# ---- fifo_param ----
fifo_param/ff_map.png
Drawn at 1.5 px/um. Other sequential cells in the stronger grey, the rest of the logic in the fainter grey.
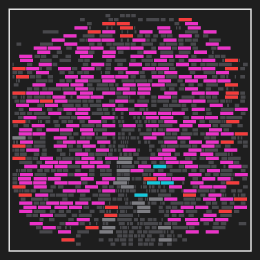

==> config.mk <==
export PLATFORM = sky130hd
export DESIGN_NAME = fifo_param
export DESIGN_NICKNAME = d
export VERILOG_FILES = /design/src/rtl/fifo_param.sv
export SDC_FILE = /design/constraint.sdc
export NUM_CORES = 1
export LEC_CHECK = 0
export CAP_MARGIN = 0
export CORE_UTILIZATION = 55
export CTS_CLUSTER_DIAMETER = 60
export DETAILED_ROUTE_END_ITERATION = 6
export GPL_TIMING_DRIVEN = 1
export PLACE_DENSITY = 0.8
export SETUP_SLACK_MARGIN = 0.05
export SYNTH_ARGS = -nofsm -noshare
export SYNTH_HDL_FRONTEND = slang
export SYNTH_SLANG_ARGS = --single-unit
export TNS_END_PERCENT = 30
==> constraint.sdc <==
create_clock -name CLK -period 8.2 [get_ports CLK]
set_input_delay 1.23 -clock CLK [delete_from_list [all_inputs] [get_ports CLK]]
set_output_delay 1.23 -clock CLK [all_outputs]
set_load 0.03 [all_outputs]
==> src/rtl/fifo_param.sv <==
// Parameterised word/byte FIFO: word pushes with lane enables, byte-wise slot
// assembly through a byte pointer, registered 1-cycle-latency reads, sticky errors.
module fifo_param #(
    parameter  int unsigned DEPTH = 8,
    parameter  int unsigned LANES = 4,
    localparam int unsigned W     = 8 * LANES,
    localparam int unsigned AW    = $clog2(DEPTH),
    localparam int unsigned BW    = $clog2(LANES)
) (
    input  logic             CLK,
    input  logic             RST_FIFO_,
    input  logic             FLUSH,
    input  logic [W-1:0]     DIN,
    input  logic             WR_WORD,
    input  logic [LANES-1:0] WR_BE,
    input  logic             WR_BYTE,
    input  logic             BPTR_LD,
    input  logic [BW-1:0]    BPTR_VAL,
    input  logic             RD,
    input  logic             ERR_CLR,
    output logic [W-1:0]     DOUT,
    output logic             DOUT_VALID,
    output logic             FULL,
    output logic             EMPTY,
    output logic [AW:0]      COUNT,
    output logic [BW-1:0]    BPTR,
    output logic             BPTR_EQ0,
    output logic             BPTR_LAST,
    output logic             PARTIAL,
    output logic             OVF,
    output logic             UDF
);

    localparam int unsigned LAST = LANES - 1;

    logic [W-1:0]     mem [DEPTH];
    logic [AW-1:0]    wp;
    logic [AW-1:0]    rp;

    logic             push_req;
    logic             pop_ok;
    logic             push_ok;
    logic             byte_wr;
    logic             commit;
    logic             bptr_load;
    logic [LANES-1:0] lane_en;
    logic [AW:0]      count_nxt;
    logic [BW-1:0]    bptr_nxt;
    logic             partial_nxt;
    logic             ovf_nxt;
    logic             udf_nxt;

    // Acceptance, commit and next-state decode; a full FIFO still takes a push
    // when a pop frees a slot in the same cycle.
    always_comb begin
        push_req    = WR_WORD | WR_BYTE;
        pop_ok      = RD & ~EMPTY;
        push_ok     = push_req & (~FULL | pop_ok);
        byte_wr     = push_ok & ~WR_WORD;
        commit      = push_ok & (WR_WORD | BPTR_LAST);
        bptr_load   = BPTR_LD & ~push_req & ~PARTIAL;
        lane_en     = WR_WORD ? WR_BE : (LANES'(1) << BPTR);
        count_nxt   = COUNT + (AW+1)'(commit) - (AW+1)'(pop_ok);
        bptr_nxt    = BPTR;
        partial_nxt = PARTIAL;
        if (commit) begin
            bptr_nxt    = '0;
            partial_nxt = 1'b0;
        end else if (byte_wr) begin
            bptr_nxt    = BPTR + BW'(1);
            partial_nxt = 1'b1;
        end else if (bptr_load) begin
            bptr_nxt    = BPTR_VAL;
        end
        ovf_nxt = (push_req & ~push_ok) | (OVF & ~ERR_CLR);
        udf_nxt = (RD & EMPTY) | (UDF & ~ERR_CLR);
    end

    // Storage: lane-masked writes into slot WP; FLUSH leaves contents alone.
    always_ff @(posedge CLK or negedge RST_FIFO_) begin
        if (!RST_FIFO_) begin
            for (int unsigned i = 0; i < DEPTH; i++) begin
                mem[i] <= '0;
            end
        end else if (!FLUSH && push_ok) begin
            for (int unsigned l = 0; l < LANES; l++) begin
                if (lane_en[l]) begin
                    mem[wp][l*8 +: 8] <= DIN[l*8 +: 8];
                end
            end
        end
    end

    // Pointers, occupancy, read port and status flags.
    always_ff @(posedge CLK or negedge RST_FIFO_) begin
        if (!RST_FIFO_) begin
            wp         <= '0;
            rp         <= '0;
            COUNT      <= '0;
            FULL       <= 1'b0;
            EMPTY      <= 1'b1;
            BPTR       <= '0;
            BPTR_EQ0   <= 1'b1;
            BPTR_LAST  <= 1'b0;
            PARTIAL    <= 1'b0;
            OVF        <= 1'b0;
            UDF        <= 1'b0;
            DOUT       <= '0;
            DOUT_VALID <= 1'b0;
        end else if (FLUSH) begin
            wp         <= '0;
            rp         <= '0;
            COUNT      <= '0;
            FULL       <= 1'b0;
            EMPTY      <= 1'b1;
            BPTR       <= '0;
            BPTR_EQ0   <= 1'b1;
            BPTR_LAST  <= 1'b0;
            PARTIAL    <= 1'b0;
            OVF        <= 1'b0;
            UDF        <= 1'b0;
            DOUT_VALID <= 1'b0;
        end else begin
            if (commit) begin
                wp <= wp + AW'(1);
            end
            if (pop_ok) begin
                rp   <= rp + AW'(1);
                DOUT <= mem[rp];
            end
            DOUT_VALID <= pop_ok;
            COUNT      <= count_nxt;
            FULL       <= (count_nxt == (AW+1)'(DEPTH));
            EMPTY      <= (count_nxt == '0);
            BPTR       <= bptr_nxt;
            BPTR_EQ0   <= (bptr_nxt == '0);
            BPTR_LAST  <= (bptr_nxt == BW'(LAST));
            PARTIAL    <= partial_nxt;
            OVF        <= ovf_nxt;
            UDF        <= udf_nxt;
        end
    end

endmodule

# ---- branch_check_flat ----
$ cat config.mk
export PLATFORM = sky130hd
export DESIGN_NAME = branch_check_flat
export DESIGN_NICKNAME = d
export VERILOG_FILES = /design/src/rtl/branch_check_if.sv /design/src/rtl/branch_check.sv /design/src/flat_wrapper.sv
export SDC_FILE = /design/constraint.sdc
export NUM_CORES = 1
export LEC_CHECK = 0
export CORE_UTILIZATION = 46
export CTS_CLUSTER_DIAMETER = 60
export DETAILED_ROUTE_END_ITERATION = 16
export PLACE_DENSITY = 0.77
export RECOVER_POWER = 25
export SYNTH_ARGS = -nofsm -noshare
export SYNTH_HDL_FRONTEND = slang
export SYNTH_SLANG_ARGS = --single-unit
export TNS_END_PERCENT = 1
$ cat constraint.sdc
create_clock -name clk -period 6.2 [get_ports clk]
set_input_delay 1.24 -clock clk [delete_from_list [all_inputs] [get_ports clk]]
set_output_delay 1.24 -clock clk [all_outputs]
set_load 0.01 [all_outputs]
$ cat src/rtl/branch_check_if.sv
// ============================================================================
//  Module      : branch_check_if
//  Description : Bundles the pipeline-facing signals of branch_check. The
//                pipeline side drives the D-stage branch info, the stalls
//                and the flushes, and reads the M-stage resolution results.
//  Revision    : 1.0 - initial release
// ============================================================================
`default_nettype none

interface branch_check_if #(
  parameter int CNT_W = 32
);
  // Pipeline control
  logic             stallE;
  logic             stallM;
  logic             flushE;
  logic             flushM;
  // D-stage branch information from the predictor
  logic             branchD;
  logic             pred_takeD;
  logic [31:0]      pcD;
  logic [31:0]      targetD;
  // M-stage resolved direction
  logic             actual_takeM;
  // M-stage results and predictor feedback
  logic             branchM;
  logic [31:0]      pcM;
  logic             pred_takeM;
  logic             mispredictM;
  logic [31:0]      redirect_pcM;
  logic             flush_req;
  logic [CNT_W-1:0] branch_cnt;
  logic [CNT_W-1:0] mispred_cnt;

  // Pipeline / predictor side
  modport master (
    output stallE, stallM, flushE, flushM,
    output branchD, pred_takeD, pcD, targetD, actual_takeM,
    input  branchM, pcM, pred_takeM, mispredictM, redirect_pcM, flush_req,
    input  branch_cnt, mispred_cnt
  );

  // branch_check side
  modport slave (
    input  stallE, stallM, flushE, flushM,
    input  branchD, pred_takeD, pcD, targetD, actual_takeM,
    output branchM, pcM, pred_takeM, mispredictM, redirect_pcM, flush_req,
    output branch_cnt, mispred_cnt
  );
endinterface

`default_nettype wire

$ cat src/rtl/branch_check.sv
// ============================================================================
//  Module      : branch_check
//  Description : Carries a branch's prediction and target from D through E
//                into M, resolves it against the actual direction at M,
//                raises mispredict/flush, produces the redirect PC, feeds
//                the predictor update and keeps saturating statistics.
//  Revision    : 1.0 - initial release
// ============================================================================
`default_nettype none

module branch_check #(
  parameter int DELAY_SLOT = 1,
  parameter int CNT_W      = 32
) (
  input  logic          clk,
  input  logic          rst,
  branch_check_if.slave bus
);

  // Fall-through distance: skip the delay slot when the ISA has one.
  localparam logic [31:0]      FALL_OFFSET = (DELAY_SLOT != 0) ? 32'd8 : 32'd4;
  localparam logic [CNT_W-1:0] CNT_MAX     = {CNT_W{1'b1}};
  localparam logic [CNT_W-1:0] CNT_ONE     = {{(CNT_W-1){1'b0}}, 1'b1};

  // E-stage branch record
  logic        valid_e;
  logic        pred_e;
  logic [31:0] pc_e;
  logic [31:0] target_e;

  // M-stage branch record
  logic        valid_m;
  logic        pred_m;
  logic [31:0] pc_m;
  logic [31:0] target_m;

  logic [CNT_W-1:0] branch_cnt_q;
  logic [CNT_W-1:0] mispred_cnt_q;

  logic        mispredict;
  logic        retire;

  assign mispredict = valid_m & (pred_m != bus.actual_takeM);
  // A branch is counted on the cycle it leaves M, so a stall never double-counts.
  assign retire     = valid_m & ~bus.stallM;

  assign bus.branchM      = valid_m;
  assign bus.pcM          = pc_m;
  assign bus.pred_takeM   = pred_m;
  assign bus.mispredictM  = mispredict;
  assign bus.flush_req    = mispredict;
  // Predicted taken but fell through -> sequential PC; predicted not-taken but taken -> target.
  assign bus.redirect_pcM = pred_m ? (pc_m + FALL_OFFSET) : target_m;
  assign bus.branch_cnt   = branch_cnt_q;
  assign bus.mispred_cnt  = mispred_cnt_q;

  // E register: a mispredict in M squashes whatever would enter E, even over a stall.
  always_ff @(posedge clk or posedge rst) begin
    if (rst) begin
      valid_e  <= 1'b0;
      pred_e   <= 1'b0;
      pc_e     <= 32'd0;
      target_e <= 32'd0;
    end else if (bus.flushE || mispredict) begin
      valid_e  <= 1'b0;
    end else if (!bus.stallE) begin
      valid_e  <= bus.branchD;
      pred_e   <= bus.pred_takeD;
      pc_e     <= bus.pcD;
      target_e <= bus.targetD;
    end
  end

  // M register: takes the E record (bubble included) unless flushed or stalled.
  always_ff @(posedge clk or posedge rst) begin
    if (rst) begin
      valid_m  <= 1'b0;
      pred_m   <= 1'b0;
      pc_m     <= 32'd0;
      target_m <= 32'd0;
    end else if (bus.flushM) begin
      valid_m  <= 1'b0;
    end else if (!bus.stallM) begin
      valid_m  <= valid_e;
      pred_m   <= pred_e;
      pc_m     <= pc_e;
      target_m <= target_e;
    end
  end

  // Saturating statistics, stepped once per branch leaving M.
  always_ff @(posedge clk or posedge rst) begin
    if (rst) begin
      branch_cnt_q  <= '0;
      mispred_cnt_q <= '0;
    end else if (retire) begin
      if (branch_cnt_q != CNT_MAX) begin
        branch_cnt_q <= branch_cnt_q + CNT_ONE;
      end
      if (mispredict && (mispred_cnt_q != CNT_MAX)) begin
        mispred_cnt_q <= mispred_cnt_q + CNT_ONE;
      end
    end
  end

endmodule

`default_nettype wire

$ cat src/flat_wrapper.sv
// flat-port wrapper written by rule: the top's interface ports become plain ports
module branch_check_flat 
#(
  parameter int DELAY_SLOT = 1,
  parameter int CNT_W      = 32
)
  (clk, rst, bus_stallE, bus_stallM, bus_flushE, bus_flushM, bus_branchD, bus_pred_takeD, bus_pcD, bus_targetD, bus_actual_takeM, bus_branchM, bus_pcM, bus_pred_takeM, bus_mispredictM, bus_redirect_pcM, bus_flush_req, bus_branch_cnt, bus_mispred_cnt);
  branch_check_if #(.CNT_W(CNT_W)) bus_i ();
  input  logic clk;
  input  logic rst;
  input wire logic [$bits(bus_i.stallE)-1:0] bus_stallE;
  input wire logic [$bits(bus_i.stallM)-1:0] bus_stallM;
  input wire logic [$bits(bus_i.flushE)-1:0] bus_flushE;
  input wire logic [$bits(bus_i.flushM)-1:0] bus_flushM;
  input wire logic [$bits(bus_i.branchD)-1:0] bus_branchD;
  input wire logic [$bits(bus_i.pred_takeD)-1:0] bus_pred_takeD;
  input wire logic [$bits(bus_i.pcD)-1:0] bus_pcD;
  input wire logic [$bits(bus_i.targetD)-1:0] bus_targetD;
  input wire logic [$bits(bus_i.actual_takeM)-1:0] bus_actual_takeM;
  output wire logic [$bits(bus_i.branchM)-1:0] bus_branchM;
  output wire logic [$bits(bus_i.pcM)-1:0] bus_pcM;
  output wire logic [$bits(bus_i.pred_takeM)-1:0] bus_pred_takeM;
  output wire logic [$bits(bus_i.mispredictM)-1:0] bus_mispredictM;
  output wire logic [$bits(bus_i.redirect_pcM)-1:0] bus_redirect_pcM;
  output wire logic [$bits(bus_i.flush_req)-1:0] bus_flush_req;
  output wire logic [$bits(bus_i.branch_cnt)-1:0] bus_branch_cnt;
  output wire logic [$bits(bus_i.mispred_cnt)-1:0] bus_mispred_cnt;
  assign bus_i.stallE = bus_stallE;
  assign bus_i.stallM = bus_stallM;
  assign bus_i.flushE = bus_flushE;
  assign bus_i.flushM = bus_flushM;
  assign bus_i.branchD = bus_branchD;
  assign bus_i.pred_takeD = bus_pred_takeD;
  assign bus_i.pcD = bus_pcD;
  assign bus_i.targetD = bus_targetD;
  assign bus_i.actual_takeM = bus_actual_takeM;
  assign bus_branchM = bus_i.branchM;
  assign bus_pcM = bus_i.pcM;
  assign bus_pred_takeM = bus_i.pred_takeM;
  assign bus_mispredictM = bus_i.mispredictM;
  assign bus_redirect_pcM = bus_i.redirect_pcM;
  assign bus_flush_req = bus_i.flush_req;
  assign bus_branch_cnt = bus_i.branch_cnt;
  assign bus_mispred_cnt = bus_i.mispred_cnt;
  branch_check #(.DELAY_SLOT(DELAY_SLOT), .CNT_W(CNT_W)) u_core (.clk(clk), .rst(rst), .bus(bus_i));
endmodule
# ---- instr_fetch_unit ----
$ cat src/rtl/fetch_pkg.sv
// Shared fetch/decode definitions: FSM states, default widths, opcodes and
// the packed control field consumed by the control decoder.
package fetch_pkg;

    localparam int unsigned XLEN_DEFAULT    = 32;
    localparam int unsigned PC_STEP_DEFAULT = 4;

    localparam logic [6:0] OPC_BEQ   = 7'b1100011;
    localparam logic [6:0] OPC_ARITH = 7'b0110011;
    localparam logic [6:0] OPC_SW    = 7'b0100011;

    typedef enum logic [1:0] {
        IDLE,
        REQ,
        DROP,
        HOLD
    } fetch_state_t;

    function automatic logic [10:0] pack_ctrl_bits(input logic [31:0] word);
        return {word[31], word[14:12], word[6:0]};
    endfunction

endpackage

$ cat src/rtl/fetch_stall_counter.sv
// Saturating 32-bit cycle counter for fetch stalls (memory wait or decoder
// backpressure).
module fetch_stall_counter (
    input  logic        clk,
    input  logic        rst_n,
    input  logic        inc,
    output logic [31:0] count
);

    always_ff @(posedge clk or negedge rst_n) begin
        if (!rst_n) begin
            count <= '0;
        end else if (inc && (count != '1)) begin
            count <= count + 32'd1;
        end
    end

endmodule

$ cat src/rtl/instr_fetch_unit.sv
// Instruction fetch front end: req/ack memory reader feeding a valid/ready
// instruction port, with branch redirects. FETCH_STALL_CNT_EN adds stall_cnt.
module instr_fetch_unit
    import fetch_pkg::*;
#(
    parameter int unsigned     XLEN     = XLEN_DEFAULT,
    parameter logic [XLEN-1:0] RESET_PC = '0,
    parameter int unsigned     PC_STEP  = PC_STEP_DEFAULT
) (
    input  logic            clk,
    input  logic            rst_n,
    output logic            imem_req,
    output logic [XLEN-1:0] imem_addr,
    input  logic            imem_ack,
    input  logic [XLEN-1:0] imem_rdata,
    input  logic            redirect_valid,
    input  logic [XLEN-1:0] redirect_pc,
    output logic            instr_valid,
    input  logic            instr_ready,
    output logic [XLEN-1:0] instr,
    output logic [XLEN-1:0] instr_pc,
    output logic [10:0]     ctrl_bits
`ifdef FETCH_STALL_CNT_EN
    ,
    output logic [31:0]     stall_cnt
`endif
);

    fetch_state_t    state;
    logic [XLEN-1:0] pc;
    logic [XLEN-1:0] req_addr;
    logic [XLEN-1:0] redir_pc;

    assign redir_pc  = redirect_pc & ~XLEN'(3);
    assign imem_addr = req_addr;
    assign ctrl_bits = pack_ctrl_bits(instr[31:0]);

    always_ff @(posedge clk or negedge rst_n) begin
        if (!rst_n) begin
            state       <= IDLE;
            pc          <= RESET_PC;
            req_addr    <= '0;
            imem_req    <= 1'b0;
            instr_valid <= 1'b0;
            instr       <= '0;
            instr_pc    <= '0;
        end else begin
            case (state)
                IDLE: begin
                    req_addr <= pc;
                    imem_req <= 1'b1;
                    state    <= REQ;
                end
                REQ: begin
                    if (imem_ack) begin
                        if (redirect_valid) begin
                            pc       <= redir_pc;
                            req_addr <= redir_pc;
                            state    <= REQ;
                        end else begin
                            instr       <= imem_rdata;
                            instr_pc    <= req_addr;
                            instr_valid <= 1'b1;
                            pc          <= req_addr + XLEN'(PC_STEP);
                            imem_req    <= 1'b0;
                            state       <= HOLD;
                        end
                    end else if (redirect_valid) begin
                        // Outstanding read must still complete; its data is dropped.
                        pc    <= redir_pc;
                        state <= DROP;
                    end
                end
                DROP: begin
                    if (imem_ack) begin
                        pc       <= redirect_valid ? redir_pc : pc;
                        req_addr <= redirect_valid ? redir_pc : pc;
                        state    <= REQ;
                    end else if (redirect_valid) begin
                        pc <= redir_pc;
                    end
                end
                HOLD: begin
                    if (redirect_valid) begin
                        instr_valid <= 1'b0;
                        pc          <= redir_pc;
                        req_addr    <= redir_pc;
                        imem_req    <= 1'b1;
                        state       <= REQ;
                    end else if (instr_ready) begin
                        instr_valid <= 1'b0;
                        req_addr    <= pc;
                        imem_req    <= 1'b1;
                        state       <= REQ;
                    end
                end
                default: begin
                    state <= IDLE;
                end
            endcase
        end
    end

`ifdef FETCH_STALL_CNT_EN
    logic stall_inc;

    assign stall_inc = (imem_req & ~imem_ack) | (instr_valid & ~instr_ready);

    fetch_stall_counter u_stall_counter (
        .clk   (clk),
        .rst_n (rst_n),
        .inc   (stall_inc),
        .count (stall_cnt)
    );
`endif

endmodule

$ cat config.mk
export PLATFORM = sky130hd
export DESIGN_NAME = instr_fetch_unit
export DESIGN_NICKNAME = d
export VERILOG_FILES = /design/src/rtl/fetch_pkg.sv /design/src/rtl/fetch_stall_counter.sv /design/src/rtl/instr_fetch_unit.sv
export SDC_FILE = /design/constraint.sdc
export NUM_CORES = 1
export LEC_CHECK = 0
export CAP_MARGIN = 0
export CORE_ASPECT_RATIO = 2
export CORE_MARGIN = 10
export CORE_UTILIZATION = 48
export DETAILED_ROUTE_END_ITERATION = 10
export GPL_ROUTABILITY_DRIVEN = 1
export PLACE_DENSITY = 0.9
export SYNTH_ARGS = -nofsm -noshare
export SYNTH_HDL_FRONTEND = slang
export SYNTH_SLANG_ARGS = --single-unit
export TNS_END_PERCENT = 20
$ cat constraint.sdc
create_clock -name clk -period 2.08 [get_ports clk]
set_input_delay 0.312 -clock clk [delete_from_list [all_inputs] [get_ports clk]]
set_output_delay 0.312 -clock clk [all_outputs]
set_load 0.05 [all_outputs]
# ---- ssl_frame_sched_flat ----
$ cat src/rtl/ssl_frame_sched_if.sv
// Downstream word channel of the frame scheduler: one lag index per beat,
// tagged with its channel and frame sequence number, over valid/ready.
interface ssl_frame_sched_if #(
  parameter int NDATA_LOG = 7,
  parameter int SEQW      = 8
);
  logic                 out_valid;
  logic                 out_ready;
  logic [1:0]           out_ch;
  logic [NDATA_LOG-1:0] out_id;
  logic [SEQW-1:0]      out_seq;

  modport master (output out_valid, out_ch, out_id, out_seq, input out_ready);
  modport slave  (input out_valid, out_ch, out_id, out_seq, output out_ready);
endinterface

$ cat src/rtl/ssl_frame_sched.sv
// Captures the A/B/C lag indices at each frame boundary and serialises them
// to a single consumer; frames arriving while a frame is still in flight are dropped.
//
// state | meaning
// IDLE  | not running, waiting for start
// ARM   | running, discarding the partial frame up to the first boundary
// WAIT  | running, waiting for the next boundary to capture a frame
// SEND  | presenting captured words A, B, C in order
module ssl_frame_sched #(
  parameter int NDATA     = 128,
  parameter int NDATA_LOG = $clog2(NDATA),
  parameter int SEQW      = 8
) (
  input  logic                 clk,
  input  logic                 rst,
  input  logic                 ena,
  input  logic [NDATA_LOG-1:0] cntin,
  input  logic [NDATA_LOG-1:0] idA,
  input  logic [NDATA_LOG-1:0] idB,
  input  logic [NDATA_LOG-1:0] idC,
  input  logic                 start,
  input  logic [7:0]           frames,
  ssl_frame_sched_if.master    word,
  output logic                 busy,
  output logic                 overrun,
  output logic                 done
);

  typedef enum logic [1:0] {IDLE, ARM, WAIT, SEND} state_t;

  state_t               state;
  logic [NDATA_LOG-1:0] hold_a, hold_b, hold_c;
  logic [SEQW-1:0]      seq_ctr, cap_seq;
  logic [7:0]           rem;
  logic                 cont;
  logic [1:0]           idx;
  logic                 boundary, xfer;

  assign boundary = ena && (cntin == NDATA_LOG'(NDATA - 1));
  assign xfer     = ena && word.out_valid && word.out_ready;

  assign busy           = (state != IDLE);
  assign word.out_valid = (state == SEND);
  assign word.out_ch    = idx;
  assign word.out_seq   = cap_seq;

  always_comb begin
    case (idx)
      2'd0:    word.out_id = hold_a;
      2'd1:    word.out_id = hold_b;
      default: word.out_id = hold_c;
    endcase
  end

  always_ff @(posedge clk) begin
    if (!rst) begin
      state   <= IDLE;
      hold_a  <= '0;
      hold_b  <= '0;
      hold_c  <= '0;
      seq_ctr <= '0;
      cap_seq <= '0;
      rem     <= '0;
      cont    <= 1'b0;
      idx     <= 2'd0;
      overrun <= 1'b0;
      done    <= 1'b0;
    end else if (ena) begin
      done <= 1'b0;
      case (state)
        IDLE: begin
          if (start) begin
            state   <= ARM;
            rem     <= frames;
            cont    <= (frames == 8'd0);
            seq_ctr <= '0;
            overrun <= 1'b0;
          end
        end
        ARM: begin
          if (!start)        state <= IDLE;
          else if (boundary) state <= WAIT;
        end
        WAIT: begin
          if (boundary) begin
            hold_a  <= idA;
            hold_b  <= idB;
            hold_c  <= idC;
            cap_seq <= seq_ctr;
            seq_ctr <= seq_ctr + 1'b1;
            idx     <= 2'd0;
            state   <= SEND;
          end else if (!start) begin
            state <= IDLE;
          end
        end
        SEND: begin
          if (xfer && idx == 2'd2) begin
            idx <= 2'd0;
            // A counted run ends on its last frame even if a boundary coincides.
            if (!cont && rem == 8'd1) begin
              state <= IDLE;
              done  <= 1'b1;
            end else if (!start) begin
              state <= IDLE;
            end else begin
              if (!cont) rem <= rem - 8'd1;
              if (boundary) begin
                hold_a  <= idA;
                hold_b  <= idB;
                hold_c  <= idC;
                cap_seq <= seq_ctr;
                seq_ctr <= seq_ctr + 1'b1;
              end else begin
                state <= WAIT;
              end
            end
          end else begin
            if (xfer) idx <= idx + 2'd1;
            // Frame lost while busy: it still consumes a sequence number.
            if (boundary) begin
              overrun <= 1'b1;
              seq_ctr <= seq_ctr + 1'b1;
            end
          end
        end
        default: state <= IDLE;
      endcase
    end
  end

endmodule
$ cat src/flat_wrapper.sv
// flat-port wrapper written by rule: the top's interface ports become plain ports
module ssl_frame_sched_flat 
#(
  parameter int NDATA     = 128,
  parameter int NDATA_LOG = $clog2(NDATA),
  parameter int SEQW      = 8
)
  (clk, rst, ena, cntin, idA, idB, idC, start, frames, busy, overrun, done, word_out_valid, word_out_ch, word_out_id, word_out_seq, word_out_ready);
  ssl_frame_sched_if #(.NDATA_LOG(NDATA_LOG), .SEQW(SEQW)) word_i ();
  input  logic clk;
  input  logic rst;
  input  logic ena;
  input  logic [NDATA_LOG-1:0] cntin;
  input  logic [NDATA_LOG-1:0] idA;
  input  logic [NDATA_LOG-1:0] idB;
  input  logic [NDATA_LOG-1:0] idC;
  input  logic start;
  input  logic [7:0] frames;
  output logic busy;
  output logic overrun;
  output logic done;
  output wire logic [$bits(word_i.out_valid)-1:0] word_out_valid;
  output wire logic [$bits(word_i.out_ch)-1:0] word_out_ch;
  output wire logic [$bits(word_i.out_id)-1:0] word_out_id;
  output wire logic [$bits(word_i.out_seq)-1:0] word_out_seq;
  input wire logic [$bits(word_i.out_ready)-1:0] word_out_ready;
  assign word_out_valid = word_i.out_valid;
  assign word_out_ch = word_i.out_ch;
  assign word_out_id = word_i.out_id;
  assign word_out_seq = word_i.out_seq;
  assign word_i.out_ready = word_out_ready;
  ssl_frame_sched #(.NDATA(NDATA), .NDATA_LOG(NDATA_LOG), .SEQW(SEQW)) u_core (.clk(clk), .rst(rst), .ena(ena), .cntin(cntin), .idA(idA), .idB(idB), .idC(idC), .start(start), .frames(frames), .word(word_i), .busy(busy), .overrun(overrun), .done(done));
endmodule
$ cat config.mk
export PLATFORM = sky130hd
export DESIGN_NAME = ssl_frame_sched_flat
export DESIGN_NICKNAME = d
export VERILOG_FILES = /design/src/rtl/ssl_frame_sched_if.sv /design/src/rtl/ssl_frame_sched.sv /design/src/flat_wrapper.sv
export SDC_FILE = /design/constraint.sdc
export NUM_CORES = 1
export LEC_CHECK = 0
export CORE_ASPECT_RATIO = 0.9
export CORE_UTILIZATION = 35
export CTS_CLUSTER_SIZE = 28
export DETAILED_ROUTE_END_ITERATION = 8
export HOLD_SLACK_MARGIN = 0.06
export MAX_ROUTING_LAYER = met4
export PLACE_DENSITY = 0.67
export REMOVE_ABC_BUFFERS = 1
export SETUP_SLACK_MARGIN = 0.4
export SYNTH_ARGS = -nofsm -noshare
export SYNTH_HDL_FRONTEND = slang
export SYNTH_SLANG_ARGS = --single-unit
$ cat constraint.sdc
create_clock -name clk -period 2.1 [get_ports clk]
set_input_delay 0.42 -clock clk [delete_from_list [all_inputs] [get_ports clk]]
set_output_delay 0.42 -clock clk [all_outputs]
set_load 0.02 [all_outputs]
branch_check_flat/pinout.png
Drawn at 2 px/um. Pins as bars across the die edge, other pins in grey.
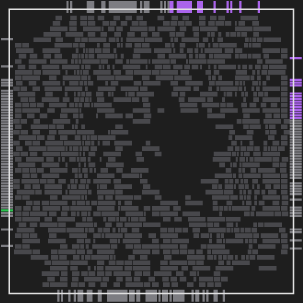
- bus_mispred_cnt: purple (pins 32; direction output; edge 18 top, 14 right)
- bus_pred_takeD: green (pins 1; direction input; edge left)
- all pins by edge: 54 left, 53 bottom, 50 right, 48 top

==> CHANGELOG.md, branch_check_flat <==
## Flow update

- Worst EP arrival: 4.14 ns
- # Taps: 260
- Sequence of cells on the critical path: dlygate4sd3_1, clkinvlp_2, clkbuf_1
- First-pass GRT wire length: 32,000 um
- Net switching power of the design: 1.01 mW
- Final count of pins violating max slew: 61
- Number of clock sinks: 196
- Violations in the final reports: max-capacitance violations, max-slew violations
- DRT met1 WL: 9130 um
- Share of the core filled with cells in the final layout: 62.4%
- Number of top-level design ports: 205
- Max Clk Rate: 0.232 GHz
- Number of cells traversed by the worst hold path: 2
- Nets at Floorplan: 802
- Sequential group share of total power: 45.7%
- Largest vdd supply drop: 0.000198 V
- EDFF count, synth: 0
- Data required time at the worst endpoint: 6.04 ns
- Setup skew after layout: 0.00886 ns
- Outcome: finished with violations
- Max-slew headroom: -108%
- Gr busiest metal: met2
- Sequential share of cell area: 41.6%
- Count of distinct cell types in the synthesized netlist: 42
- Sw frac: 28.2%
- Most frequent cells in the layout: sky130_fd_sc_hd__clkdlybuf4s50_1 (202), sky130_fd_sc_hd__dfrtp_1 (195), sky130_fd_sc_hd__mux2_2 (132)
- Flip-flop and latch count after synthesis: 196
- Met1 Use GR: 27.7%
- Number of cells on the critical path: 3
- Max-capacitance violation count: 1
- XOR-XNOR Cells, Area Fraction: 8.91%
- Total of warnings raised by yosys: 0
- Post-CTS resize count: 0
- Placer's final routability congestion estimate: 0.857
- Sum of routed wire length over all layers: 19,600 um
- Element type at the critical path end: asynchronous set/reset pin
- Register-to-Register Setup Slack: 3.34 ns
- CTS root buffer: sky130_fd_sc_hd__clkbuf_16
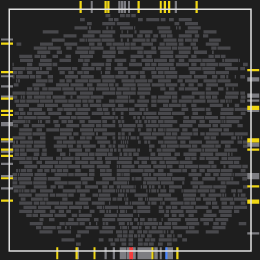
fifo_param/pinout.png
Drawn at 1.5 px/um. Pins as bars across the die edge, other pins in grey.
- DIN: yellow (pins 32; direction input; edge 10 left, 9 right, 8 top, 5 bottom)
- BPTR_VAL: red (pins 2; direction input; edge bottom)
- ERR_CLR: blue (pins 1; direction input; edge bottom)
chip width: 160 um
die height: 160 um
tally of buffers added on design ports: 91

About fifo_param/ff_map.png:
- mem: magenta (placed flops 256; where widely spread)
- DOUT: red (placed flops 32; where widely spread)
- COUNT: cyan (placed flops 4; where bottom middle)
- not coloured: 16
Seq group: 2.17 mW
share of the core filled with cells in the final layout: 65.7%

==> CHANGELOG.md, fifo_param <==
## Flow update

- Outcome: finished, final reports clean
- Fraction of cell area in non-clock buffers: 6.04%
- Full die area: 25,600 um2
- Sw frac: 29.4%
- Element type at the critical path end: register
- Sequential group share of total power: 42.7%
- Number of cells on the critical path: 12
- R2r startpoint: EMPTY
- Largest register by flop count: mem
- Nets at Floorplan: 941
- Logic area: 5840 um2
- Placed cell count: 1,272
- Internal portion of total power: 3.58 mW
- CP Buf/Inv Count: 3
- Post-synth top area cell: sky130_fd_sc_hd__dfrtp_1
- Area share of the leading cell type in the synthesized netlist: 55.7%
- Simple logic cell fraction of the synthesized area: 3.85%
- First-pass GRT wire length: 45,000 um
- Share of synthesized cell area in and-or and or-and compound cells: 2.83%
- Number of vias per cell: 5.80
- Max Clk Rate: 0.262 GHz
- Worst Hold End: mem[99]
- Area occupied by registers: 7720 um2
- Fillcell total: 1,760
- Hold buffer count at cts: 0
- Setup skew after layout: 0.0111 ns
- Number of top-level design ports: 92
- Fraction of power consumed by combinational cells: 28.7%
- Area of the core: 24,400 um2
- Placed cell area: 15,000 um2
- Synthesis-to-layout area growth: 16.6%
- CTS tree: done
- Power per cell area: 316 nW/um2
- Proportion of synthesized chip area in sequential cells: 56.1%
- Total iterations of the first detailed-routing run: 4
- Sequential share of cell area: 48.1%
- Final cell area excluding filler cells: 16,000 um2
- Synth Area per Inst: 15.6 um2
- Number of cells traversed by the worst hold path: 1
- Crit start category: input port
- EDFF count, synth: 0
- Max-slew headroom: 23.9%
- Period utilisation layout: 46.6%
- Final count of pins violating max slew: 0
- Clock Power: 1.45 mW
- Combinational share of cell area: 36.4%
- Count of distinct cell types in the synthesized netlist: 37
- Number of logic gates: 531
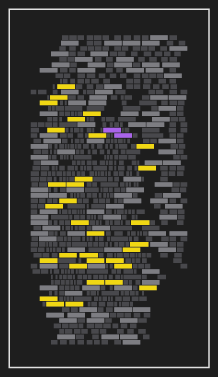
instr_fetch_unit/ff_map.png
Drawn at 2 px/um. Other sequential cells in the stronger grey, the rest of the logic in the fainter grey.
- imem_addr: yellow (placed flops 32)
- state: purple (placed flops 2)

==> CHANGELOG.md, instr_fetch_unit <==
## Flow update

- Outcome: finished, final reports clean
- Number of cells on the critical path: 2
- Terminus of the critical flop-to-flop path: pc[28]
- Final count of pins violating max slew: 0
- Leakage power figure: 3.89 nW
- Fillcell total: 761
- Worst hold-check path type: in2async
- Fraction of cell area in non-clock buffers: 24.8%
- Aggregate global routing overflow: 0
- Gr busiest metal: met2
- Most frequent cells in the layout: sky130_fd_sc_hd__clkdlybuf4s50_1 (152), sky130_fd_sc_hd__dfrtp_1 (129), sky130_fd_sc_hd__mux2_2 (62)
- Max Clk Rate: 0.489 GHz
- Total tool warning count: 31
- Vias in the first global route: 5,908
- Final worst slack: 0.0338 ns
- Initial antenna violation count: 0
- Detail Placement HPWL: 14,300 um
- Number of vias per cell: 6.15
- Area occupied by registers: 3310 um2
- Top metal layer carrying routed signals: met4
- Area share of the leading cell type in the synthesized netlist: 54.9%
- Top cell class by occupied area: registers
- CTS root buffer: sky130_fd_sc_hd__clkbuf_16
- Count of distinct cell types in the synthesized netlist: 40
- Full die area: 17,700 um2
- Critical path class: reg2out
- Clock Power: 3.03 mW
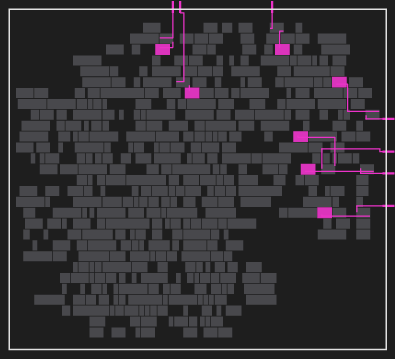
ssl_frame_sched_flat/port_trees.png
Drawn at 4 px/um.
- idA: magenta (bits 7; direction input; edge 4 right, 3 top; end cells 7; buffers 7; wire 151 um)

==> CHANGELOG.md, ssl_frame_sched_flat <==
## Flow update

- Cell with the most instances after synthesis: sky130_fd_sc_hd__dfxtp_1
- Element type at the critical path end: register
- Clock network contribution to total cell area: 3.82%
- Count of H-tree levels built during CTS: 2
- Routed met3 length: 433 um
- Initial antenna violation count: 1
- Multiplexer share of the synthesized area: 13.9%
- Tally of non-filler cells in the final layout: 503
- Maximum number of pins on one net before global-route repair: 36
- Setup crit start: cntin[6]
- Net switching power of the design: 0.506 mW
- CTS tree: done
- WHS: 0.503 ns
- Count of flip-flops and latches: 52
- Sum of routed wire length over all layers: 7530 um
- Internal portion of total power: 1.78 mW
- Simple logic cell fraction of the synthesized area: 23.8%
- Max-capacitance violation count: 0
- Last element of the critical path: u_core.hold_b[4]
- Placer's final routability congestion estimate: 0.830
- Detail Placement HPWL: 4880 um
- Max-slew headroom: 71.4%
- Outcome: finished, final reports clean
- Number of non-clock buffers: 116
- Power per cell area: 550 nW/um2
- Yosys stat chip area: 2660 um2
- Synthesis-to-layout area growth: 56.6%
- Hold buffer count at cts: 0
- Fp util: 37.0%
- Cts bufs inserted: 5

# ---- pipeline_fork_fifo_flat ----
pipeline_fork_fifo_flat/layers.png
Drawn at 4 px/um.
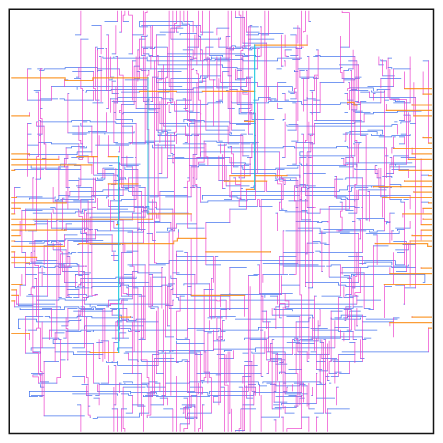

[src/rtl/pipeline_fork_fifo_if.sv]
// Handshake bundle for pipeline_fork_fifo: one producer-side stream and N consumer-side streams.
// Latency/backpressure are properties of the fork itself; this only groups the wires.
interface pipeline_fork_fifo_if #(
    parameter int N     = 2,
    parameter int DW    = 32,
    parameter int DEPTH = 2
);
    localparam int LW = $clog2(DEPTH + 1);

    logic                   i_valid;
    logic                   i_ready;
    logic [DW-1:0]          i_data;
    logic [N-1:0]           i_mask;
    logic [N-1:0]           o_valid;
    logic [N-1:0]           o_ready;
    logic [N-1:0][DW-1:0]   o_data;
    logic [N-1:0][LW-1:0]   o_level;

    modport master (
        output i_valid, i_data, i_mask, o_ready,
        input  i_ready, o_valid, o_data, o_level
    );

    modport slave (
        input  i_valid, i_data, i_mask, o_ready,
        output i_ready, o_valid, o_data, o_level
    );
endinterface

[src/rtl/pipeline_fork_fifo.sv]
// Multicast fork: one valid/ready stream into N per-output DEPTH-entry FIFOs (PIPELINE_FORK_BYPASS_EN adds cut-through).
// Latency: 1 cycle input accept to o_valid; 0 cycles on an empty output when bypass is built in.
// Backpressure: i_ready drops while any masked FIFO is full; it depends only on i_mask and registered levels.
module pipeline_fork_fifo #(
    parameter int N     = 2,
    parameter int DW    = 32,
    parameter int DEPTH = 2
) (
    input  logic                clk,
    input  logic                rst,
    pipeline_fork_fifo_if.slave bus
);
    localparam int AW = $clog2(DEPTH);
    localparam int LW = $clog2(DEPTH + 1);

    logic [AW-1:0]  wr_ptr_q [N];
    logic [AW-1:0]  wr_ptr_d [N];
    logic [AW-1:0]  rd_ptr_q [N];
    logic [AW-1:0]  rd_ptr_d [N];
    logic [LW-1:0]  level_q  [N];
    logic [LW-1:0]  level_d  [N];
    logic [DW-1:0]  mem_q    [N][DEPTH];
    logic [DW-1:0]  mem_d    [N][DEPTH];

    logic [N-1:0]           full;
    logic [N-1:0]           empty;
    logic [N-1:0]           push;
    logic [N-1:0]           store;
    logic [N-1:0]           pop;
    logic [N-1:0]           o_valid;
    logic [N-1:0][DW-1:0]   o_data;
    logic [N-1:0][LW-1:0]   o_level;
    logic                   i_ready;
    logic                   accept;

    always_comb begin
        full  = '0;
        empty = '0;
        for (int i = 0; i < N; i++) begin
            full[i]  = (level_q[i] == LW'(DEPTH));
            empty[i] = (level_q[i] == '0);
        end
    end

    // Whole-beat acceptance: a single full destination holds off every destination.
    assign i_ready = &(~bus.i_mask | ~full);
    assign accept  = bus.i_valid & i_ready;

    always_comb begin
        mem_d    = mem_q;
        wr_ptr_d = wr_ptr_q;
        rd_ptr_d = rd_ptr_q;
        level_d  = level_q;
        push     = '0;
        store    = '0;
        pop      = '0;
        o_valid  = '0;
        o_data   = '0;
        o_level  = '0;
        for (int i = 0; i < N; i++) begin
            push[i] = accept & bus.i_mask[i];
`ifdef PIPELINE_FORK_BYPASS_EN
            o_valid[i] = !empty[i] || push[i];
            if (!empty[i])
                o_data[i] = mem_q[i][rd_ptr_q[i]];
            else if (push[i])
                o_data[i] = bus.i_data;
            // A cut-through beat taken by the consumer never occupies the FIFO.
            store[i] = push[i] && !(empty[i] && bus.o_ready[i]);
`else
            o_valid[i] = !empty[i];
            if (!empty[i])
                o_data[i] = mem_q[i][rd_ptr_q[i]];
            store[i] = push[i];
`endif
            pop[i] = !empty[i] && bus.o_ready[i];
            if (store[i]) begin
                mem_d[i][wr_ptr_q[i]] = bus.i_data;
                wr_ptr_d[i]           = wr_ptr_q[i] + AW'(1);
            end
            if (pop[i])
                rd_ptr_d[i] = rd_ptr_q[i] + AW'(1);
            level_d[i] = level_q[i] + LW'(store[i]) - LW'(pop[i]);
            o_level[i] = level_q[i];
        end
    end

    always_ff @(posedge clk) begin
        if (!rst) begin
            for (int i = 0; i < N; i++) begin
                wr_ptr_q[i] <= '0;
                rd_ptr_q[i] <= '0;
                level_q[i]  <= '0;
            end
        end else begin
            wr_ptr_q <= wr_ptr_d;
            rd_ptr_q <= rd_ptr_d;
            level_q  <= level_d;
        end
    end

    // Storage is deliberately left out of reset; levels gate everything read from it.
    always_ff @(posedge clk) begin
        mem_q <= mem_d;
    end

    assign bus.i_ready = i_ready;
    assign bus.o_valid = o_valid;
    assign bus.o_data  = o_data;
    assign bus.o_level = o_level;
endmodule

[src/flat_wrapper.sv]
// flat-port wrapper written by rule: the top's interface ports become plain ports
module pipeline_fork_fifo_flat 
#(
    parameter int N     = 2,
    parameter int DW    = 32,
    parameter int DEPTH = 2
)
  (clk, rst, bus_i_valid, bus_i_data, bus_i_mask, bus_o_ready, bus_i_ready, bus_o_valid, bus_o_data, bus_o_level);
  pipeline_fork_fifo_if #(.N(N), .DW(DW), .DEPTH(DEPTH)) bus_i ();
  input  logic clk;
  input  logic rst;
  input wire logic [$bits(bus_i.i_valid)-1:0] bus_i_valid;
  input wire logic [$bits(bus_i.i_data)-1:0] bus_i_data;
  input wire logic [$bits(bus_i.i_mask)-1:0] bus_i_mask;
  input wire logic [$bits(bus_i.o_ready)-1:0] bus_o_ready;
  output wire logic [$bits(bus_i.i_ready)-1:0] bus_i_ready;
  output wire logic [$bits(bus_i.o_valid)-1:0] bus_o_valid;
  output wire logic [$bits(bus_i.o_data)-1:0] bus_o_data;
  output wire logic [$bits(bus_i.o_level)-1:0] bus_o_level;
  assign bus_i.i_valid = bus_i_valid;
  assign bus_i.i_data = bus_i_data;
  assign bus_i.i_mask = bus_i_mask;
  assign bus_i.o_ready = bus_o_ready;
  assign bus_i_ready = bus_i.i_ready;
  assign bus_o_valid = bus_i.o_valid;
  assign bus_o_data = bus_i.o_data;
  assign bus_o_level = bus_i.o_level;
  pipeline_fork_fifo #(.N(N), .DW(DW), .DEPTH(DEPTH)) u_core (.clk(clk), .rst(rst), .bus(bus_i));
endmodule
[config.mk]
export PLATFORM = sky130hd
export DESIGN_NAME = pipeline_fork_fifo_flat
export DESIGN_NICKNAME = d
export VERILOG_FILES = /design/src/rtl/pipeline_fork_fifo_if.sv /design/src/rtl/pipeline_fork_fifo.sv /design/src/flat_wrapper.sv
export SDC_FILE = /design/constraint.sdc
export NUM_CORES = 1
export LEC_CHECK = 0
export CAP_MARGIN = 10
export CORE_MARGIN = 2
export CORE_UTILIZATION = 51
export CTS_CLUSTER_DIAMETER = 150
export DETAILED_ROUTE_END_ITERATION = 6
export PLACE_DENSITY = 0.87
export SYNTH_ARGS = -nofsm -noshare
export SYNTH_HDL_FRONTEND = slang
export SYNTH_SLANG_ARGS = --single-unit
[constraint.sdc]
create_clock -name clk -period 3.6 [get_ports clk]
set_input_delay 0.72 -clock clk [delete_from_list [all_inputs] [get_ports clk]]
set_output_delay 0.72 -clock clk [all_outputs]
set_load 0.02 [all_outputs]
# ---- imm_compressor ----
===== src/rtl/imm_compressor.sv =====
// Compresses a 32-bit operand into a 5/14/24-bit immediate field and flags whether the field round-trips exactly.
// Two registered stages, 2-cycle latency; valid/ready with full throughput, stalls hold S2 stable when out_ready is low.
module imm_compressor #(
   parameter int DATA_W = 32,
   parameter int CNT_W  = 8
) (
   input  logic              clk,
   input  logic              rst_n,
   input  logic              in_valid,
   output logic              in_ready,
   input  logic [DATA_W-1:0] in_data,
   input  logic              in_signop,
   input  logic              in_auto,
   input  logic [1:0]        in_exsrc,
   output logic              out_valid,
   input  logic              out_ready,
   output logic [23:0]       out_field,
   output logic [1:0]        out_exsrc,
   output logic              out_fits,
   input  logic              clr_count,
   output logic [CNT_W-1:0]  ovf_count
);

   logic              rdy_en_q;
   logic              s1_vld_q, s1_vld_d;
   logic [23:0]       s1_data_q, s1_data_d;
   logic              s1_auto_q, s1_auto_d;
   logic [1:0]        s1_exsrc_q, s1_exsrc_d;
   logic              s1_fit5_q, s1_fit5_d;
   logic              s1_fit14_q, s1_fit14_d;
   logic              s1_fit24_q, s1_fit24_d;

   logic              out_vld_q, out_vld_d;
   logic [23:0]       out_field_q, out_field_d;
   logic [1:0]        out_exsrc_q, out_exsrc_d;
   logic              out_fits_q, out_fits_d;
   logic [CNT_W-1:0]  ovf_count_q, ovf_count_d;

   logic              advance;
   logic              fit5_c, fit14_c, fit24_c;
   logic [1:0]        sel_code;
   logic              sel_fits;

   assign advance   = !out_vld_q || out_ready;
   assign in_ready  = rdy_en_q && (!s1_vld_q || advance);
   assign out_valid = out_vld_q;
   assign out_field = out_field_q;
   assign out_exsrc = out_exsrc_q;
   assign out_fits  = out_fits_q;
   assign ovf_count = ovf_count_q;

   // Signed fit: every bit from the field's sign bit upward matches; unsigned fit: all bits above the field are zero.
   always_comb begin
      fit5_c  = 1'b0;
      fit14_c = 1'b0;
      fit24_c = 1'b0;
      if (in_signop) begin
         fit5_c  = (&in_data[DATA_W-1:4])  | ~(|in_data[DATA_W-1:4]);
         fit14_c = (&in_data[DATA_W-1:13]) | ~(|in_data[DATA_W-1:13]);
         fit24_c = (&in_data[DATA_W-1:23]) | ~(|in_data[DATA_W-1:23]);
      end else begin
         fit5_c  = ~(|in_data[DATA_W-1:5]);
         fit14_c = ~(|in_data[DATA_W-1:14]);
         fit24_c = ~(|in_data[DATA_W-1:24]);
      end
   end

   always_comb begin
      s1_vld_d   = s1_vld_q;
      s1_data_d  = s1_data_q;
      s1_auto_d  = s1_auto_q;
      s1_exsrc_d = s1_exsrc_q;
      s1_fit5_d  = s1_fit5_q;
      s1_fit14_d = s1_fit14_q;
      s1_fit24_d = s1_fit24_q;
      if (in_ready) begin
         s1_vld_d = in_valid;
         if (in_valid) begin
            s1_data_d  = in_data[23:0];
            s1_auto_d  = in_auto;
            s1_exsrc_d = in_exsrc;
            s1_fit5_d  = fit5_c;
            s1_fit14_d = fit14_c;
            s1_fit24_d = fit24_c;
         end
      end
   end

   always_comb begin
      sel_code = 2'd2;
      sel_fits = s1_fit24_q;
      if (s1_auto_q) begin
         if (s1_fit5_q) begin
            sel_code = 2'd0;
            sel_fits = 1'b1;
         end else if (s1_fit14_q) begin
            sel_code = 2'd1;
            sel_fits = 1'b1;
         end
      end else begin
         case (s1_exsrc_q)
            2'd0:    begin sel_code = 2'd0; sel_fits = s1_fit5_q;  end
            2'd1:    begin sel_code = 2'd1; sel_fits = s1_fit14_q; end
            default: begin sel_code = 2'd2; sel_fits = s1_fit24_q; end
         endcase
      end
   end

   always_comb begin
      out_vld_d   = out_vld_q;
      out_field_d = out_field_q;
      out_exsrc_d = out_exsrc_q;
      out_fits_d  = out_fits_q;
      if (advance) begin
         out_vld_d = s1_vld_q;
         if (s1_vld_q) begin
            out_exsrc_d = sel_code;
            out_fits_d  = sel_fits;
            case (sel_code)
               2'd0:    out_field_d = {19'd0, s1_data_q[4:0]};
               2'd1:    out_field_d = {10'd0, s1_data_q[13:0]};
               default: out_field_d = s1_data_q;
            endcase
         end
      end
   end

   // Clear has priority over a same-cycle overflow increment.
   always_comb begin
      ovf_count_d = ovf_count_q;
      if (clr_count) begin
         ovf_count_d = '0;
      end else if (out_vld_q && out_ready && !out_fits_q && (ovf_count_q != {CNT_W{1'b1}})) begin
         ovf_count_d = ovf_count_q + 1'b1;
      end
   end

   always_ff @(posedge clk or negedge rst_n) begin
      if (!rst_n) begin
         rdy_en_q    <= 1'b0;
         s1_vld_q    <= 1'b0;
         s1_data_q   <= '0;
         s1_auto_q   <= 1'b0;
         s1_exsrc_q  <= 2'd0;
         s1_fit5_q   <= 1'b0;
         s1_fit14_q  <= 1'b0;
         s1_fit24_q  <= 1'b0;
         out_vld_q   <= 1'b0;
         out_field_q <= '0;
         out_exsrc_q <= 2'd0;
         out_fits_q  <= 1'b0;
         ovf_count_q <= '0;
      end else begin
         rdy_en_q    <= 1'b1;
         s1_vld_q    <= s1_vld_d;
         s1_data_q   <= s1_data_d;
         s1_auto_q   <= s1_auto_d;
         s1_exsrc_q  <= s1_exsrc_d;
         s1_fit5_q   <= s1_fit5_d;
         s1_fit14_q  <= s1_fit14_d;
         s1_fit24_q  <= s1_fit24_d;
         out_vld_q   <= out_vld_d;
         out_field_q <= out_field_d;
         out_exsrc_q <= out_exsrc_d;
         out_fits_q  <= out_fits_d;
         ovf_count_q <= ovf_count_d;
      end
   end

endmodule


===== config.mk =====
export PLATFORM = sky130hd
export DESIGN_NAME = imm_compressor
export DESIGN_NICKNAME = d
export VERILOG_FILES = /design/src/rtl/imm_compressor.sv
export SDC_FILE = /design/constraint.sdc
export NUM_CORES = 1
export LEC_CHECK = 0
export CAP_MARGIN = 10
export CORE_MARGIN = 5
export CORE_UTILIZATION = 51
export CTS_CLUSTER_SIZE = 8
export DETAILED_ROUTE_END_ITERATION = 7
export PLACE_DENSITY_LB_ADDON = 0.05
export SYNTH_ARGS = -nofsm -noshare
export SYNTH_HDL_FRONTEND = slang
export SYNTH_SLANG_ARGS = --single-unit

===== constraint.sdc =====
create_clock -name clk -period 2.2 [get_ports clk]
set_input_delay 0.44 -clock clk [delete_from_list [all_inputs] [get_ports clk]]
set_output_delay 0.44 -clock clk [all_outputs]
set_load 0.01 [all_outputs]

# ---- sprite_rom_arbiter ----
File: config.mk
export PLATFORM = sky130hd
export DESIGN_NAME = sprite_rom_arbiter
export DESIGN_NICKNAME = d
export VERILOG_FILES = /design/src/rtl/sprite_rom_arbiter.sv
export SDC_FILE = /design/constraint.sdc
export NUM_CORES = 1
export LEC_CHECK = 0
export CORE_MARGIN = 2
export CORE_UTILIZATION = 40
export CTS_BUF_LIST = sky130_fd_sc_hd__clkbuf_2
export DETAILED_ROUTE_END_ITERATION = 8
export PLACE_DENSITY_LB_ADDON = 0.25
export SYNTH_ARGS = -nofsm -noshare
export SYNTH_HDL_FRONTEND = slang
export SYNTH_SLANG_ARGS = --single-unit
export TNS_END_PERCENT = 10
File: constraint.sdc
create_clock -name i_clk2 -period 1.6 [get_ports i_clk2]
set_input_delay 0.24 -clock i_clk2 [delete_from_list [all_inputs] [get_ports i_clk2]]
set_output_delay 0.24 -clock i_clk2 [all_outputs]
set_load 0.02 [all_outputs]
File: src/rtl/sprite_rom_arbiter.sv
// Shares one 1-cycle sprite ROM between a strict-priority pixel renderer (A) and a req/ack client (B).
// Results return 3 cycles after the A request or B ack; B gets no ack while an in-range A owns the slot.
module sprite_rom_arbiter #(
    parameter int          W           = 34,
    parameter int          H           = 27,
    parameter logic [7:0]  TRANSPARENT = 8'h00
) (
    input  logic        i_clk2,
    input  logic        i_rst,
    input  logic        i_a_req,
    input  logic [5:0]  i_a_col,
    input  logic [4:0]  i_a_row,
    output logic        o_a_valid,
    output logic [7:0]  o_a_data,
    output logic        o_a_hit,
    input  logic        i_b_req,
    input  logic [9:0]  i_b_addr,
    output logic        o_b_ack,
    output logic        o_b_valid,
    output logic [7:0]  o_b_data,
    output logic [9:0]  o_rom_addr,
    input  logic [7:0]  i_rom_data
);
    // An out-of-range A result and a B grant can share one cycle, so the tag tracks both owners.
    typedef struct packed {
        logic a;
        logic a_rom;
        logic b;
    } tag_t;

    typedef enum logic [1:0] {B_IDLE, B_WAIT, B_DONE} b_state_t;

    localparam logic [5:0] W_COL  = 6'(W);
    localparam logic [4:0] H_ROW  = 5'(H);
    localparam logic [9:0] W_ADDR = 10'(W);

    logic       a_in_range;
    logic       a_owns;
    logic       b_grant;
    logic [9:0] a_addr;
    tag_t       slot_tag;
    tag_t       tag1;
    tag_t       tag2;
    b_state_t   b_state;
    b_state_t   b_state_nxt;

    assign a_in_range = (i_a_col < W_COL) && (i_a_row < H_ROW);
    assign a_addr     = 10'(i_a_row) * W_ADDR + 10'(i_a_col);
    assign a_owns     = i_a_req && a_in_range;
    assign b_grant    = !i_rst && (b_state == B_IDLE) && i_b_req && !a_owns;
    assign o_b_ack    = b_grant;

    always_comb begin
        slot_tag       = '0;
        slot_tag.a     = i_a_req;
        slot_tag.a_rom = a_owns;
        slot_tag.b     = b_grant;
    end

    always_ff @(posedge i_clk2 or posedge i_rst) begin
        if (i_rst) begin
            b_state <= B_IDLE;
        end else begin
            b_state <= b_state_nxt;
        end
    end

    always_comb begin
        b_state_nxt = b_state;
        case (b_state)
            B_IDLE:  if (b_grant) b_state_nxt = B_WAIT;
            B_WAIT:  if (tag2.b)  b_state_nxt = B_DONE;
            B_DONE:  b_state_nxt = B_IDLE;
            default: b_state_nxt = B_IDLE;
        endcase
    end

    // Address register doubles as stage 1; the ROM output aligns with stage 2.
    always_ff @(posedge i_clk2 or posedge i_rst) begin
        if (i_rst) begin
            o_rom_addr <= '0;
            tag1       <= '0;
            tag2       <= '0;
            o_a_valid  <= 1'b0;
            o_a_data   <= '0;
            o_a_hit    <= 1'b0;
            o_b_valid  <= 1'b0;
            o_b_data   <= '0;
        end else begin
            if (a_owns) begin
                o_rom_addr <= a_addr;
            end else if (b_grant) begin
                o_rom_addr <= i_b_addr;
            end
            tag1      <= slot_tag;
            tag2      <= tag1;
            o_a_valid <= tag2.a;
            o_b_valid <= tag2.b;
            if (tag2.a) begin
                o_a_data <= tag2.a_rom ? i_rom_data : TRANSPARENT;
                o_a_hit  <= tag2.a_rom;
            end
            if (tag2.b) begin
                o_b_data <= i_rom_data;
            end
        end
    end

endmodule
sprite_rom_arbiter/pinout.png
Drawn at 4 px/um. Pins as bars across the die edge, other pins in grey.
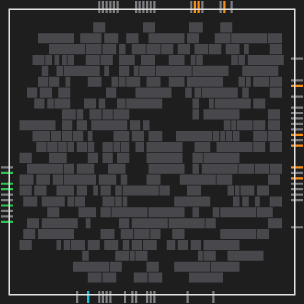
- i_a_row: green (pins 5; direction input; edge left)
- i_rom_data: orange (pins 8; direction input; edge 5 right, 3 top)
- i_a_req: cyan (pins 1; direction input; edge bottom)
die height: 71.0 um
chip width: 71.0 um
tally of buffers added on design ports: 62

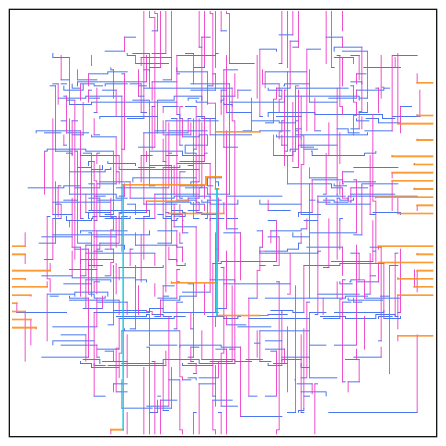
sprite_rom_arbiter/layers.png
Drawn at 6 px/um.
- M2: magenta (wire length 2,370 um)
- M3: orange (wire length 189 um)
- M1: blue (wire length 1,740 um)
- M4: cyan (wire length 61.9 um)

==> CHANGELOG.md, sprite_rom_arbiter <==
## Flow update

- Outcome: finished with violations
- Violations in the final reports: negative setup slack
- Drc violations: 0
- CTS tree: done
- Full die area: 5040 um2
- Number of instances in the synthesized netlist: 156
- Antenna fix cells: 0
- Number of non-clock buffers: 88
- Total iterations of the first detailed-routing run: 4
- Flip-flop and latch count after synthesis: 37
- Commonest cells in the netlist: sky130_fd_sc_hd__dfrtp_1 (37), sky130_fd_sc_hd__o21ai_0 (17), sky130_fd_sc_hd__mux2_2 (13), sky130_fd_sc_hd__inv_1 (9), sky130_fd_sc_hd__nand3_1 (9)
- Last element of the critical path: o_b_ack
- Final worst slack: -0.0526 ns
- Total of endpoints with negative setup slack in the final report: 3
- Clock Power: 0.411 mW
- Count of inverters not on the clock network in the layout: 10
- Critical path class: reg2out
- Final count of pins violating max slew: 0
- Tally of non-filler cells in the final layout: 297
- Synth Area per Inst: 11.5 um2
- Worst EP arrival: 1.41 ns
- Final hold viol count: 0
- Combinational share of cell area: 31.9%
- First DRT Iteration DRCs: 62
- Area share of the leading cell type in the synthesized netlist: 51.6%
- WL per Instance: 14.7 um
- Sum of routed wire length over all layers: 4360 um
- Global Route met2 Usage: 34.5%
- Terminus of the critical flop-to-flop path: o_rom_addr[5]
- Post-synth top area cell: sky130_fd_sc_hd__dfrtp_1
- Clock period minus worst slack: 1.65 ns
- Number of standard cells reported by yosys: 156
- Power per cell area: 1080 nW/um2
- Adder Share, Synth: 6.69%
- Global routing usage on met3: 3.42%
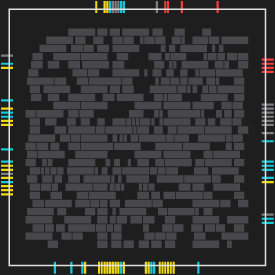
imm_compressor/pinout.png
Drawn at 3 px/um. Pins as bars across the die edge, other pins in grey.
- in_data: yellow (pins 32; direction input; edge 18 bottom, 10 left, 3 top, 1 right)
- out_field: cyan (pins 24; direction output; edge 7 bottom, 7 right, 7 left, 3 top)
- ovf_count: red (pins 8; direction output; edge 4 top, 4 right)
- all pins by edge: 25 bottom, 20 right, 19 left, 14 top
chip width: 84.9 um
tally of buffers added on design ports: 77
die height: 84.9 um

==> CHANGELOG.md, imm_compressor <==
## Flow update

- Number of top-level design ports: 78
- # Taps: 72
- Post-DRT Antenna Nets: 0
- Total number of vias: 2,083
- Vias in the first global route: 2,149
- Clock transition at the registers of the reported paths: 0.07 ns
- Sequence of cells on the critical path: clkdlybuf4s50_1, nand3b_1, and2_1, dlygate4sd2_1
- Yosys stat chip area: 2860 um2
- Final worst slack: 0.227 ns
- Count of distinct cell types in the synthesized netlist: 37
- Sequential group share of total power: 41.8%
- Fraction of final layout cells with drive strength greater than 1: 19.5%
- Outcome: finished, final reports clean
- Fillcell total: 398
- Setup skew after layout: 0.00966 ns
- Proportion of synthesized chip area in sequential cells: 59.5%
- Aggregate global routing overflow: 0
- Top cell class by occupied area: registers
- Sum of routed wire length over all layers: 6210 um
- Max-slew headroom: 44.0%
- Clock network contribution to total cell area: 6.61%
- Area occupied by registers: 1700 um2
- Power per cell area: 1060 nW/um2
- Async S/R FF share, synth: 100%
- Max Clk Rate: 0.507 GHz
- Initial antenna violation count: 0
- Count of flip-flops and latches: 68
- Combinational share of cell area: 27.4%
- Detail Placement HPWL: 4350 um
- Count of clock-net buffers in the final layout: 10
- Crit path max-delay family: buffers and inverters
- Net switching power of the design: 1.10 mW
- Largest vdd supply drop: 0.000672 V
- Area share of the leading cell type in the synthesized netlist: 59.5%
- Worst EP arrival: 1.53 ns
- Fp util: 52.3%
- CTS Buffer Depth: 2
- Antenna fix cells: 0
- Post-synth top flop: sky130_fd_sc_hd__dfrtp_1
- Fin nets: 344
- Nets at Floorplan: 261
- Synthesis-to-layout area growth: 39.6%
- Sw frac: 25.9%
- Number of cells on the critical path: 4
- Global routing usage on met3: 4.76%
- Cell with the most instances after synthesis: sky130_fd_sc_hd__dfrtp_1
- Overall track demand over capacity in global routing: 18.7%
- Count of inverters not on the clock network in the layout: 4
- Data required time at the worst endpoint: 1.76 ns
- Fraction of cell area in non-clock buffers: 20.7%
- Total power of the final layout: 4.23 mW
- Top area cells in the synthesized netlist: sky130_fd_sc_hd__dfrtp_1 (59%), sky130_fd_sc_hd__mux2_2 (13%), sky130_fd_sc_hd__a22o_1 (5.8%)
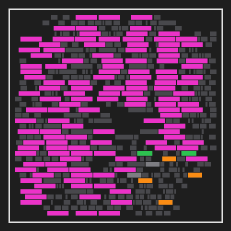
pipeline_fork_fifo_flat/ff_map.png
Drawn at 2 px/um. Other sequential cells in the stronger grey, the rest of the logic in the fainter grey.
- u_core.rd_ptr_q: green (placed flops 2)
- u_core.mem_q: magenta (placed flops 128; where widely spread)
- u_core.bus.o_level: orange (placed flops 4; where bottom right)
- not coloured: 2
Seq group: 1.97 mW
sequential share of cell area: 56.0%

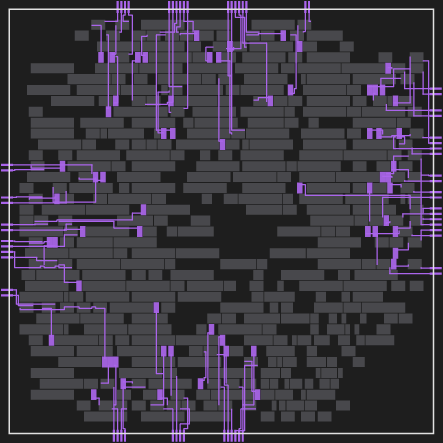
pipeline_fork_fifo_flat/port_trees.png
Drawn at 4 px/um.
- bus_o_data: purple (bits 64; direction output; edge 20 right, 18 top, 14 bottom, 12 left; end cells 64; buffers 64; wire 1,420 um)

## Picture notes: pipeline_fork_fifo_flat/layers.png
- M3: orange (wire length 532 um)
- M2: magenta (wire length 5,470 um)
- M1: blue (wire length 4,410 um)
- M4: cyan (wire length 119 um)
WL per Instance: 17.5 um
sum of routed wire length over all layers: 10,500 um
overall track demand over capacity in global routing: 19.6%

==> CHANGELOG.md, pipeline_fork_fifo_flat <==
## Flow update

- Total number of vias: 3,006
- Area share of the leading cell type in the synthesized netlist: 72.9%
- Critical-path maximum fanout: 20
- Global Route met2 Usage: 33.6%
- Combinational share of cell area: 16.4%
- Prevailing logic family in the synthesized netlist: multiplexers
- Clk pwr share: 30.3%
- Top cell class by occupied area: registers
- Placer's final routability congestion estimate: 0.756
- Post-synth top flop: sky130_fd_sc_hd__edfxtp_1
- Internal portion of total power: 3.77 mW
- Largest stage delay on the critical path: 0.56 ns
- Clock period minus worst slack: 3.20 ns
- Cell Rows: 37
- Clock transition at the registers of the reported paths: 0.06 ns
- CTS Buffer Depth: 2
- Number of cells traversed by the worst hold path: 2
- Full die area: 11,200 um2
- Worst EP arrival: 2.48 ns
- Period utilisation layout: 88.8%
- Final hold viol count: 0
- RSZ-0062 raised after global routing: false
- Aggregate global routing overflow: 0
- Total of warnings raised by yosys: 0
- Register-to-Register Setup Slack: 1.56 ns
- Max-slew headroom: 54.8%
- R2r startpoint: u_core.bus.o_level[2]
- Number of cells on the critical path: 4
- Fraction of final layout cells with drive strength greater than 1: 11.0%
- Setup crit start: u_core.bus.o_level[3]
- Number of instances in the synthesized netlist: 323
- Worst Hold End: u_core.wr_ptr_q[0]
- Setup skew after layout: 0.00345 ns
- Leakage power figure: 2.44 nW
- Tally of non-filler cells in the final layout: 600
- Element type at the critical path end: output port
- EDFF count, synth: 128
- Cts bufs inserted: 17
- Clock Power: 1.66 mW
- Outcome: finished, final reports clean
- Hold buffer count at cts: 0
- Synth Area per Inst: 16.3 um2
- First-pass GRT wire length: 16,300 um
- Area of the core: 10,200 um2
- Global routing usage on met3: 6.12%
- Maximum number of pins on one net before global-route repair: 21
- Cell with the most instances after synthesis: sky130_fd_sc_hd__edfxtp_1
- Final count of pins violating max slew: 0
- Placed cell area: 6580 um2
- Terminus of the critical flop-to-flop path: u_core.mem_q[127]
- Drc violations: 0
- Count of flip-flops and latches: 136
- Fillcell total: 684
- Clock latency at the later pin of the worst-skew pair: 0.51 ns
- Sequential group share of total power: 35.9%
- Count of clock-net buffers in the final layout: 18
- Top area cells in the synthesized netlist: sky130_fd_sc_hd__edfxtp_1 (73%), sky130_fd_sc_hd__mux2i_1 (13%), sky130_fd_sc_hd__nor2_1 (4.7%)
- Post-DRT Antenna Nets: 0
- Crit start category: register
- Fraction of power consumed by combinational cells: 33.9%
- Largest vdd supply drop: 0.000452 V
- CP Buf/Inv Count: 2

# ---- pattern_tx ----
pattern_tx/pinout.png
Drawn at 3 px/um. Pins as bars across the die edge, other pins in grey.
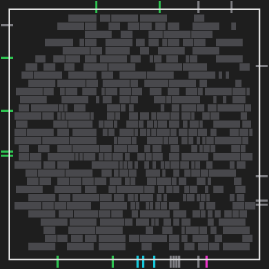

### src/rtl/pattern_tx.sv
// pattern_tx: plays a programmable table of NSEG (level, length) segments as
// a single-bit waveform on d_out.
//
// Ports:
//   clk, rst_n                  clock, asynchronous active-low reset
//   start / stop / loop         begin playback (IDLE), abort (RUN), wrap at end
//   cfg_we/cfg_addr/cfg_level/cfg_len   table write port, honoured in IDLE only
//   d_out                       waveform (registered)
//   busy                        high while playing
//   done                        one-cycle pulse when playback ends or is stopped
//   seg_idx                     segment currently driven on d_out
//
// FSM states:
//   state | meaning
//   IDLE  | outputs parked low, table writable, waiting for start
//   RUN   | driving level[seg_idx] until the duration counter reaches 0
module pattern_tx #(
  parameter int NSEG  = 6,
  parameter int CNT_W = 8
) (
  input  logic                     clk,
  input  logic                     rst_n,
  input  logic                     start,
  input  logic                     stop,
  input  logic                     loop,
  input  logic                     cfg_we,
  input  logic [$clog2(NSEG)-1:0]  cfg_addr,
  input  logic                     cfg_level,
  input  logic [CNT_W-1:0]         cfg_len,
  output logic                     d_out,
  output logic                     busy,
  output logic                     done,
  output logic [$clog2(NSEG)-1:0]  seg_idx
);

  localparam int AW = $clog2(NSEG);
  localparam logic [AW-1:0] LAST_SEG = AW'(NSEG - 1);
  localparam logic [AW:0]   NSEG_EXT = (AW + 1)'(NSEG);

  typedef enum logic {IDLE = 1'b0, RUN = 1'b1} state_t;

  state_t           state_q, state_d;
  logic             level_q [NSEG];
  logic [CNT_W-1:0] len_q   [NSEG];
  logic [CNT_W-1:0] cnt_q, cnt_d;
  logic [AW-1:0]    seg_q, seg_d, seg_inc;
  logic             d_out_q, d_out_d;
  logic             busy_q, busy_d;
  logic             done_q, done_d;
  logic             tc, last_seg, cfg_hit;

  // Counter load value: a segment of length 0 still occupies one cycle.
  function automatic logic [CNT_W-1:0] load_val(input logic [CNT_W-1:0] len);
    return (len == '0) ? '0 : len - CNT_W'(1);
  endfunction

  assign tc       = (cnt_q == '0);
  assign last_seg = (seg_q == LAST_SEG);
  assign seg_inc  = seg_q + AW'(1);
  assign cfg_hit  = cfg_we && (state_q == IDLE) && ({1'b0, cfg_addr} < NSEG_EXT);

  always_ff @(posedge clk or negedge rst_n) begin
    if (!rst_n) begin
      for (int i = 0; i < NSEG; i++) begin
        level_q[i] <= 1'b0;
        len_q[i]   <= CNT_W'(1);
      end
    end else if (cfg_hit) begin
      level_q[cfg_addr] <= cfg_level;
      len_q[cfg_addr]   <= cfg_len;
    end
  end

  // State register, together with the registered outputs and counter.
  always_ff @(posedge clk or negedge rst_n) begin
    if (!rst_n) begin
      state_q <= IDLE;
      cnt_q   <= '0;
      seg_q   <= '0;
      d_out_q <= 1'b0;
      busy_q  <= 1'b0;
      done_q  <= 1'b0;
    end else begin
      state_q <= state_d;
      cnt_q   <= cnt_d;
      seg_q   <= seg_d;
      d_out_q <= d_out_d;
      busy_q  <= busy_d;
      done_q  <= done_d;
    end
  end

  always_comb begin
    state_d = state_q;
    case (state_q)
      IDLE: if (start) state_d = RUN;
      RUN: begin
        if (stop)                            state_d = IDLE;
        else if (tc && last_seg && !loop)    state_d = IDLE;
      end
    endcase
  end

  // Next values for the registered outputs; stop outranks advance and wrap.
  always_comb begin
    cnt_d   = cnt_q;
    seg_d   = seg_q;
    d_out_d = d_out_q;
    busy_d  = busy_q;
    done_d  = 1'b0;
    case (state_q)
      IDLE: begin
        cnt_d   = '0;
        seg_d   = '0;
        d_out_d = 1'b0;
        busy_d  = 1'b0;
        if (start) begin
          cnt_d   = load_val(len_q[0]);
          d_out_d = level_q[0];
          busy_d  = 1'b1;
        end
      end
      RUN: begin
        if (stop) begin
          cnt_d   = '0;
          seg_d   = '0;
          d_out_d = 1'b0;
          busy_d  = 1'b0;
          done_d  = 1'b1;
        end else if (tc) begin
          if (!last_seg) begin
            seg_d   = seg_inc;
            cnt_d   = load_val(len_q[seg_inc]);
            d_out_d = level_q[seg_inc];
          end else if (loop) begin
            seg_d   = '0;
            cnt_d   = load_val(len_q[0]);
            d_out_d = level_q[0];
          end else begin
            cnt_d   = '0;
            seg_d   = '0;
            d_out_d = 1'b0;
            busy_d  = 1'b0;
            done_d  = 1'b1;
          end
        end else begin
          cnt_d = cnt_q - CNT_W'(1);
        end
      end
    endcase
  end

  assign d_out   = d_out_q;
  assign busy    = busy_q;
  assign done    = done_q;
  assign seg_idx = seg_q;

endmodule
### config.mk
export PLATFORM = sky130hd
export DESIGN_NAME = pattern_tx
export DESIGN_NICKNAME = d
export VERILOG_FILES = /design/src/rtl/pattern_tx.sv
export SDC_FILE = /design/constraint.sdc
export NUM_CORES = 1
export LEC_CHECK = 0
export CAP_MARGIN = 20
export CORE_UTILIZATION = 60
export DETAILED_ROUTE_END_ITERATION = 10
export PLACE_DENSITY = 0.8
export SETUP_SLACK_MARGIN = 0.02
export SLEW_MARGIN = 20
export SYNTH_ARGS = -nofsm -noshare
export SYNTH_HDL_FRONTEND = slang
export SYNTH_SLANG_ARGS = --single-unit
### constraint.sdc
create_clock -name clk -period 3.51 [get_ports clk]
set_clock_uncertainty 0.1 [all_clocks]
set_input_delay 1.053 -clock clk [delete_from_list [all_inputs] [get_ports clk]]
set_output_delay 1.053 -clock clk [all_outputs]
set_load 0.005 [all_outputs]
# ---- gmm_model_mem_arbiter ----
### src/rtl/gmm_model_mem_arbiter_pkg.sv
// Shared types for the GMM model memory arbiter.
// Model word layout and arbiter state encoding.
package gmm_model_mem_arbiter_pkg;

  typedef struct packed {
    logic [13:0] weight;
    logic [7:0]  mean;
    logic [15:0] variance;
  } cluster_t;

  typedef struct packed {
    logic [1:0]      clusters_num;
    cluster_t [2:0]  cluster;
  } model_t;

  localparam int MODEL_W = $bits(model_t);

  typedef enum logic [1:0] {
    ARB,
    DRAIN,
    SWEEP
  } arb_state_t;

endpackage

### src/rtl/gmm_model_mem_arbiter_init_sweeper.sv
// Init sweep address generator.
// Walks 0..NUM_WORDS-1, one step per loaded write.
module gmm_init_sweeper #(
  parameter int ADDR_W    = 21,
  parameter int NUM_WORDS = 2073600
) (
  input  logic              clk,
  input  logic              reset_n,
  input  logic              clear,
  input  logic              load,
  output logic [ADDR_W-1:0] addr,
  output logic              done
);

  localparam logic [ADDR_W-1:0] LAST = ADDR_W'(NUM_WORDS - 1);

  // advance on each loaded sweep write; done once the last one is loaded
  always_ff @(posedge clk) begin
    if (!reset_n || clear) begin
      addr <= '0;
      done <= 1'b0;
    end else if (load && !done) begin
      if (addr == LAST) begin
        done <= 1'b1;
      end else begin
        addr <= addr + 1'b1;
      end
    end
  end

endmodule

### src/rtl/gmm_model_mem_arbiter.sv
// GMM model memory arbiter: fetch, write-back and init sweep
// share one Avalon-MM port through a single command register.
module gmm_model_mem_arbiter
  import gmm_model_mem_arbiter_pkg::*;
#(
  parameter int ADDR_W       = 21,
  parameter int NUM_WORDS    = 2073600,
  parameter int MEM_W        = 128,
  parameter int MAX_WR_BURST = 4,
  parameter int MAX_RD_OUT   = 8
) (
  input  logic              clk,
  input  logic              reset_n,
  input  logic              init_req,
  output logic              init_busy,
  input  logic              rd_req,
  input  logic [ADDR_W-1:0] rd_addr,
  output logic              rd_gnt,
  output logic              rd_valid,
  output model_t            rd_data,
  input  logic              wr_req,
  input  logic [ADDR_W-1:0] wr_addr,
  input  model_t            wr_data,
  output logic              wr_gnt,
  output logic [ADDR_W-1:0] mem_address,
  output logic              mem_read,
  output logic              mem_write,
  output logic [MEM_W-1:0]  mem_writedata,
  input  logic              mem_waitrequest,
  input  logic              mem_readdatavalid,
  input  logic [MEM_W-1:0]  mem_readdata
);

  localparam int CNT_W = $clog2(MAX_RD_OUT + 1);
  localparam int BW    = $clog2(MAX_WR_BURST + 1);

  arb_state_t        state;
  logic [CNT_W-1:0]  rd_out;
  logic [BW-1:0]     wr_burst;
  logic              cmd_valid;
  logic              free;
  logic              rd_accept;
  logic              wr_accept;
  logic [CNT_W:0]    rd_inflight;
  logic              rd_ok;
  logic              hazard;
  logic              burst_full;
  logic              arb_open;
  logic              pick_rd;
  logic              sweep_load;
  logic              sweep_done;
  logic [ADDR_W-1:0] sweep_addr;
  logic              rd_pad_unused;

  assign cmd_valid = mem_read | mem_write;
  assign free      = !cmd_valid || !mem_waitrequest;
  assign rd_accept = mem_read && !mem_waitrequest;
  assign wr_accept = mem_write && !mem_waitrequest;

  // a read still waiting in the command stage counts against the cap
  assign rd_inflight = {1'b0, rd_out} + (CNT_W + 1)'(mem_read);
  assign rd_ok       = rd_inflight < (CNT_W + 1)'(MAX_RD_OUT);
  assign hazard      = rd_req && wr_req && (rd_addr == wr_addr);
  assign burst_full  = wr_burst >= BW'(MAX_WR_BURST);
  assign arb_open    = reset_n && (state == ARB) && !init_req && free;
  assign pick_rd     = rd_req && rd_ok &&
                       (!wr_req || (burst_full && !hazard));

  assign rd_gnt = arb_open && pick_rd;
  assign wr_gnt = arb_open && wr_req && !pick_rd;

  assign sweep_load = (state == SWEEP) && free && !sweep_done;

  assign rd_pad_unused = ^mem_readdata[MEM_W-1:MODEL_W];

  gmm_init_sweeper #(
    .ADDR_W    (ADDR_W),
    .NUM_WORDS (NUM_WORDS)
  ) u_sweeper (
    .clk     (clk),
    .reset_n (reset_n),
    .clear   (state != SWEEP),
    .load    (sweep_load),
    .addr    (sweep_addr),
    .done    (sweep_done)
  );

  // command stage: load a new command whenever it is free
  always_ff @(posedge clk) begin
    if (!reset_n) begin
      mem_read      <= 1'b0;
      mem_write     <= 1'b0;
      mem_address   <= '0;
      mem_writedata <= '0;
    end else if (free) begin
      if (rd_gnt) begin
        mem_read    <= 1'b1;
        mem_write   <= 1'b0;
        mem_address <= rd_addr;
      end else if (wr_gnt) begin
        mem_read      <= 1'b0;
        mem_write     <= 1'b1;
        mem_address   <= wr_addr;
        mem_writedata <= {{(MEM_W - MODEL_W){1'b0}}, wr_data};
      end else if (sweep_load) begin
        mem_read      <= 1'b0;
        mem_write     <= 1'b1;
        mem_address   <= sweep_addr;
        mem_writedata <= '0;
      end else begin
        mem_read  <= 1'b0;
        mem_write <= 1'b0;
      end
    end
  end

  // outstanding read count: issued to memory but not yet returned
  always_ff @(posedge clk) begin
    if (!reset_n) begin
      rd_out <= '0;
    end else if (rd_accept && !mem_readdatavalid) begin
      rd_out <= rd_out + CNT_W'(1);
    end else if (!rd_accept && mem_readdatavalid && rd_out != '0) begin
      rd_out <= rd_out - CNT_W'(1);
    end
  end

  // consecutive write grants while a read is waiting
  always_ff @(posedge clk) begin
    if (!reset_n) begin
      wr_burst <= '0;
    end else if (rd_gnt || !rd_req) begin
      wr_burst <= '0;
    end else if (wr_gnt && !burst_full) begin
      wr_burst <= wr_burst + BW'(1);
    end
  end

  // read return register
  always_ff @(posedge clk) begin
    if (!reset_n) begin
      rd_valid <= 1'b0;
      rd_data  <= '0;
    end else begin
      rd_valid <= mem_readdatavalid;
      rd_data  <= model_t'(mem_readdata[MODEL_W-1:0]);
    end
  end

  // init control: drain traffic, sweep zeros, return to arbitration
  always_ff @(posedge clk) begin
    if (!reset_n) begin
      state     <= ARB;
      init_busy <= 1'b0;
    end else begin
      unique case (state)
        ARB: begin
          if (init_req) begin
            state     <= DRAIN;
            init_busy <= 1'b1;
          end
        end
        DRAIN: begin
          if (!cmd_valid && rd_out == '0) begin
            state <= SWEEP;
          end
        end
        SWEEP: begin
          if (sweep_done && wr_accept) begin
            state     <= ARB;
            init_busy <= 1'b0;
          end
        end
        default: begin
          state     <= ARB;
          init_busy <= 1'b0;
        end
      endcase
    end
  end

endmodule

### config.mk
export PLATFORM = sky130hd
export DESIGN_NAME = gmm_model_mem_arbiter
export DESIGN_NICKNAME = d
export VERILOG_FILES = /design/src/rtl/gmm_model_mem_arbiter_pkg.sv /design/src/rtl/gmm_model_mem_arbiter_init_sweeper.sv /design/src/rtl/gmm_model_mem_arbiter.sv
export SDC_FILE = /design/constraint.sdc
export NUM_CORES = 1
export LEC_CHECK = 0
export CAP_MARGIN = 20
export CORE_AREA = 2 2 218 220
export DETAILED_ROUTE_END_ITERATION = 7
export DIE_AREA = 0 0 220 222
export PLACE_DENSITY = 0.56
export SYNTH_ARGS = -nofsm -noshare
export SYNTH_HDL_FRONTEND = slang
export SYNTH_HIERARCHICAL = 1
export SYNTH_SLANG_ARGS = --single-unit
### constraint.sdc
create_clock -name clk -period 2.9 [get_ports clk]
set_input_delay 0.87 -clock clk [delete_from_list [all_inputs] [get_ports clk]]
set_output_delay 0.87 -clock clk [all_outputs]
set_load 0.02 [all_outputs]
gmm_model_mem_arbiter/pinout.png
Drawn at 1 px/um. Pins as bars across the die edge, other pins in grey.
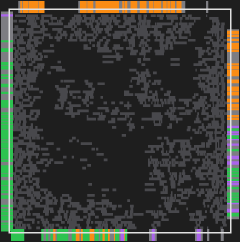
- rd_addr: purple (pins 21; direction input; edge 14 right, 6 bottom, 1 left)
- wr_data: orange (pins 116; direction input; edge 71 top, 30 right, 15 bottom)
- mem_readdata: green (pins 128; direction input; edge 71 left, 41 bottom, 16 right)
- all pins by edge: 161 left, 143 top, 139 right, 121 bottom
tally of buffers added on design ports: 539
chip width: 220 um
die height: 222 um

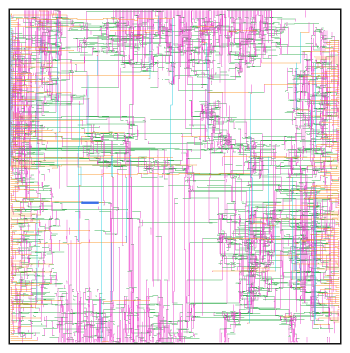
gmm_model_mem_arbiter/layers.png
Drawn at 1.5 px/um.
- M1: green (wire length 14,900 um)
- M5: blue (wire length 10.1 um)
- M4: cyan (wire length 1,710 um)
- M2: magenta (wire length 21.2 mm)
- M3: orange (wire length 4,120 um)
total number of vias: 9,443
overall track demand over capacity in global routing: 16.7%

==> CHANGELOG.md, gmm_model_mem_arbiter <==
## Flow update

- Outcome: finished with violations
- Violations in the final reports: negative setup slack
- Yosys stat chip area: 10,000 um2
- Clock period minus worst slack: 3.22 ns
- Placed cell count: 2,127
- Top area cells in the synthesized netlist: sky130_fd_sc_hd__dfxtp_1 (58%), sky130_fd_sc_hd__a22oi_1 (8.7%), sky130_fd_sc_hd__and2_1 (7.3%)
- Clk pwr share: 40.0%
- Fraction of cell area in non-clock buffers: 33.0%
- Hold buffer count at cts: 0
- CTS tree: done
- Async S/R FF share, synth: 0%
- Final worst slack: -0.322 ns
- Largest stage delay on the critical path: 0.31 ns
- Number of clock sinks: 288
- Met1 Use GR: 16.9%
- Max Clk Rate: 0.310 GHz
- Prevailing logic family in the synthesized netlist: simple AND/OR/NAND/NOR gates
- Critical-path maximum fanout: 2
- Count of clock-net buffers in the final layout: 46
- Commonest cells in the netlist: sky130_fd_sc_hd__dfxtp_1 (288), sky130_fd_sc_hd__nor2_1 (146), sky130_fd_sc_hd__a22oi_1 (116), sky130_fd_sc_hd__and2_1 (116), sky130_fd_sc_hd__clkbuf_1 (55)
- Total tool warning count: 45
- Total of endpoints with negative setup slack in the final report: 2
- Period utilisation layout: 111%
- Number of top-level design ports: 564
- Worst EP arrival: 2.35 ns
- Simple logic cell fraction of the synthesized area: 17.8%
- Number of instances in the synthesized netlist: 997
- Max-capacitance violation count: 0
- First DRT Iteration DRCs: 505
- Setup skew after layout: 0.00971 ns
- Maximum number of pins on one net before global-route repair: 130
- Initial antenna violation count: 10
- Count of flip-flops and latches: 288
- Synth Area per Inst: 10.0 um2
- Number of standard cells reported by yosys: 997
- Sequence of cells on the critical path: buf_6, xor2_1, nor4_2, nand4_1, or2_1, a31oi_4, inv_2, buf_6
- Crit-path slowest cell: sky130_fd_sc_hd__nor4_2
- Clock Power: 4.58 mW
- Fraction of power consumed by combinational cells: 21.6%
- Combinational share of cell area: 22.6%
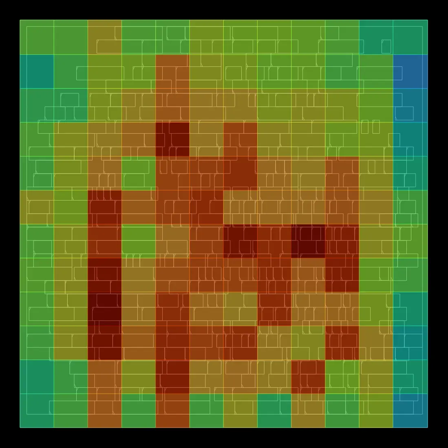
pattern_tx/congestion_map.png
share of the core filled with cells in the final layout: 70.5%
WL per Instance: 20.0 um
overall track demand over capacity in global routing: 28.6%
Global Route met2 Usage: 42.7%
global routing usage on met3: 6.06%

## Picture notes: pattern_tx/pinout.png
- seg_idx: cyan (pins 3; direction output; edge bottom)
- cfg_len: green (pins 8; direction input; edge 4 left, 2 top, 2 bottom)
- busy: magenta (pins 1; direction output; edge bottom)
chip width: 82.9 um
die height: 82.9 um
tally of buffers added on design ports: 23

==> CHANGELOG.md, pattern_tx <==
## Flow update

- Number of logic gates: 248
- Seq group: 1.24 mW
- Antenna fix cells: 0
- Async S/R FF share, synth: 100%
- Logic area: 2120 um2
- Outcome: finished, final reports clean
- Cell Rows: 29
- First-pass GRT wire length: 15,000 um
- Most frequent cells in the layout: sky130_fd_sc_hd__dfrtp_1 (63), sky130_fd_sc_hd__mux2_2 (55), sky130_fd_sc_hd__nand2_1 (22), sky130_fd_sc_hd__clkdlybuf4s50_1 (22)
- Simple logic cell fraction of the synthesized area: 13.9%
- Count of flip-flops and latches: 69
- Final hold viol count: 0
- Max-capacitance violation count: 0
- Clock transition at the registers of the reported paths: 0.08 ns
- Multiplexer share of the synthesized area: 23.3%
- Post-CTS resize count: 0
- DRT met1 WL: 3780 um
- Total power of the final layout: 3.06 mW
- Cells on worst reg2reg path: 10
- Number of clock sinks: 69
- Initial antenna violation count: 0
- CTS tree: done
- Worst hold-check path type: reg2reg
- Number of non-clock buffers: 35
- Total iterations of the first detailed-routing run: 5
- Fraction of final layout cells with drive strength greater than 1: 30.9%
- Leakage power figure: 1.82 nW
- Net switching power of the design: 1.12 mW
- Fraction of power consumed by combinational cells: 40.3%
- First DRT Iteration DRCs: 217
- Vias in the first global route: 2,982
- Adder Share, Synth: 2.55%
- Sequential group share of total power: 40.6%
- Post-synth top area cell: sky130_fd_sc_hd__dfrtp_1
- Tally of non-filler cells in the final layout: 452
- Period utilisation layout: 87.6%
- Nets at Floorplan: 363
- Crit path max-delay family: AND-OR/OR-AND gates
- Worst EP arrival: 3.21 ns
- Prevailing logic family in the synthesized netlist: multiplexers
- Total of endpoints with negative setup slack in the final report: 0
- RSZ-0062 raised after global routing: false
- Met1 Use GR: 38.6%
- Power in combinational cells: 1.24 mW
- Largest stage delay on the critical path: 0.59 ns
- Cts bufs inserted: 9
- Total tool warning count: 30
- Count of clock-net buffers in the final layout: 10
- Clock latency at the later pin of the worst-skew pair: 0.35 ns
- Post-synth top flop: sky130_fd_sc_hd__dfrtp_1
- Sum of routed wire length over all layers: 9040 um
- Number of buffers inserted to repair setup after CTS: 0
- Pwr top: registers
- Placement Setup Slack: 0.453 ns
- Number of cells on the critical path: 10
- Synth Area per Inst: 11.7 um2
- R2r startpoint: seg_idx[1]
- Number of top-level design ports: 24
- Post-DRT Antenna Nets: 0
- Largest register by flop count: len_q
- Sw frac: 36.6%
- Fin Setup TNS: 0 ns
- Count of distinct cell types in the synthesized netlist: 61

==> layout pictures side by side <==
Port wiring.
(a)
Drawn at 4 px/um.
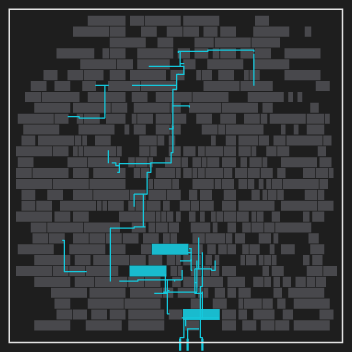
(b)
Drawn at 1.5 px/um.
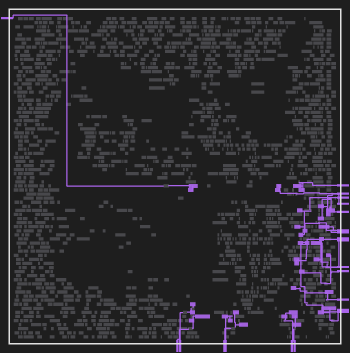
pattern_tx -> (a)
gmm_model_mem_arbiter -> (b)
- largest die: (b)
- most cells: (b)


# ---- dsb_coupling_sched ----
[config.mk]
export PLATFORM = sky130hd
export DESIGN_NAME = dsb_coupling_sched
export DESIGN_NICKNAME = d
export VERILOG_FILES = /design/src/rtl/dsb_coupling_sched.sv
export SDC_FILE = /design/constraint.sdc
export NUM_CORES = 2
export LEC_CHECK = 0
export CAP_MARGIN = 25
export CORE_MARGIN = 5
export CORE_UTILIZATION = 38
export CTS_CLUSTER_DIAMETER = 200
export DETAILED_ROUTE_END_ITERATION = 10
export GPL_TIMING_DRIVEN = 1
export SLEW_MARGIN = 0
export SYNTH_ARGS = -nofsm -noshare
export SYNTH_HDL_FRONTEND = slang
export SYNTH_SLANG_ARGS = --single-unit
[constraint.sdc]
create_clock -name clk -period 14.75 [get_ports clk]
set_input_delay 1.475 -clock clk [delete_from_list [all_inputs] [get_ports clk]]
set_output_delay 1.475 -clock clk [all_outputs]
set_load 0.02 [all_outputs]
[src/rtl/dsb_coupling_sched.sv]
// rtl/dsb_coupling_sched.sv - dSB anneal scheduler: snapshot x, serial coupling MAC, PE enable with ramped a_t.
module dsb_coupling_sched #(
    parameter int              WIDTH     = 16,
    parameter int              N         = 8,
    parameter int              IDX_W     = 3,
    parameter int              NUM_STEPS = 256,
    parameter int              STEP_W    = 9,
    parameter logic [WIDTH-1:0] A_STEP   = 16'h0002
) (
    input  logic                 clk,
    input  logic                 rst_n,
    input  logic                 start,
    input  logic                 abort,
    output logic                 busy,
    output logic                 done,
    input  logic                 j_we,
    input  logic [2*IDX_W-1:0]   j_addr,
    input  logic [WIDTH-1:0]     j_wdata,
    input  logic [N*WIDTH-1:0]   x_in,
    output logic [WIDTH-1:0]     a_t,
    output logic [N*WIDTH-1:0]   coupling_force,
    output logic                 pe_enable,
    output logic [N-1:0]         spins,
    output logic [STEP_W-1:0]    step_count
);
    localparam int ACC_W = 2*WIDTH + IDX_W;
    localparam logic signed [ACC_W-1:0] F_MAX = ACC_W'((1 << (WIDTH-1)) - 1);
    localparam logic signed [ACC_W-1:0] F_MIN = -F_MAX - ACC_W'(1);
    localparam logic signed [WIDTH:0]   A_MAX = (WIDTH+1)'(256);
    localparam logic signed [WIDTH:0]   A_MIN = {2'b11, {(WIDTH-1){1'b0}}};

    typedef enum logic [2:0] {S_IDLE, S_SAMPLE, S_MAC, S_UPDATE, S_DONE} state_t;

    state_t                   state_q;
    logic signed [WIDTH-1:0]  j_mem_q  [N*N];
    logic signed [WIDTH-1:0]  x_snap_q [N];
    logic signed [WIDTH-1:0]  force_q  [N];
    logic [IDX_W-1:0]         i_q, j_q;
    logic signed [ACC_W-1:0]  acc_q;
    logic signed [WIDTH-1:0]  a_t_q;
    logic [STEP_W-1:0]        step_q;
    logic                     busy_q, done_q, pe_en_q;
    logic [N-1:0]             spins_q;

    logic signed [2*WIDTH-1:0] prod;
    logic signed [ACC_W-1:0]   acc_d, acc_shr;
    logic signed [WIDTH-1:0]   force_d, a_t_d;
    logic signed [WIDTH:0]     a_sum;
    logic [STEP_W-1:0]         step_d;

    assign prod    = j_mem_q[{i_q, j_q}] * x_snap_q[j_q];
    assign acc_d   = acc_q + ACC_W'(prod);
    assign acc_shr = acc_d >>> 8;
    assign force_d = (acc_shr > F_MAX) ? F_MAX[WIDTH-1:0] :
                     (acc_shr < F_MIN) ? F_MIN[WIDTH-1:0] : acc_shr[WIDTH-1:0];

    // a_t ramps toward 1.0 and clamps there instead of wrapping
    assign a_sum   = {a_t_q[WIDTH-1], a_t_q} + {A_STEP[WIDTH-1], A_STEP};
    assign a_t_d   = (a_sum > A_MAX) ? A_MAX[WIDTH-1:0] :
                     (a_sum < A_MIN) ? A_MIN[WIDTH-1:0] : a_sum[WIDTH-1:0];
    assign step_d  = step_q + STEP_W'(1);

    always_ff @(posedge clk or negedge rst_n) begin
        if (!rst_n) begin
            state_q <= S_IDLE;
            for (int k = 0; k < N*N; k++) j_mem_q[k] <= '0;
            for (int k = 0; k < N; k++) begin
                x_snap_q[k] <= '0;
                force_q[k]  <= '0;
            end
            i_q     <= '0;
            j_q     <= '0;
            acc_q   <= '0;
            a_t_q   <= '0;
            step_q  <= '0;
            busy_q  <= 1'b0;
            done_q  <= 1'b0;
            pe_en_q <= 1'b0;
            spins_q <= '0;
        end else begin
            done_q  <= 1'b0;
            pe_en_q <= 1'b0;
            if (j_we && (state_q == S_IDLE || state_q == S_DONE))
                j_mem_q[j_addr] <= j_wdata;
            case (state_q)
                S_IDLE: begin
                    if (start) begin
                        a_t_q   <= '0;
                        step_q  <= '0;
                        busy_q  <= 1'b1;
                        state_q <= S_SAMPLE;
                    end
                end
                S_SAMPLE: begin
                    if (abort) begin
                        busy_q  <= 1'b0;
                        state_q <= S_IDLE;
                    end else begin
                        for (int k = 0; k < N; k++) x_snap_q[k] <= x_in[k*WIDTH +: WIDTH];
                        i_q     <= '0;
                        j_q     <= '0;
                        acc_q   <= '0;
                        state_q <= S_MAC;
                    end
                end
                S_MAC: begin
                    if (abort) begin
                        busy_q  <= 1'b0;
                        state_q <= S_IDLE;
                    end else if (j_q == IDX_W'(N-1)) begin
                        force_q[i_q] <= force_d;
                        acc_q        <= '0;
                        j_q          <= '0;
                        if (i_q == IDX_W'(N-1)) begin
                            pe_en_q <= 1'b1;
                            state_q <= S_UPDATE;
                        end else begin
                            i_q <= i_q + IDX_W'(1);
                        end
                    end else begin
                        acc_q <= acc_d;
                        j_q   <= j_q + IDX_W'(1);
                    end
                end
                S_UPDATE: begin
                    if (abort) begin
                        busy_q  <= 1'b0;
                        state_q <= S_IDLE;
                    end else begin
                        a_t_q   <= a_t_d;
                        step_q  <= step_d;
                        state_q <= (step_d == STEP_W'(NUM_STEPS)) ? S_DONE : S_SAMPLE;
                    end
                end
                S_DONE: begin
                    // PEs already registered their post-update x on the UPDATE edge
                    for (int k = 0; k < N; k++) spins_q[k] <= ~x_in[k*WIDTH + WIDTH - 1];
                    done_q  <= 1'b1;
                    busy_q  <= 1'b0;
                    state_q <= S_IDLE;
                end
                default: state_q <= S_IDLE;
            endcase
        end
    end

    for (genvar k = 0; k < N; k++) begin : g_force
        assign coupling_force[k*WIDTH +: WIDTH] = force_q[k];
    end

    assign a_t        = a_t_q;
    assign busy       = busy_q;
    assign done       = done_q;
    assign pe_enable  = pe_en_q;
    assign spins      = spins_q;
    assign step_count = step_q;
endmodule

# ---- fetch_unit ----
==> src/rtl/fetch_unit.sv <==
// rtl/fetch_unit.sv - instruction fetch stage: PC, imem req/ack, IR and next-PC
module fetch_unit #(
  parameter int                ADDR_W   = 32,
  parameter logic [ADDR_W-1:0] RESET_PC = '0
) (
  input  logic              clk,
  input  logic              rst_n,
  output logic              imem_req,
  output logic [ADDR_W-1:0] imem_addr,
  input  logic              imem_ack,
  input  logic [31:0]       imem_rdata,
  input  logic              stall,
  input  logic              branch_taken,
  output logic              instr_valid,
  output logic [ADDR_W-1:0] pc,
  output logic [5:0]        opcode,
  output logic [4:0]        rs,
  output logic [4:0]        rt,
  output logic [4:0]        rd,
  output logic [5:0]        funct,
  output logic [15:0]       imm
);

  typedef enum logic [1:0] {BOOT, REQ, EXEC} state_t;

  state_t            state;
  logic [31:0]       ir;
  logic [ADDR_W-1:0] seq_pc;
  logic [ADDR_W-1:0] br_off;
  logic [ADDR_W-1:0] next_pc;

  assign imem_addr = pc;
  assign opcode    = ir[31:26];
  assign rs        = ir[25:21];
  assign rt        = ir[20:16];
  assign rd        = ir[15:11];
  assign funct     = ir[5:0];
  assign imm       = ir[15:0];

  // Branch offset is the word-scaled, sign-extended immediate; wraps silently.
  assign seq_pc  = pc + ADDR_W'(4);
  assign br_off  = {{(ADDR_W-18){ir[15]}}, ir[15:0], 2'b00};
  assign next_pc = branch_taken ? (seq_pc + br_off) : seq_pc;

  always_ff @(posedge clk) begin
    if (!rst_n) begin
      state       <= BOOT;
      pc          <= {RESET_PC[ADDR_W-1:2], 2'b00};
      ir          <= 32'h0;
      imem_req    <= 1'b0;
      instr_valid <= 1'b0;
    end else begin
      case (state)
        BOOT: begin
          state    <= REQ;
          imem_req <= 1'b1;
        end
        REQ: begin
          if (imem_ack) begin
            ir          <= imem_rdata;
            state       <= EXEC;
            imem_req    <= 1'b0;
            instr_valid <= 1'b1;
          end
        end
        EXEC: begin
          // A stall freezes the window; branch_taken only counts on release.
          if (!stall) begin
            pc          <= next_pc;
            state       <= REQ;
            imem_req    <= 1'b1;
            instr_valid <= 1'b0;
          end
        end
        default: begin
          state       <= BOOT;
          imem_req    <= 1'b0;
          instr_valid <= 1'b0;
        end
      endcase
    end
  end

endmodule

==> config.mk <==
export PLATFORM = sky130hd
export DESIGN_NAME = fetch_unit
export DESIGN_NICKNAME = d
export VERILOG_FILES = /design/src/rtl/fetch_unit.sv
export SDC_FILE = /design/constraint.sdc
export NUM_CORES = 1
export LEC_CHECK = 0
export ABC_AREA = 1
export CORE_ASPECT_RATIO = 1.25
export CORE_MARGIN = 8
export CORE_UTILIZATION = 51
export DETAILED_ROUTE_END_ITERATION = 8
export PLACE_DENSITY = 0.84
export RECOVER_POWER = 100
export SLEW_MARGIN = 20
export SYNTH_ARGS = -nofsm -noshare
export SYNTH_HDL_FRONTEND = slang
export SYNTH_SLANG_ARGS = --single-unit
==> constraint.sdc <==
create_clock -name clk -period 3.38 [get_ports clk]
set_clock_uncertainty 0.2 [all_clocks]
set_input_delay 0.507 -clock clk [delete_from_list [all_inputs] [get_ports clk]]
set_output_delay 0.507 -clock clk [all_outputs]
set_load 0.02 [all_outputs]
dsb_coupling_sched/congestion_map.png
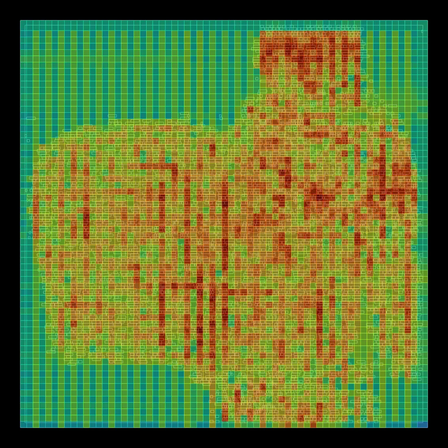
Global Route met2 Usage: 33.5%
overall track demand over capacity in global routing: 20.1%
WL per Instance: 24.5 um
gr busiest metal: met2

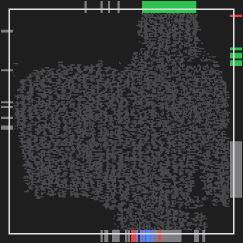
dsb_coupling_sched/pinout.png
Drawn at 0.5 px/um. Pins as bars across the die edge, other pins in grey.
- a_t: red (pins 16; direction output; edge 15 bottom, 1 right)
- coupling_force: green (pins 128; direction output; edge 114 top, 14 right)
- step_count: blue (pins 9; direction output; edge bottom)
- all pins by edge: 118 top, 97 bottom, 96 right, 8 left

==> CHANGELOG.md, dsb_coupling_sched <==
## Flow update

- Count of flip-flops and latches: 1,359
- Data required time at the worst endpoint: 15.40 ns
- Number of non-clock buffers: 465
- CP Buf/Inv Count: 5
- Post-DRT Antenna Nets: 0
- Fp util: 38.1%
- XOR-XNOR Cells, Area Fraction: 0.482%
- Post-synth design cell area: 72,200 um2
- Adder Share, Synth: 10.5%
- Flip-flop and latch count after synthesis: 1,359
- Largest register by flop count: j_mem_q
- Multiplexer share of the synthesized area: 29.5%
- Max-capacitance violation count: 0
- Detail Placement HPWL: 134,000 um
- Logic area: 35,500 um2
- Cts bufs inserted: 154
- CTS Buffer Depth: 3
- Full die area: 199,000 um2
- Drc violations: 0
- Worst Hold End: coupling_force[111]
- Post-synth top area cell: sky130_fd_sc_hd__dfrtp_1
- Top metal layer carrying routed signals: met4
- Outcome: finished, final reports clean
- Final cell area excluding filler cells: 83,900 um2
- Total of warnings raised by yosys: 0
- Number of logic gates: 3,111
- RSZ-0062 raised after global routing: false
- Top logic cell by instance count in the layout: sky130_fd_sc_hd__dfrtp_1
- Area share of the leading cell type in the synthesized netlist: 47.1%
- Crit start category: register
- CTS tree: done
- Fillcell total: 17,000
- Placed cell count: 7,803
- Crit-path slowest cell: sky130_fd_sc_hd__dfrtp_4
- R2r startpoint: j_q[0]
- Final worst slack: 2.88 ns
- Synthesis-to-layout area growth: 16.2%
- Setup skew after layout: 0.0453 ns
- Sum of routed wire length over all layers: 198,000 um
- Period utilisation layout: 80.5%
- Top cell class by occupied area: combinational gates
- First-pass GRT wire length: 305,000 um
- Aggregate global routing overflow: 0
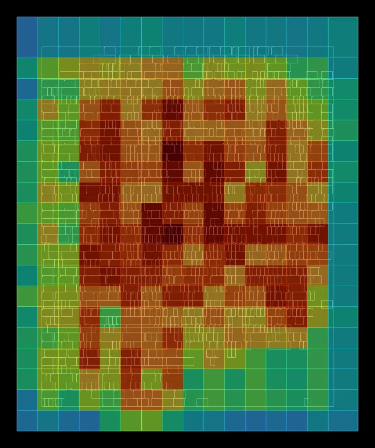
fetch_unit/congestion_map.png
Global Route met2 Usage: 45.1%
met1 Use GR: 27.4%
global routing usage on met3: 6.80%
share of the core filled with cells in the final layout: 67.0%
gr busiest metal: met2

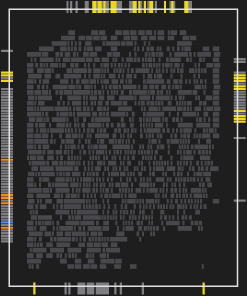
fetch_unit/pinout.png
Drawn at 2 px/um. Pins as bars across the die edge, other pins in grey.
- imem_addr: yellow (pins 32; direction output; edge 18 top, 9 right, 3 left, 2 bottom)
- instr_valid: blue (pins 1; direction output; edge left)
- rs: orange (pins 5; direction output; edge left)
- all pins by edge: 62 left, 39 top, 23 right, 22 bottom

==> CHANGELOG.md, fetch_unit <==
## Flow update

- Area occupied by registers: 1310 um2
- WL per Instance: 15.5 um
- Detail Placement HPWL: 15,600 um
- Number of cells on the critical path: 17
- Clock period minus worst slack: 3.17 ns
- Post-synth top area cell: sky130_fd_sc_hd__dfxtp_1
- Combinational share of cell area: 48.7%
- Prevailing logic family in the synthesized netlist: simple AND/OR/NAND/NOR gates
- Terminus of the critical flop-to-flop path: imem_addr[24]
- Fillcell total: 1,051
- Proportion of synthesized chip area in sequential cells: 21.5%
- Total of endpoints with negative setup slack in the final report: 0
- Final count of pins violating max slew: 46
- Number of clock sinks: 65
- # Taps: 161
- Max-capacitance violation count: 1
- Last element of the critical path: imem_addr[24]
- Placed cell area: 7370 um2
- Overall track demand over capacity in global routing: 26.0%
- Violations in the final reports: max-capacitance violations, max-slew violations
- Placed cell count: 1,294
- Final cell area excluding filler cells: 7780 um2
- Outcome: finished with violations
- Cells on worst reg2reg path: 17
- Sequence of cells on the critical path: nand4_1, inv_1, nand2_1, nor2_4, nand2_1, nand2_1, inv_1, ha_1, nand2_1, nor2_2, nand2_1, nor2_1, o21ai_0, nand4_1, nand3_1, nand2_1, a21oi_1
- Share of synthesized cell area in and-or and or-and compound cells: 11.4%
- Top metal layer carrying routed signals: met4
- Logic area: 3790 um2
- Synth Area per Inst: 5.81 um2
- Post-CTS resize count: 0

# ---- reg_file_scoreboard ----
reg_file_scoreboard/pinout.png
Pins as bars across the die edge, other pins in grey.
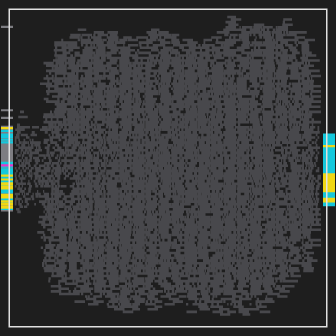

===== config.mk =====
export PLATFORM = sky130hd
export DESIGN_NAME = reg_file_scoreboard
export DESIGN_NICKNAME = d
export VERILOG_FILES = /design/src/rtl/regfile_pkg.sv /design/src/rtl/reg_scoreboard.sv /design/src/rtl/reg_file_scoreboard.sv
export SDC_FILE = /design/constraint.sdc
export NUM_CORES = 2
export LEC_CHECK = 0
export CORE_MARGIN = 5
export CORE_UTILIZATION = 55
export DETAILED_ROUTE_END_ITERATION = 8
export PLACE_DENSITY = 0.82
export SLEW_MARGIN = 40
export SYNTH_ARGS = -nofsm -noshare
export SYNTH_HDL_FRONTEND = slang
export SYNTH_SLANG_ARGS = --single-unit

===== constraint.sdc =====
create_clock -name SYS_clk -period 5.02 [get_ports SYS_clk]
set_input_delay 1.506 -clock SYS_clk [delete_from_list [all_inputs] [get_ports SYS_clk]]
set_output_delay 1.506 -clock SYS_clk [all_outputs]
set_load 0.01 [all_outputs]

===== src/rtl/regfile_pkg.sv =====
// Shared defaults for the parametrised integer register file and its busy scoreboard.
package regfile_pkg;

  localparam int DEFAULT_XLEN     = 32;
  localparam int DEFAULT_NUM_REGS = 32;
  localparam int DEFAULT_NUM_RD   = 2;
  localparam int ZERO_REG         = 0;

endpackage


===== src/rtl/reg_scoreboard.sv =====
// Per-register busy vector: issue marks a destination as having an in-flight producer,
// writeback retires it. A same-cycle issue wins because it names a newer producer.
module reg_scoreboard
  import regfile_pkg::*;
#(
  parameter int NUM_REGS = DEFAULT_NUM_REGS,
  parameter int AW       = $clog2(NUM_REGS)
) (
  input  logic                SYS_clk,
  input  logic                SYS_reset,
  input  logic                issue_accept,
  input  logic [AW-1:0]       issue_address,
  input  logic                write_enable,
  input  logic [AW-1:0]       write_address,
  output logic [NUM_REGS-1:0] busy
);

  logic [NUM_REGS-1:0] busy_next;

  always_comb begin
    busy_next = busy;
    if (write_enable && write_address != AW'(ZERO_REG))
      busy_next[write_address] = 1'b0;
    if (issue_accept && issue_address != AW'(ZERO_REG))
      busy_next[issue_address] = 1'b1;
    busy_next[ZERO_REG] = 1'b0;
  end

  always_ff @(posedge SYS_clk) begin
    if (SYS_reset)
      busy <= '0;
    else
      busy <= busy_next;
  end

endmodule


===== src/rtl/reg_file_scoreboard.sv =====
// Integer register file with optional writeback bypass and a busy scoreboard that
// lets decode refuse issue on RAW (used operands) and WAW (busy destination) hazards.
module reg_file_scoreboard
  import regfile_pkg::*;
#(
  parameter int XLEN     = DEFAULT_XLEN,
  parameter int NUM_REGS = DEFAULT_NUM_REGS,
  parameter int NUM_RD   = DEFAULT_NUM_RD,
  parameter int BYPASS   = 1
) (
  input  logic                     SYS_clk,
  input  logic                     SYS_reset,
  input  logic [NUM_RD*$clog2(NUM_REGS)-1:0] REG_rd_addr,
  input  logic [NUM_RD-1:0]        REG_rd_used,
  output logic [NUM_RD*XLEN-1:0]   REG_rd_data,
  output logic [NUM_RD-1:0]        REG_rd_busy,
  input  logic                     REG_write_enable,
  input  logic [$clog2(NUM_REGS)-1:0] REG_write_address,
  input  logic [XLEN-1:0]          REG_write_value,
  input  logic                     REG_issue_enable,
  input  logic [$clog2(NUM_REGS)-1:0] REG_issue_address,
  output logic                     REG_stall
);

  localparam int   AW  = $clog2(NUM_REGS);
  localparam logic BYP = (BYPASS != 0);

  logic [XLEN-1:0]     mem [0:NUM_REGS-1];
  logic [NUM_REGS-1:0] busy;
  logic [NUM_RD-1:0]   rd_busy_vec;
  logic                write_ok;
  logic                waw_hazard;
  logic                issue_accept;

  assign write_ok = REG_write_enable && (REG_write_address != AW'(ZERO_REG));

  always_ff @(posedge SYS_clk) begin
    if (SYS_reset) begin
      for (int i = 0; i < NUM_REGS; i++)
        mem[i] <= '0;
    end else if (write_ok) begin
      mem[REG_write_address] <= REG_write_value;
    end
  end

  // Outputs are forced quiet while reset is held so decode never sees stale state.
  for (genvar k = 0; k < NUM_RD; k++) begin : g_rd
    logic [AW-1:0] addr;
    logic          hit;

    assign addr = REG_rd_addr[k*AW +: AW];
    assign hit  = BYP && write_ok && (addr == REG_write_address);

    assign REG_rd_data[k*XLEN +: XLEN] =
      (SYS_reset || addr == AW'(ZERO_REG)) ? '0 :
      hit                                  ? REG_write_value :
                                             mem[addr];
    assign rd_busy_vec[k] = !SYS_reset && busy[addr] && !hit;
  end

  assign REG_rd_busy = rd_busy_vec;

  assign waw_hazard = busy[REG_issue_address] &&
                      !(BYP && write_ok && REG_write_address == REG_issue_address);

  assign REG_stall = REG_issue_enable && !SYS_reset &&
                     ((|(REG_rd_used & rd_busy_vec)) || waw_hazard);

  assign issue_accept = REG_issue_enable && !REG_stall;

  reg_scoreboard #(
    .NUM_REGS (NUM_REGS),
    .AW       (AW)
  ) u_scoreboard (
    .SYS_clk       (SYS_clk),
    .SYS_reset     (SYS_reset),
    .issue_accept  (issue_accept),
    .issue_address (REG_issue_address),
    .write_enable  (REG_write_enable),
    .write_address (REG_write_address),
    .busy          (busy)
  );

endmodule


# ---- beat_gather_flat ----
## src/rtl/beat_gather_pkg.sv

```systemverilog
// Shared SFU constants and types for the 8-lane beat stream and 32-word frame.
package sfu_pkg;

  localparam int SFU_DW      = 32;
  localparam int LANES       = 8;
  localparam int BEATS       = 4;
  localparam int FRAME_WORDS = LANES * BEATS;
  localparam int FCNT_W      = 16;

  // The final beat goes straight to the output registers, so only the
  // first BEATS-1 beats need staging.
  localparam int STAGE_SLOTS = BEATS - 1;
  localparam int STAGE_WORDS = STAGE_SLOTS * LANES;

  typedef logic [SFU_DW-1:0] sfu_word_t;

endpackage

```

## src/rtl/beat_gather_if.sv

```systemverilog
// Beat stream in, assembled frame and status out.
interface beat_gather_if
  import sfu_pkg::*;
#(
  parameter int DW = 32
);

  logic          enable;
  logic          flush;
  logic [DW-1:0] in_data [LANES];
  logic          in_data_valid;

  logic [DW-1:0]     out_data [FRAME_WORDS];
  logic              out_data_valid;
  logic              partial;
  logic [FCNT_W-1:0] frame_cnt;

  modport master (
    output enable, flush, in_data, in_data_valid,
    input  out_data, out_data_valid, partial, frame_cnt
  );

  modport slave (
    input  enable, flush, in_data, in_data_valid,
    output out_data, out_data_valid, partial, frame_cnt
  );

endinterface

```

## src/rtl/beat_gather_stage_mem.sv

```systemverilog
// Staging register file: holds beats 0..2 of the frame being gathered.
module beat_stage_mem
  import sfu_pkg::*;
#(
  parameter int DW = 32
) (
  input  logic          clk,
  input  logic          rst,
  input  logic          we,
  input  logic [1:0]    slot,
  input  logic [DW-1:0] wr_data [LANES],
  output logic [DW-1:0] rd_data [STAGE_WORDS]
);

  logic [DW-1:0] mem_q [STAGE_WORDS];

  // Write all eight lanes of a beat into the addressed slot.
  always_ff @(posedge clk) begin
    if (rst) begin
      for (int i = 0; i < STAGE_WORDS; i++) mem_q[i] <= '0;
    end else if (we) begin
      for (int s = 0; s < STAGE_SLOTS; s++) begin
        if (slot == 2'(s)) begin
          for (int l = 0; l < LANES; l++) mem_q[s*LANES + l] <= wr_data[l];
        end
      end
    end
  end

  assign rd_data = mem_q;

endmodule

```

## src/rtl/beat_gather.sv

```systemverilog
// Gathers four 8-lane beats into one registered 32-word frame with a
// one-cycle valid pulse, partial-frame flag and wrapping frame count.
module beat_gather
  import sfu_pkg::*;
#(
  parameter int DW = 32
) (
  input logic          clk,
  input logic          rst,
  beat_gather_if.slave bus
);

  logic [1:0]        bcnt_q, bcnt_d;
  logic              accept, complete;
  logic              partial_q;
  logic              valid_q;
  logic [FCNT_W-1:0] frame_cnt_q;
  logic [DW-1:0]     out_q   [FRAME_WORDS];
  logic [DW-1:0]     stage_w [STAGE_WORDS];

  // Beat qualification and next slot; flush beats any beat in the same cycle.
  always_comb begin
    accept   = bus.enable & bus.in_data_valid & ~bus.flush;
    complete = accept & (bcnt_q == 2'd3);
    bcnt_d   = bcnt_q;
    if (bus.enable && bus.flush) bcnt_d = 2'd0;
    else if (accept)             bcnt_d = bcnt_q + 2'd1;
  end

  beat_stage_mem #(.DW(DW)) u_stage (
    .clk     (clk),
    .rst     (rst),
    .we      (accept & ~complete),
    .slot    (bcnt_q),
    .wr_data (bus.in_data),
    .rd_data (stage_w)
  );

  // Beat counter and the registered partial-frame flag.
  always_ff @(posedge clk) begin
    if (rst) begin
      bcnt_q    <= 2'd0;
      partial_q <= 1'b0;
    end else begin
      bcnt_q    <= bcnt_d;
      partial_q <= (bcnt_d != 2'd0);
    end
  end

  // Frame output registers, valid pulse and frame counter; all load on completion.
  always_ff @(posedge clk) begin
    if (rst) begin
      for (int i = 0; i < FRAME_WORDS; i++) out_q[i] <= '0;
      valid_q     <= 1'b0;
      frame_cnt_q <= '0;
    end else begin
      valid_q <= complete;
      if (complete) begin
        for (int i = 0; i < STAGE_WORDS; i++) out_q[i] <= stage_w[i];
        for (int l = 0; l < LANES; l++) out_q[STAGE_WORDS + l] <= bus.in_data[l];
        frame_cnt_q <= frame_cnt_q + FCNT_W'(1);
      end
    end
  end

  assign bus.out_data       = out_q;
  assign bus.out_data_valid = valid_q;
  assign bus.partial        = partial_q;
  assign bus.frame_cnt      = frame_cnt_q;

endmodule
```

## src/flat_wrapper.sv

```systemverilog
// flat-port wrapper written by rule: the top's interface ports become plain ports
module beat_gather_flat import sfu_pkg::*;
#(
  parameter int DW = 32
)
  (clk, rst, bus_enable, bus_flush, bus_in_data, bus_in_data_valid, bus_out_data, bus_out_data_valid, bus_partial, bus_frame_cnt);
  beat_gather_if #(.DW(DW)) bus_i ();
  input logic clk;
  input logic rst;
  input wire logic [$bits(bus_i.enable)-1:0] bus_enable;
  input wire logic [$bits(bus_i.flush)-1:0] bus_flush;
  input wire logic [$bits(bus_i.in_data)-1:0] bus_in_data;
  input wire logic [$bits(bus_i.in_data_valid)-1:0] bus_in_data_valid;
  output wire logic [$bits(bus_i.out_data)-1:0] bus_out_data;
  output wire logic [$bits(bus_i.out_data_valid)-1:0] bus_out_data_valid;
  output wire logic [$bits(bus_i.partial)-1:0] bus_partial;
  output wire logic [$bits(bus_i.frame_cnt)-1:0] bus_frame_cnt;
  assign bus_i.enable = bus_enable;
  assign bus_i.flush = bus_flush;
  assign bus_i.in_data = {>>{bus_in_data}};
  assign bus_i.in_data_valid = bus_in_data_valid;
  assign bus_out_data = {>>{bus_i.out_data}};
  assign bus_out_data_valid = bus_i.out_data_valid;
  assign bus_partial = bus_i.partial;
  assign bus_frame_cnt = bus_i.frame_cnt;
  beat_gather #(.DW(DW)) u_core (.clk(clk), .rst(rst), .bus(bus_i));
endmodule
```

## config.mk

```make
export PLATFORM = sky130hd
export DESIGN_NAME = beat_gather_flat
export DESIGN_NICKNAME = d
export VERILOG_FILES = /design/src/rtl/beat_gather_pkg.sv /design/src/rtl/beat_gather_if.sv /design/src/rtl/beat_gather_stage_mem.sv /design/src/rtl/beat_gather.sv /design/src/flat_wrapper.sv
export SDC_FILE = /design/constraint.sdc
export NUM_CORES = 2
export LEC_CHECK = 0
export CAP_MARGIN = 20
export CORE_AREA = 2 2 510 512
export CTS_BUF_LIST = sky130_fd_sc_hd__clkbuf_4 sky130_fd_sc_hd__clkbuf_8 sky130_fd_sc_hd__clkbuf_16
export CTS_CLUSTER_DIAMETER = 100
export DETAILED_ROUTE_END_ITERATION = 8
export DIE_AREA = 0 0 512 514
export SYNTH_ARGS = -nofsm -noshare
export SYNTH_HDL_FRONTEND = slang
export SYNTH_SLANG_ARGS = --single-unit
```

## constraint.sdc

```tcl
create_clock -name clk -period 4.2 [get_ports clk]
set_clock_uncertainty 0.2 [all_clocks]
set_input_delay 1.26 -clock clk [delete_from_list [all_inputs] [get_ports clk]]
set_output_delay 1.26 -clock clk [all_outputs]
set_load 0.02 [all_outputs]
```

beat_gather_flat/ff_map.png
Drawn at 1 px/um. Other sequential cells in the stronger grey, the rest of the logic in the fainter grey.
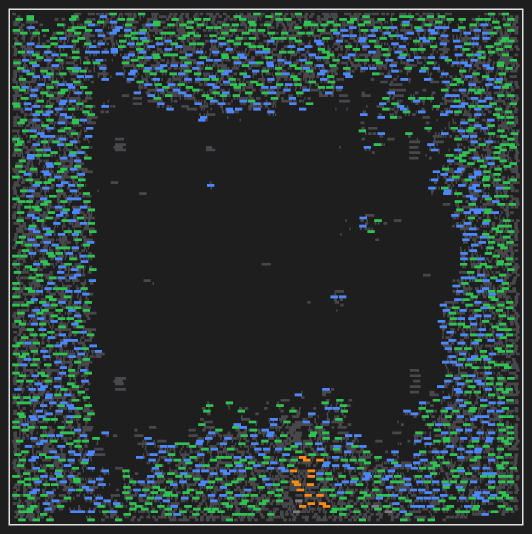
- u_core.u_stage.rd_data: blue (placed flops 768; where widely spread)
- u_core.bus.frame_cnt: orange (placed flops 16; where bottom middle)
- u_core.bus.out_data: green (placed flops 1,024; where widely spread)
sequential share of cell area: 42.2%
Seq group: 17.3 mW
area occupied by registers: 36,300 um2

==> CHANGELOG.md, beat_gather_flat <==
## Flow update

- DRT met1 WL: 104,000 um
- Number of standard cells reported by yosys: 7,882
- Crit start category: register
- Placement Setup Slack: 0.481 ns
- Antenna fix cells: 4
- Worst EP arrival: 2.09 ns
- Combinational share of cell area: 26.8%
- Pwr top: the clock network
- Largest stage delay on the critical path: 0.96 ns
- Fraction of cell area in non-clock buffers: 17.8%
- Sequential group share of total power: 46.6%
- Chip width: 512 um
- Top logic cell by instance count in the layout: sky130_fd_sc_hd__nand2_1
- Terminus of the critical flop-to-flop path: u_core.u_stage.rd_data[381]
- Synth Area per Inst: 7.82 um2
- Critical path class: reg2out
- Number of cells traversed by the worst hold path: 2
- Met2 Routed Length: 112,000 um
- Flip-flop and latch count after synthesis: 1,812
- Data required time at the worst endpoint: 2.74 ns
- Area of the core: 258,000 um2
- Nets at Floorplan: 8,148
- RSZ-0062 raised after global routing: false
- Clk pwr share: 50.0%
- Vias in the first global route: 52,000
- Tally of non-filler cells in the final layout: 12,500
- Share of the core filled with cells in the final layout: 33.3%
- Least-Margin Pin Slew: 0.924 ns
- Detail Placement HPWL: 172,000 um
- Number of vias per cell: 4.51
- Number of cells on the critical path: 1
- Largest vdd supply drop: 0.000365 V
- Commonest cells in the netlist: sky130_fd_sc_hd__nand2_1 (3,593), sky130_fd_sc_hd__dfxtp_1 (1,812), sky130_fd_sc_hd__a21oi_1 (1,803), sky130_fd_sc_hd__clkbuf_1 (525), sky130_fd_sc_hd__buf_2 (67)
- Register-to-Register Setup Slack: 1.62 ns
- Drc violations: 0
- Synthesis-to-layout area growth: 39.5%
- Initial antenna violation count: 16
- Fraction of power consumed by combinational cells: 3.4%
- Simple logic cell fraction of the synthesized area: 22.3%
- Multiplexer share of the synthesized area: 0.0548%
- Count of flip-flops and latches: 1,812
- Last element of the critical path: bus_out_data[994]
- Count of clock-net buffers in the final layout: 275
- Clock network contribution to total cell area: 8.24%
- Cells on worst reg2reg path: 7
- Full die area: 263,000 um2
- Power in combinational cells: 1.26 mW
- Proportion of synthesized chip area in sequential cells: 58.9%
- Setup crit start: u_core.bus.out_data[994]
- Total power of the final layout: 37.2 mW
- Yosys stat chip area: 61,600 um2
- Crit path max-delay family: buffers and inverters
- Post-CTS resize count: 0
- Period utilisation layout: 84.5%
- Power per cell area: 433 nW/um2
- Overall track demand over capacity in global routing: 17.9%
- Outcome: finished, final reports clean
- Fin Setup TNS: 0 ns
- Crit-path slowest cell: sky130_fd_sc_hd__clkdlybuf4s50_1
- Count of H-tree levels built during CTS: 4
- Met1 Use GR: 22.6%
- Number of non-clock buffers: 1,483
- Critical-path maximum fanout: 2
- Top cell class by occupied area: registers
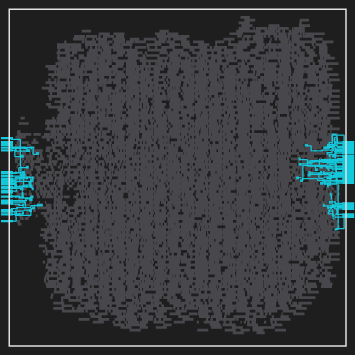
reg_file_scoreboard/port_trees.png
Drawn at 1 px/um.
- REG_rd_data: cyan (bits 64; direction output; edge 38 right, 26 left; end cells 64; buffers 64; wire 1,850 um)
tally of buffers added on design ports: 124
number of top-level design ports: 125

Notes on reg_file_scoreboard/pinout.png above:
- REG_write_value: yellow (pins 32; direction input; edge 18 right, 14 left)
- REG_rd_data: cyan (pins 64; direction output; edge 38 right, 26 left)
- REG_write_enable: magenta (pins 1; direction input; edge left)
- all pins by edge: 69 left, 56 right

==> CHANGELOG.md, reg_file_scoreboard <==
## Flow update

- Outcome: finished with violations
- Violations in the final reports: design-rule violations, negative setup slack
- Maximum number of pins on one net before global-route repair: 45
- Drc violations: 34
- Final cell area excluding filler cells: 72,200 um2
- Leakage power figure: 26.5 nW
- Number of cells on the critical path: 9
- Sw frac: 26.3%
- Largest register by flop count: mem
- Final worst slack: -0.360 ns
- Fraction of cell area in non-clock buffers: 12.6%
- Cell with the most instances after synthesis: sky130_fd_sc_hd__edfxtp_1
- Post-DRT Antenna Nets: 0
- Number of clock sinks: 1,055
- Most frequent cells in the layout: sky130_fd_sc_hd__edfxtp_1 (1,024), sky130_fd_sc_hd__and2_1 (993), sky130_fd_sc_hd__mux4_2 (461)
- Cts bufs inserted: 108
- Placer's final routability congestion estimate: 1.01
- Terminus of the critical flop-to-flop path: u_scoreboard.busy[17]
- Count of distinct cell types in the synthesized netlist: 59
- Area of the core: 105,000 um2
- Placed cell area: 64,700 um2
- WL per Instance: 36.0 um
- Total of endpoints with negative setup slack in the final report: 55
- Area occupied by registers: 31,400 um2
- Clk pwr share: 36.5%
- Setup skew after layout: 0.0228 ns
- Beginning of the worst hold path: u_scoreboard.busy[9]
- Worst Hold End: u_scoreboard.busy[9]
- Die height: 335 um
- CTS tree: done
- Clock transition at the registers of the reported paths: 0.06 ns
- Total iterations of the first detailed-routing run: 9
- Crit path max-delay family: multiplexers
- Number of flip-flops under the largest register name: 1,024
- Power in combinational cells: 3.79 mW
- Clock network contribution to total cell area: 4.84%
- Cells on worst reg2reg path: 25
- Pwr top: registers
- Chip width: 335 um
- Top cell class by occupied area: registers
- Critical path class: in2out
- Clock period minus worst slack: 5.38 ns
- Total power of the final layout: 22.4 mW
- EDFF count, synth: 1,024
- Post-CTS resize count: 611
- Number of cells traversed by the worst hold path: 2
- Number of non-clock buffers: 817


==> gallery <==
Sequential cells grouped by signal name.
picture 1
Drawn at 1 px/um. Other sequential cells in the stronger grey, the rest of the logic in the fainter grey.
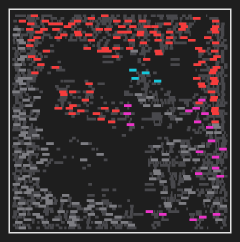
picture 2
Drawn at 3 px/um. Other sequential cells in the stronger grey, the rest of the logic in the fainter grey.
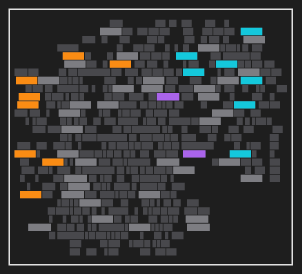
picture 3
Drawn at 4 px/um. Other sequential cells in the stronger grey, the rest of the logic in the fainter grey.
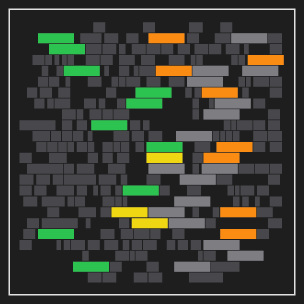
picture 4
Drawn at 1 px/um. Other cells in grey.
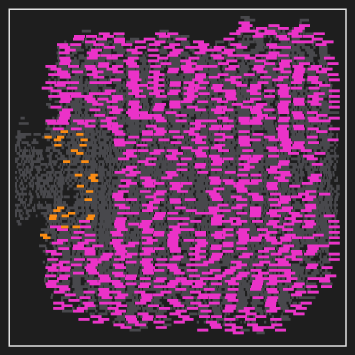
picture 5
Drawn at 3 px/um. Other sequential cells in the stronger grey, the rest of the logic in the fainter grey.
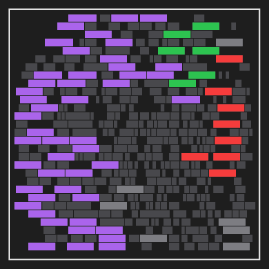
picture 6
Drawn at 3 px/um. Other sequential cells in the stronger grey, the rest of the logic in the fainter grey.
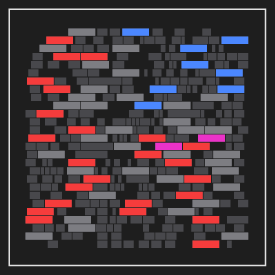
- fewest cells: picture 3
- most cells: picture 4
reg_file_scoreboard is picture 4.
ssl_frame_sched_flat is picture 2.
gmm_model_mem_arbiter is picture 1.
imm_compressor is picture 6.
sprite_rom_arbiter is picture 3.
pattern_tx is picture 5.

Key to picture 2:
- u_core.word.out_ch: purple (placed flops 2)
- u_core.hold_c: cyan (placed flops 7; where top right)
- u_core.word.out_seq: orange (placed flops 8)
- not coloured: 35


==> gallery <==
Track usage over the die.
panel A
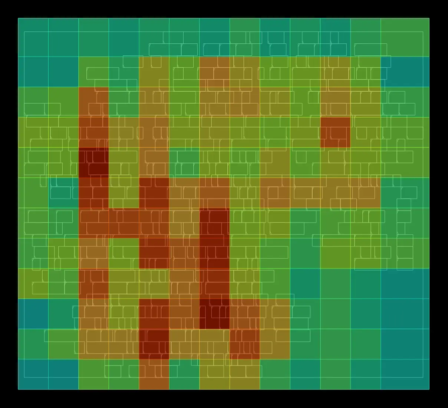
panel B
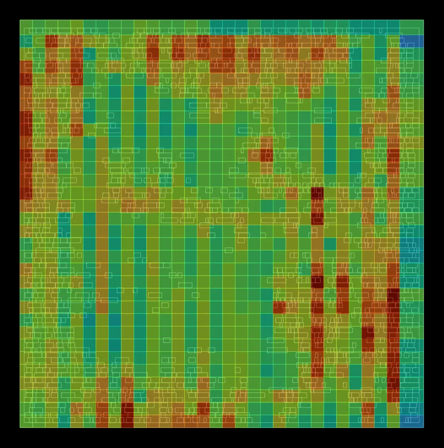
panel C
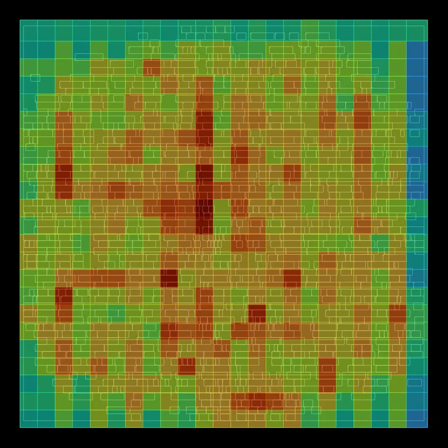
panel D
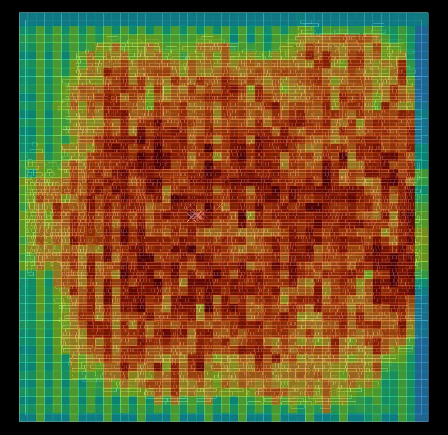
panel E
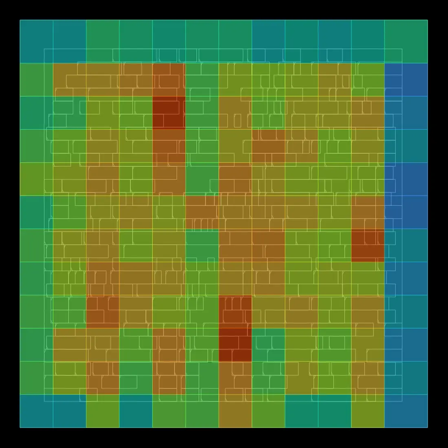
panel F
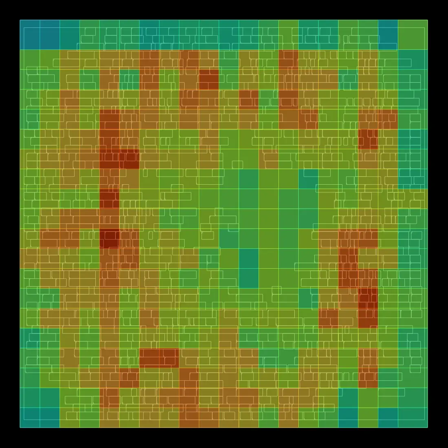
- fifo_param = panel C
- gmm_model_mem_arbiter = panel B
- imm_compressor = panel E
- ssl_frame_sched_flat = panel A
- reg_file_scoreboard = panel D
- branch_check_flat = panel F
Of these, highest track usage: panel D
Of these, lowest utilization: panel B

Power is estimated from default activity; no workload was simulated.
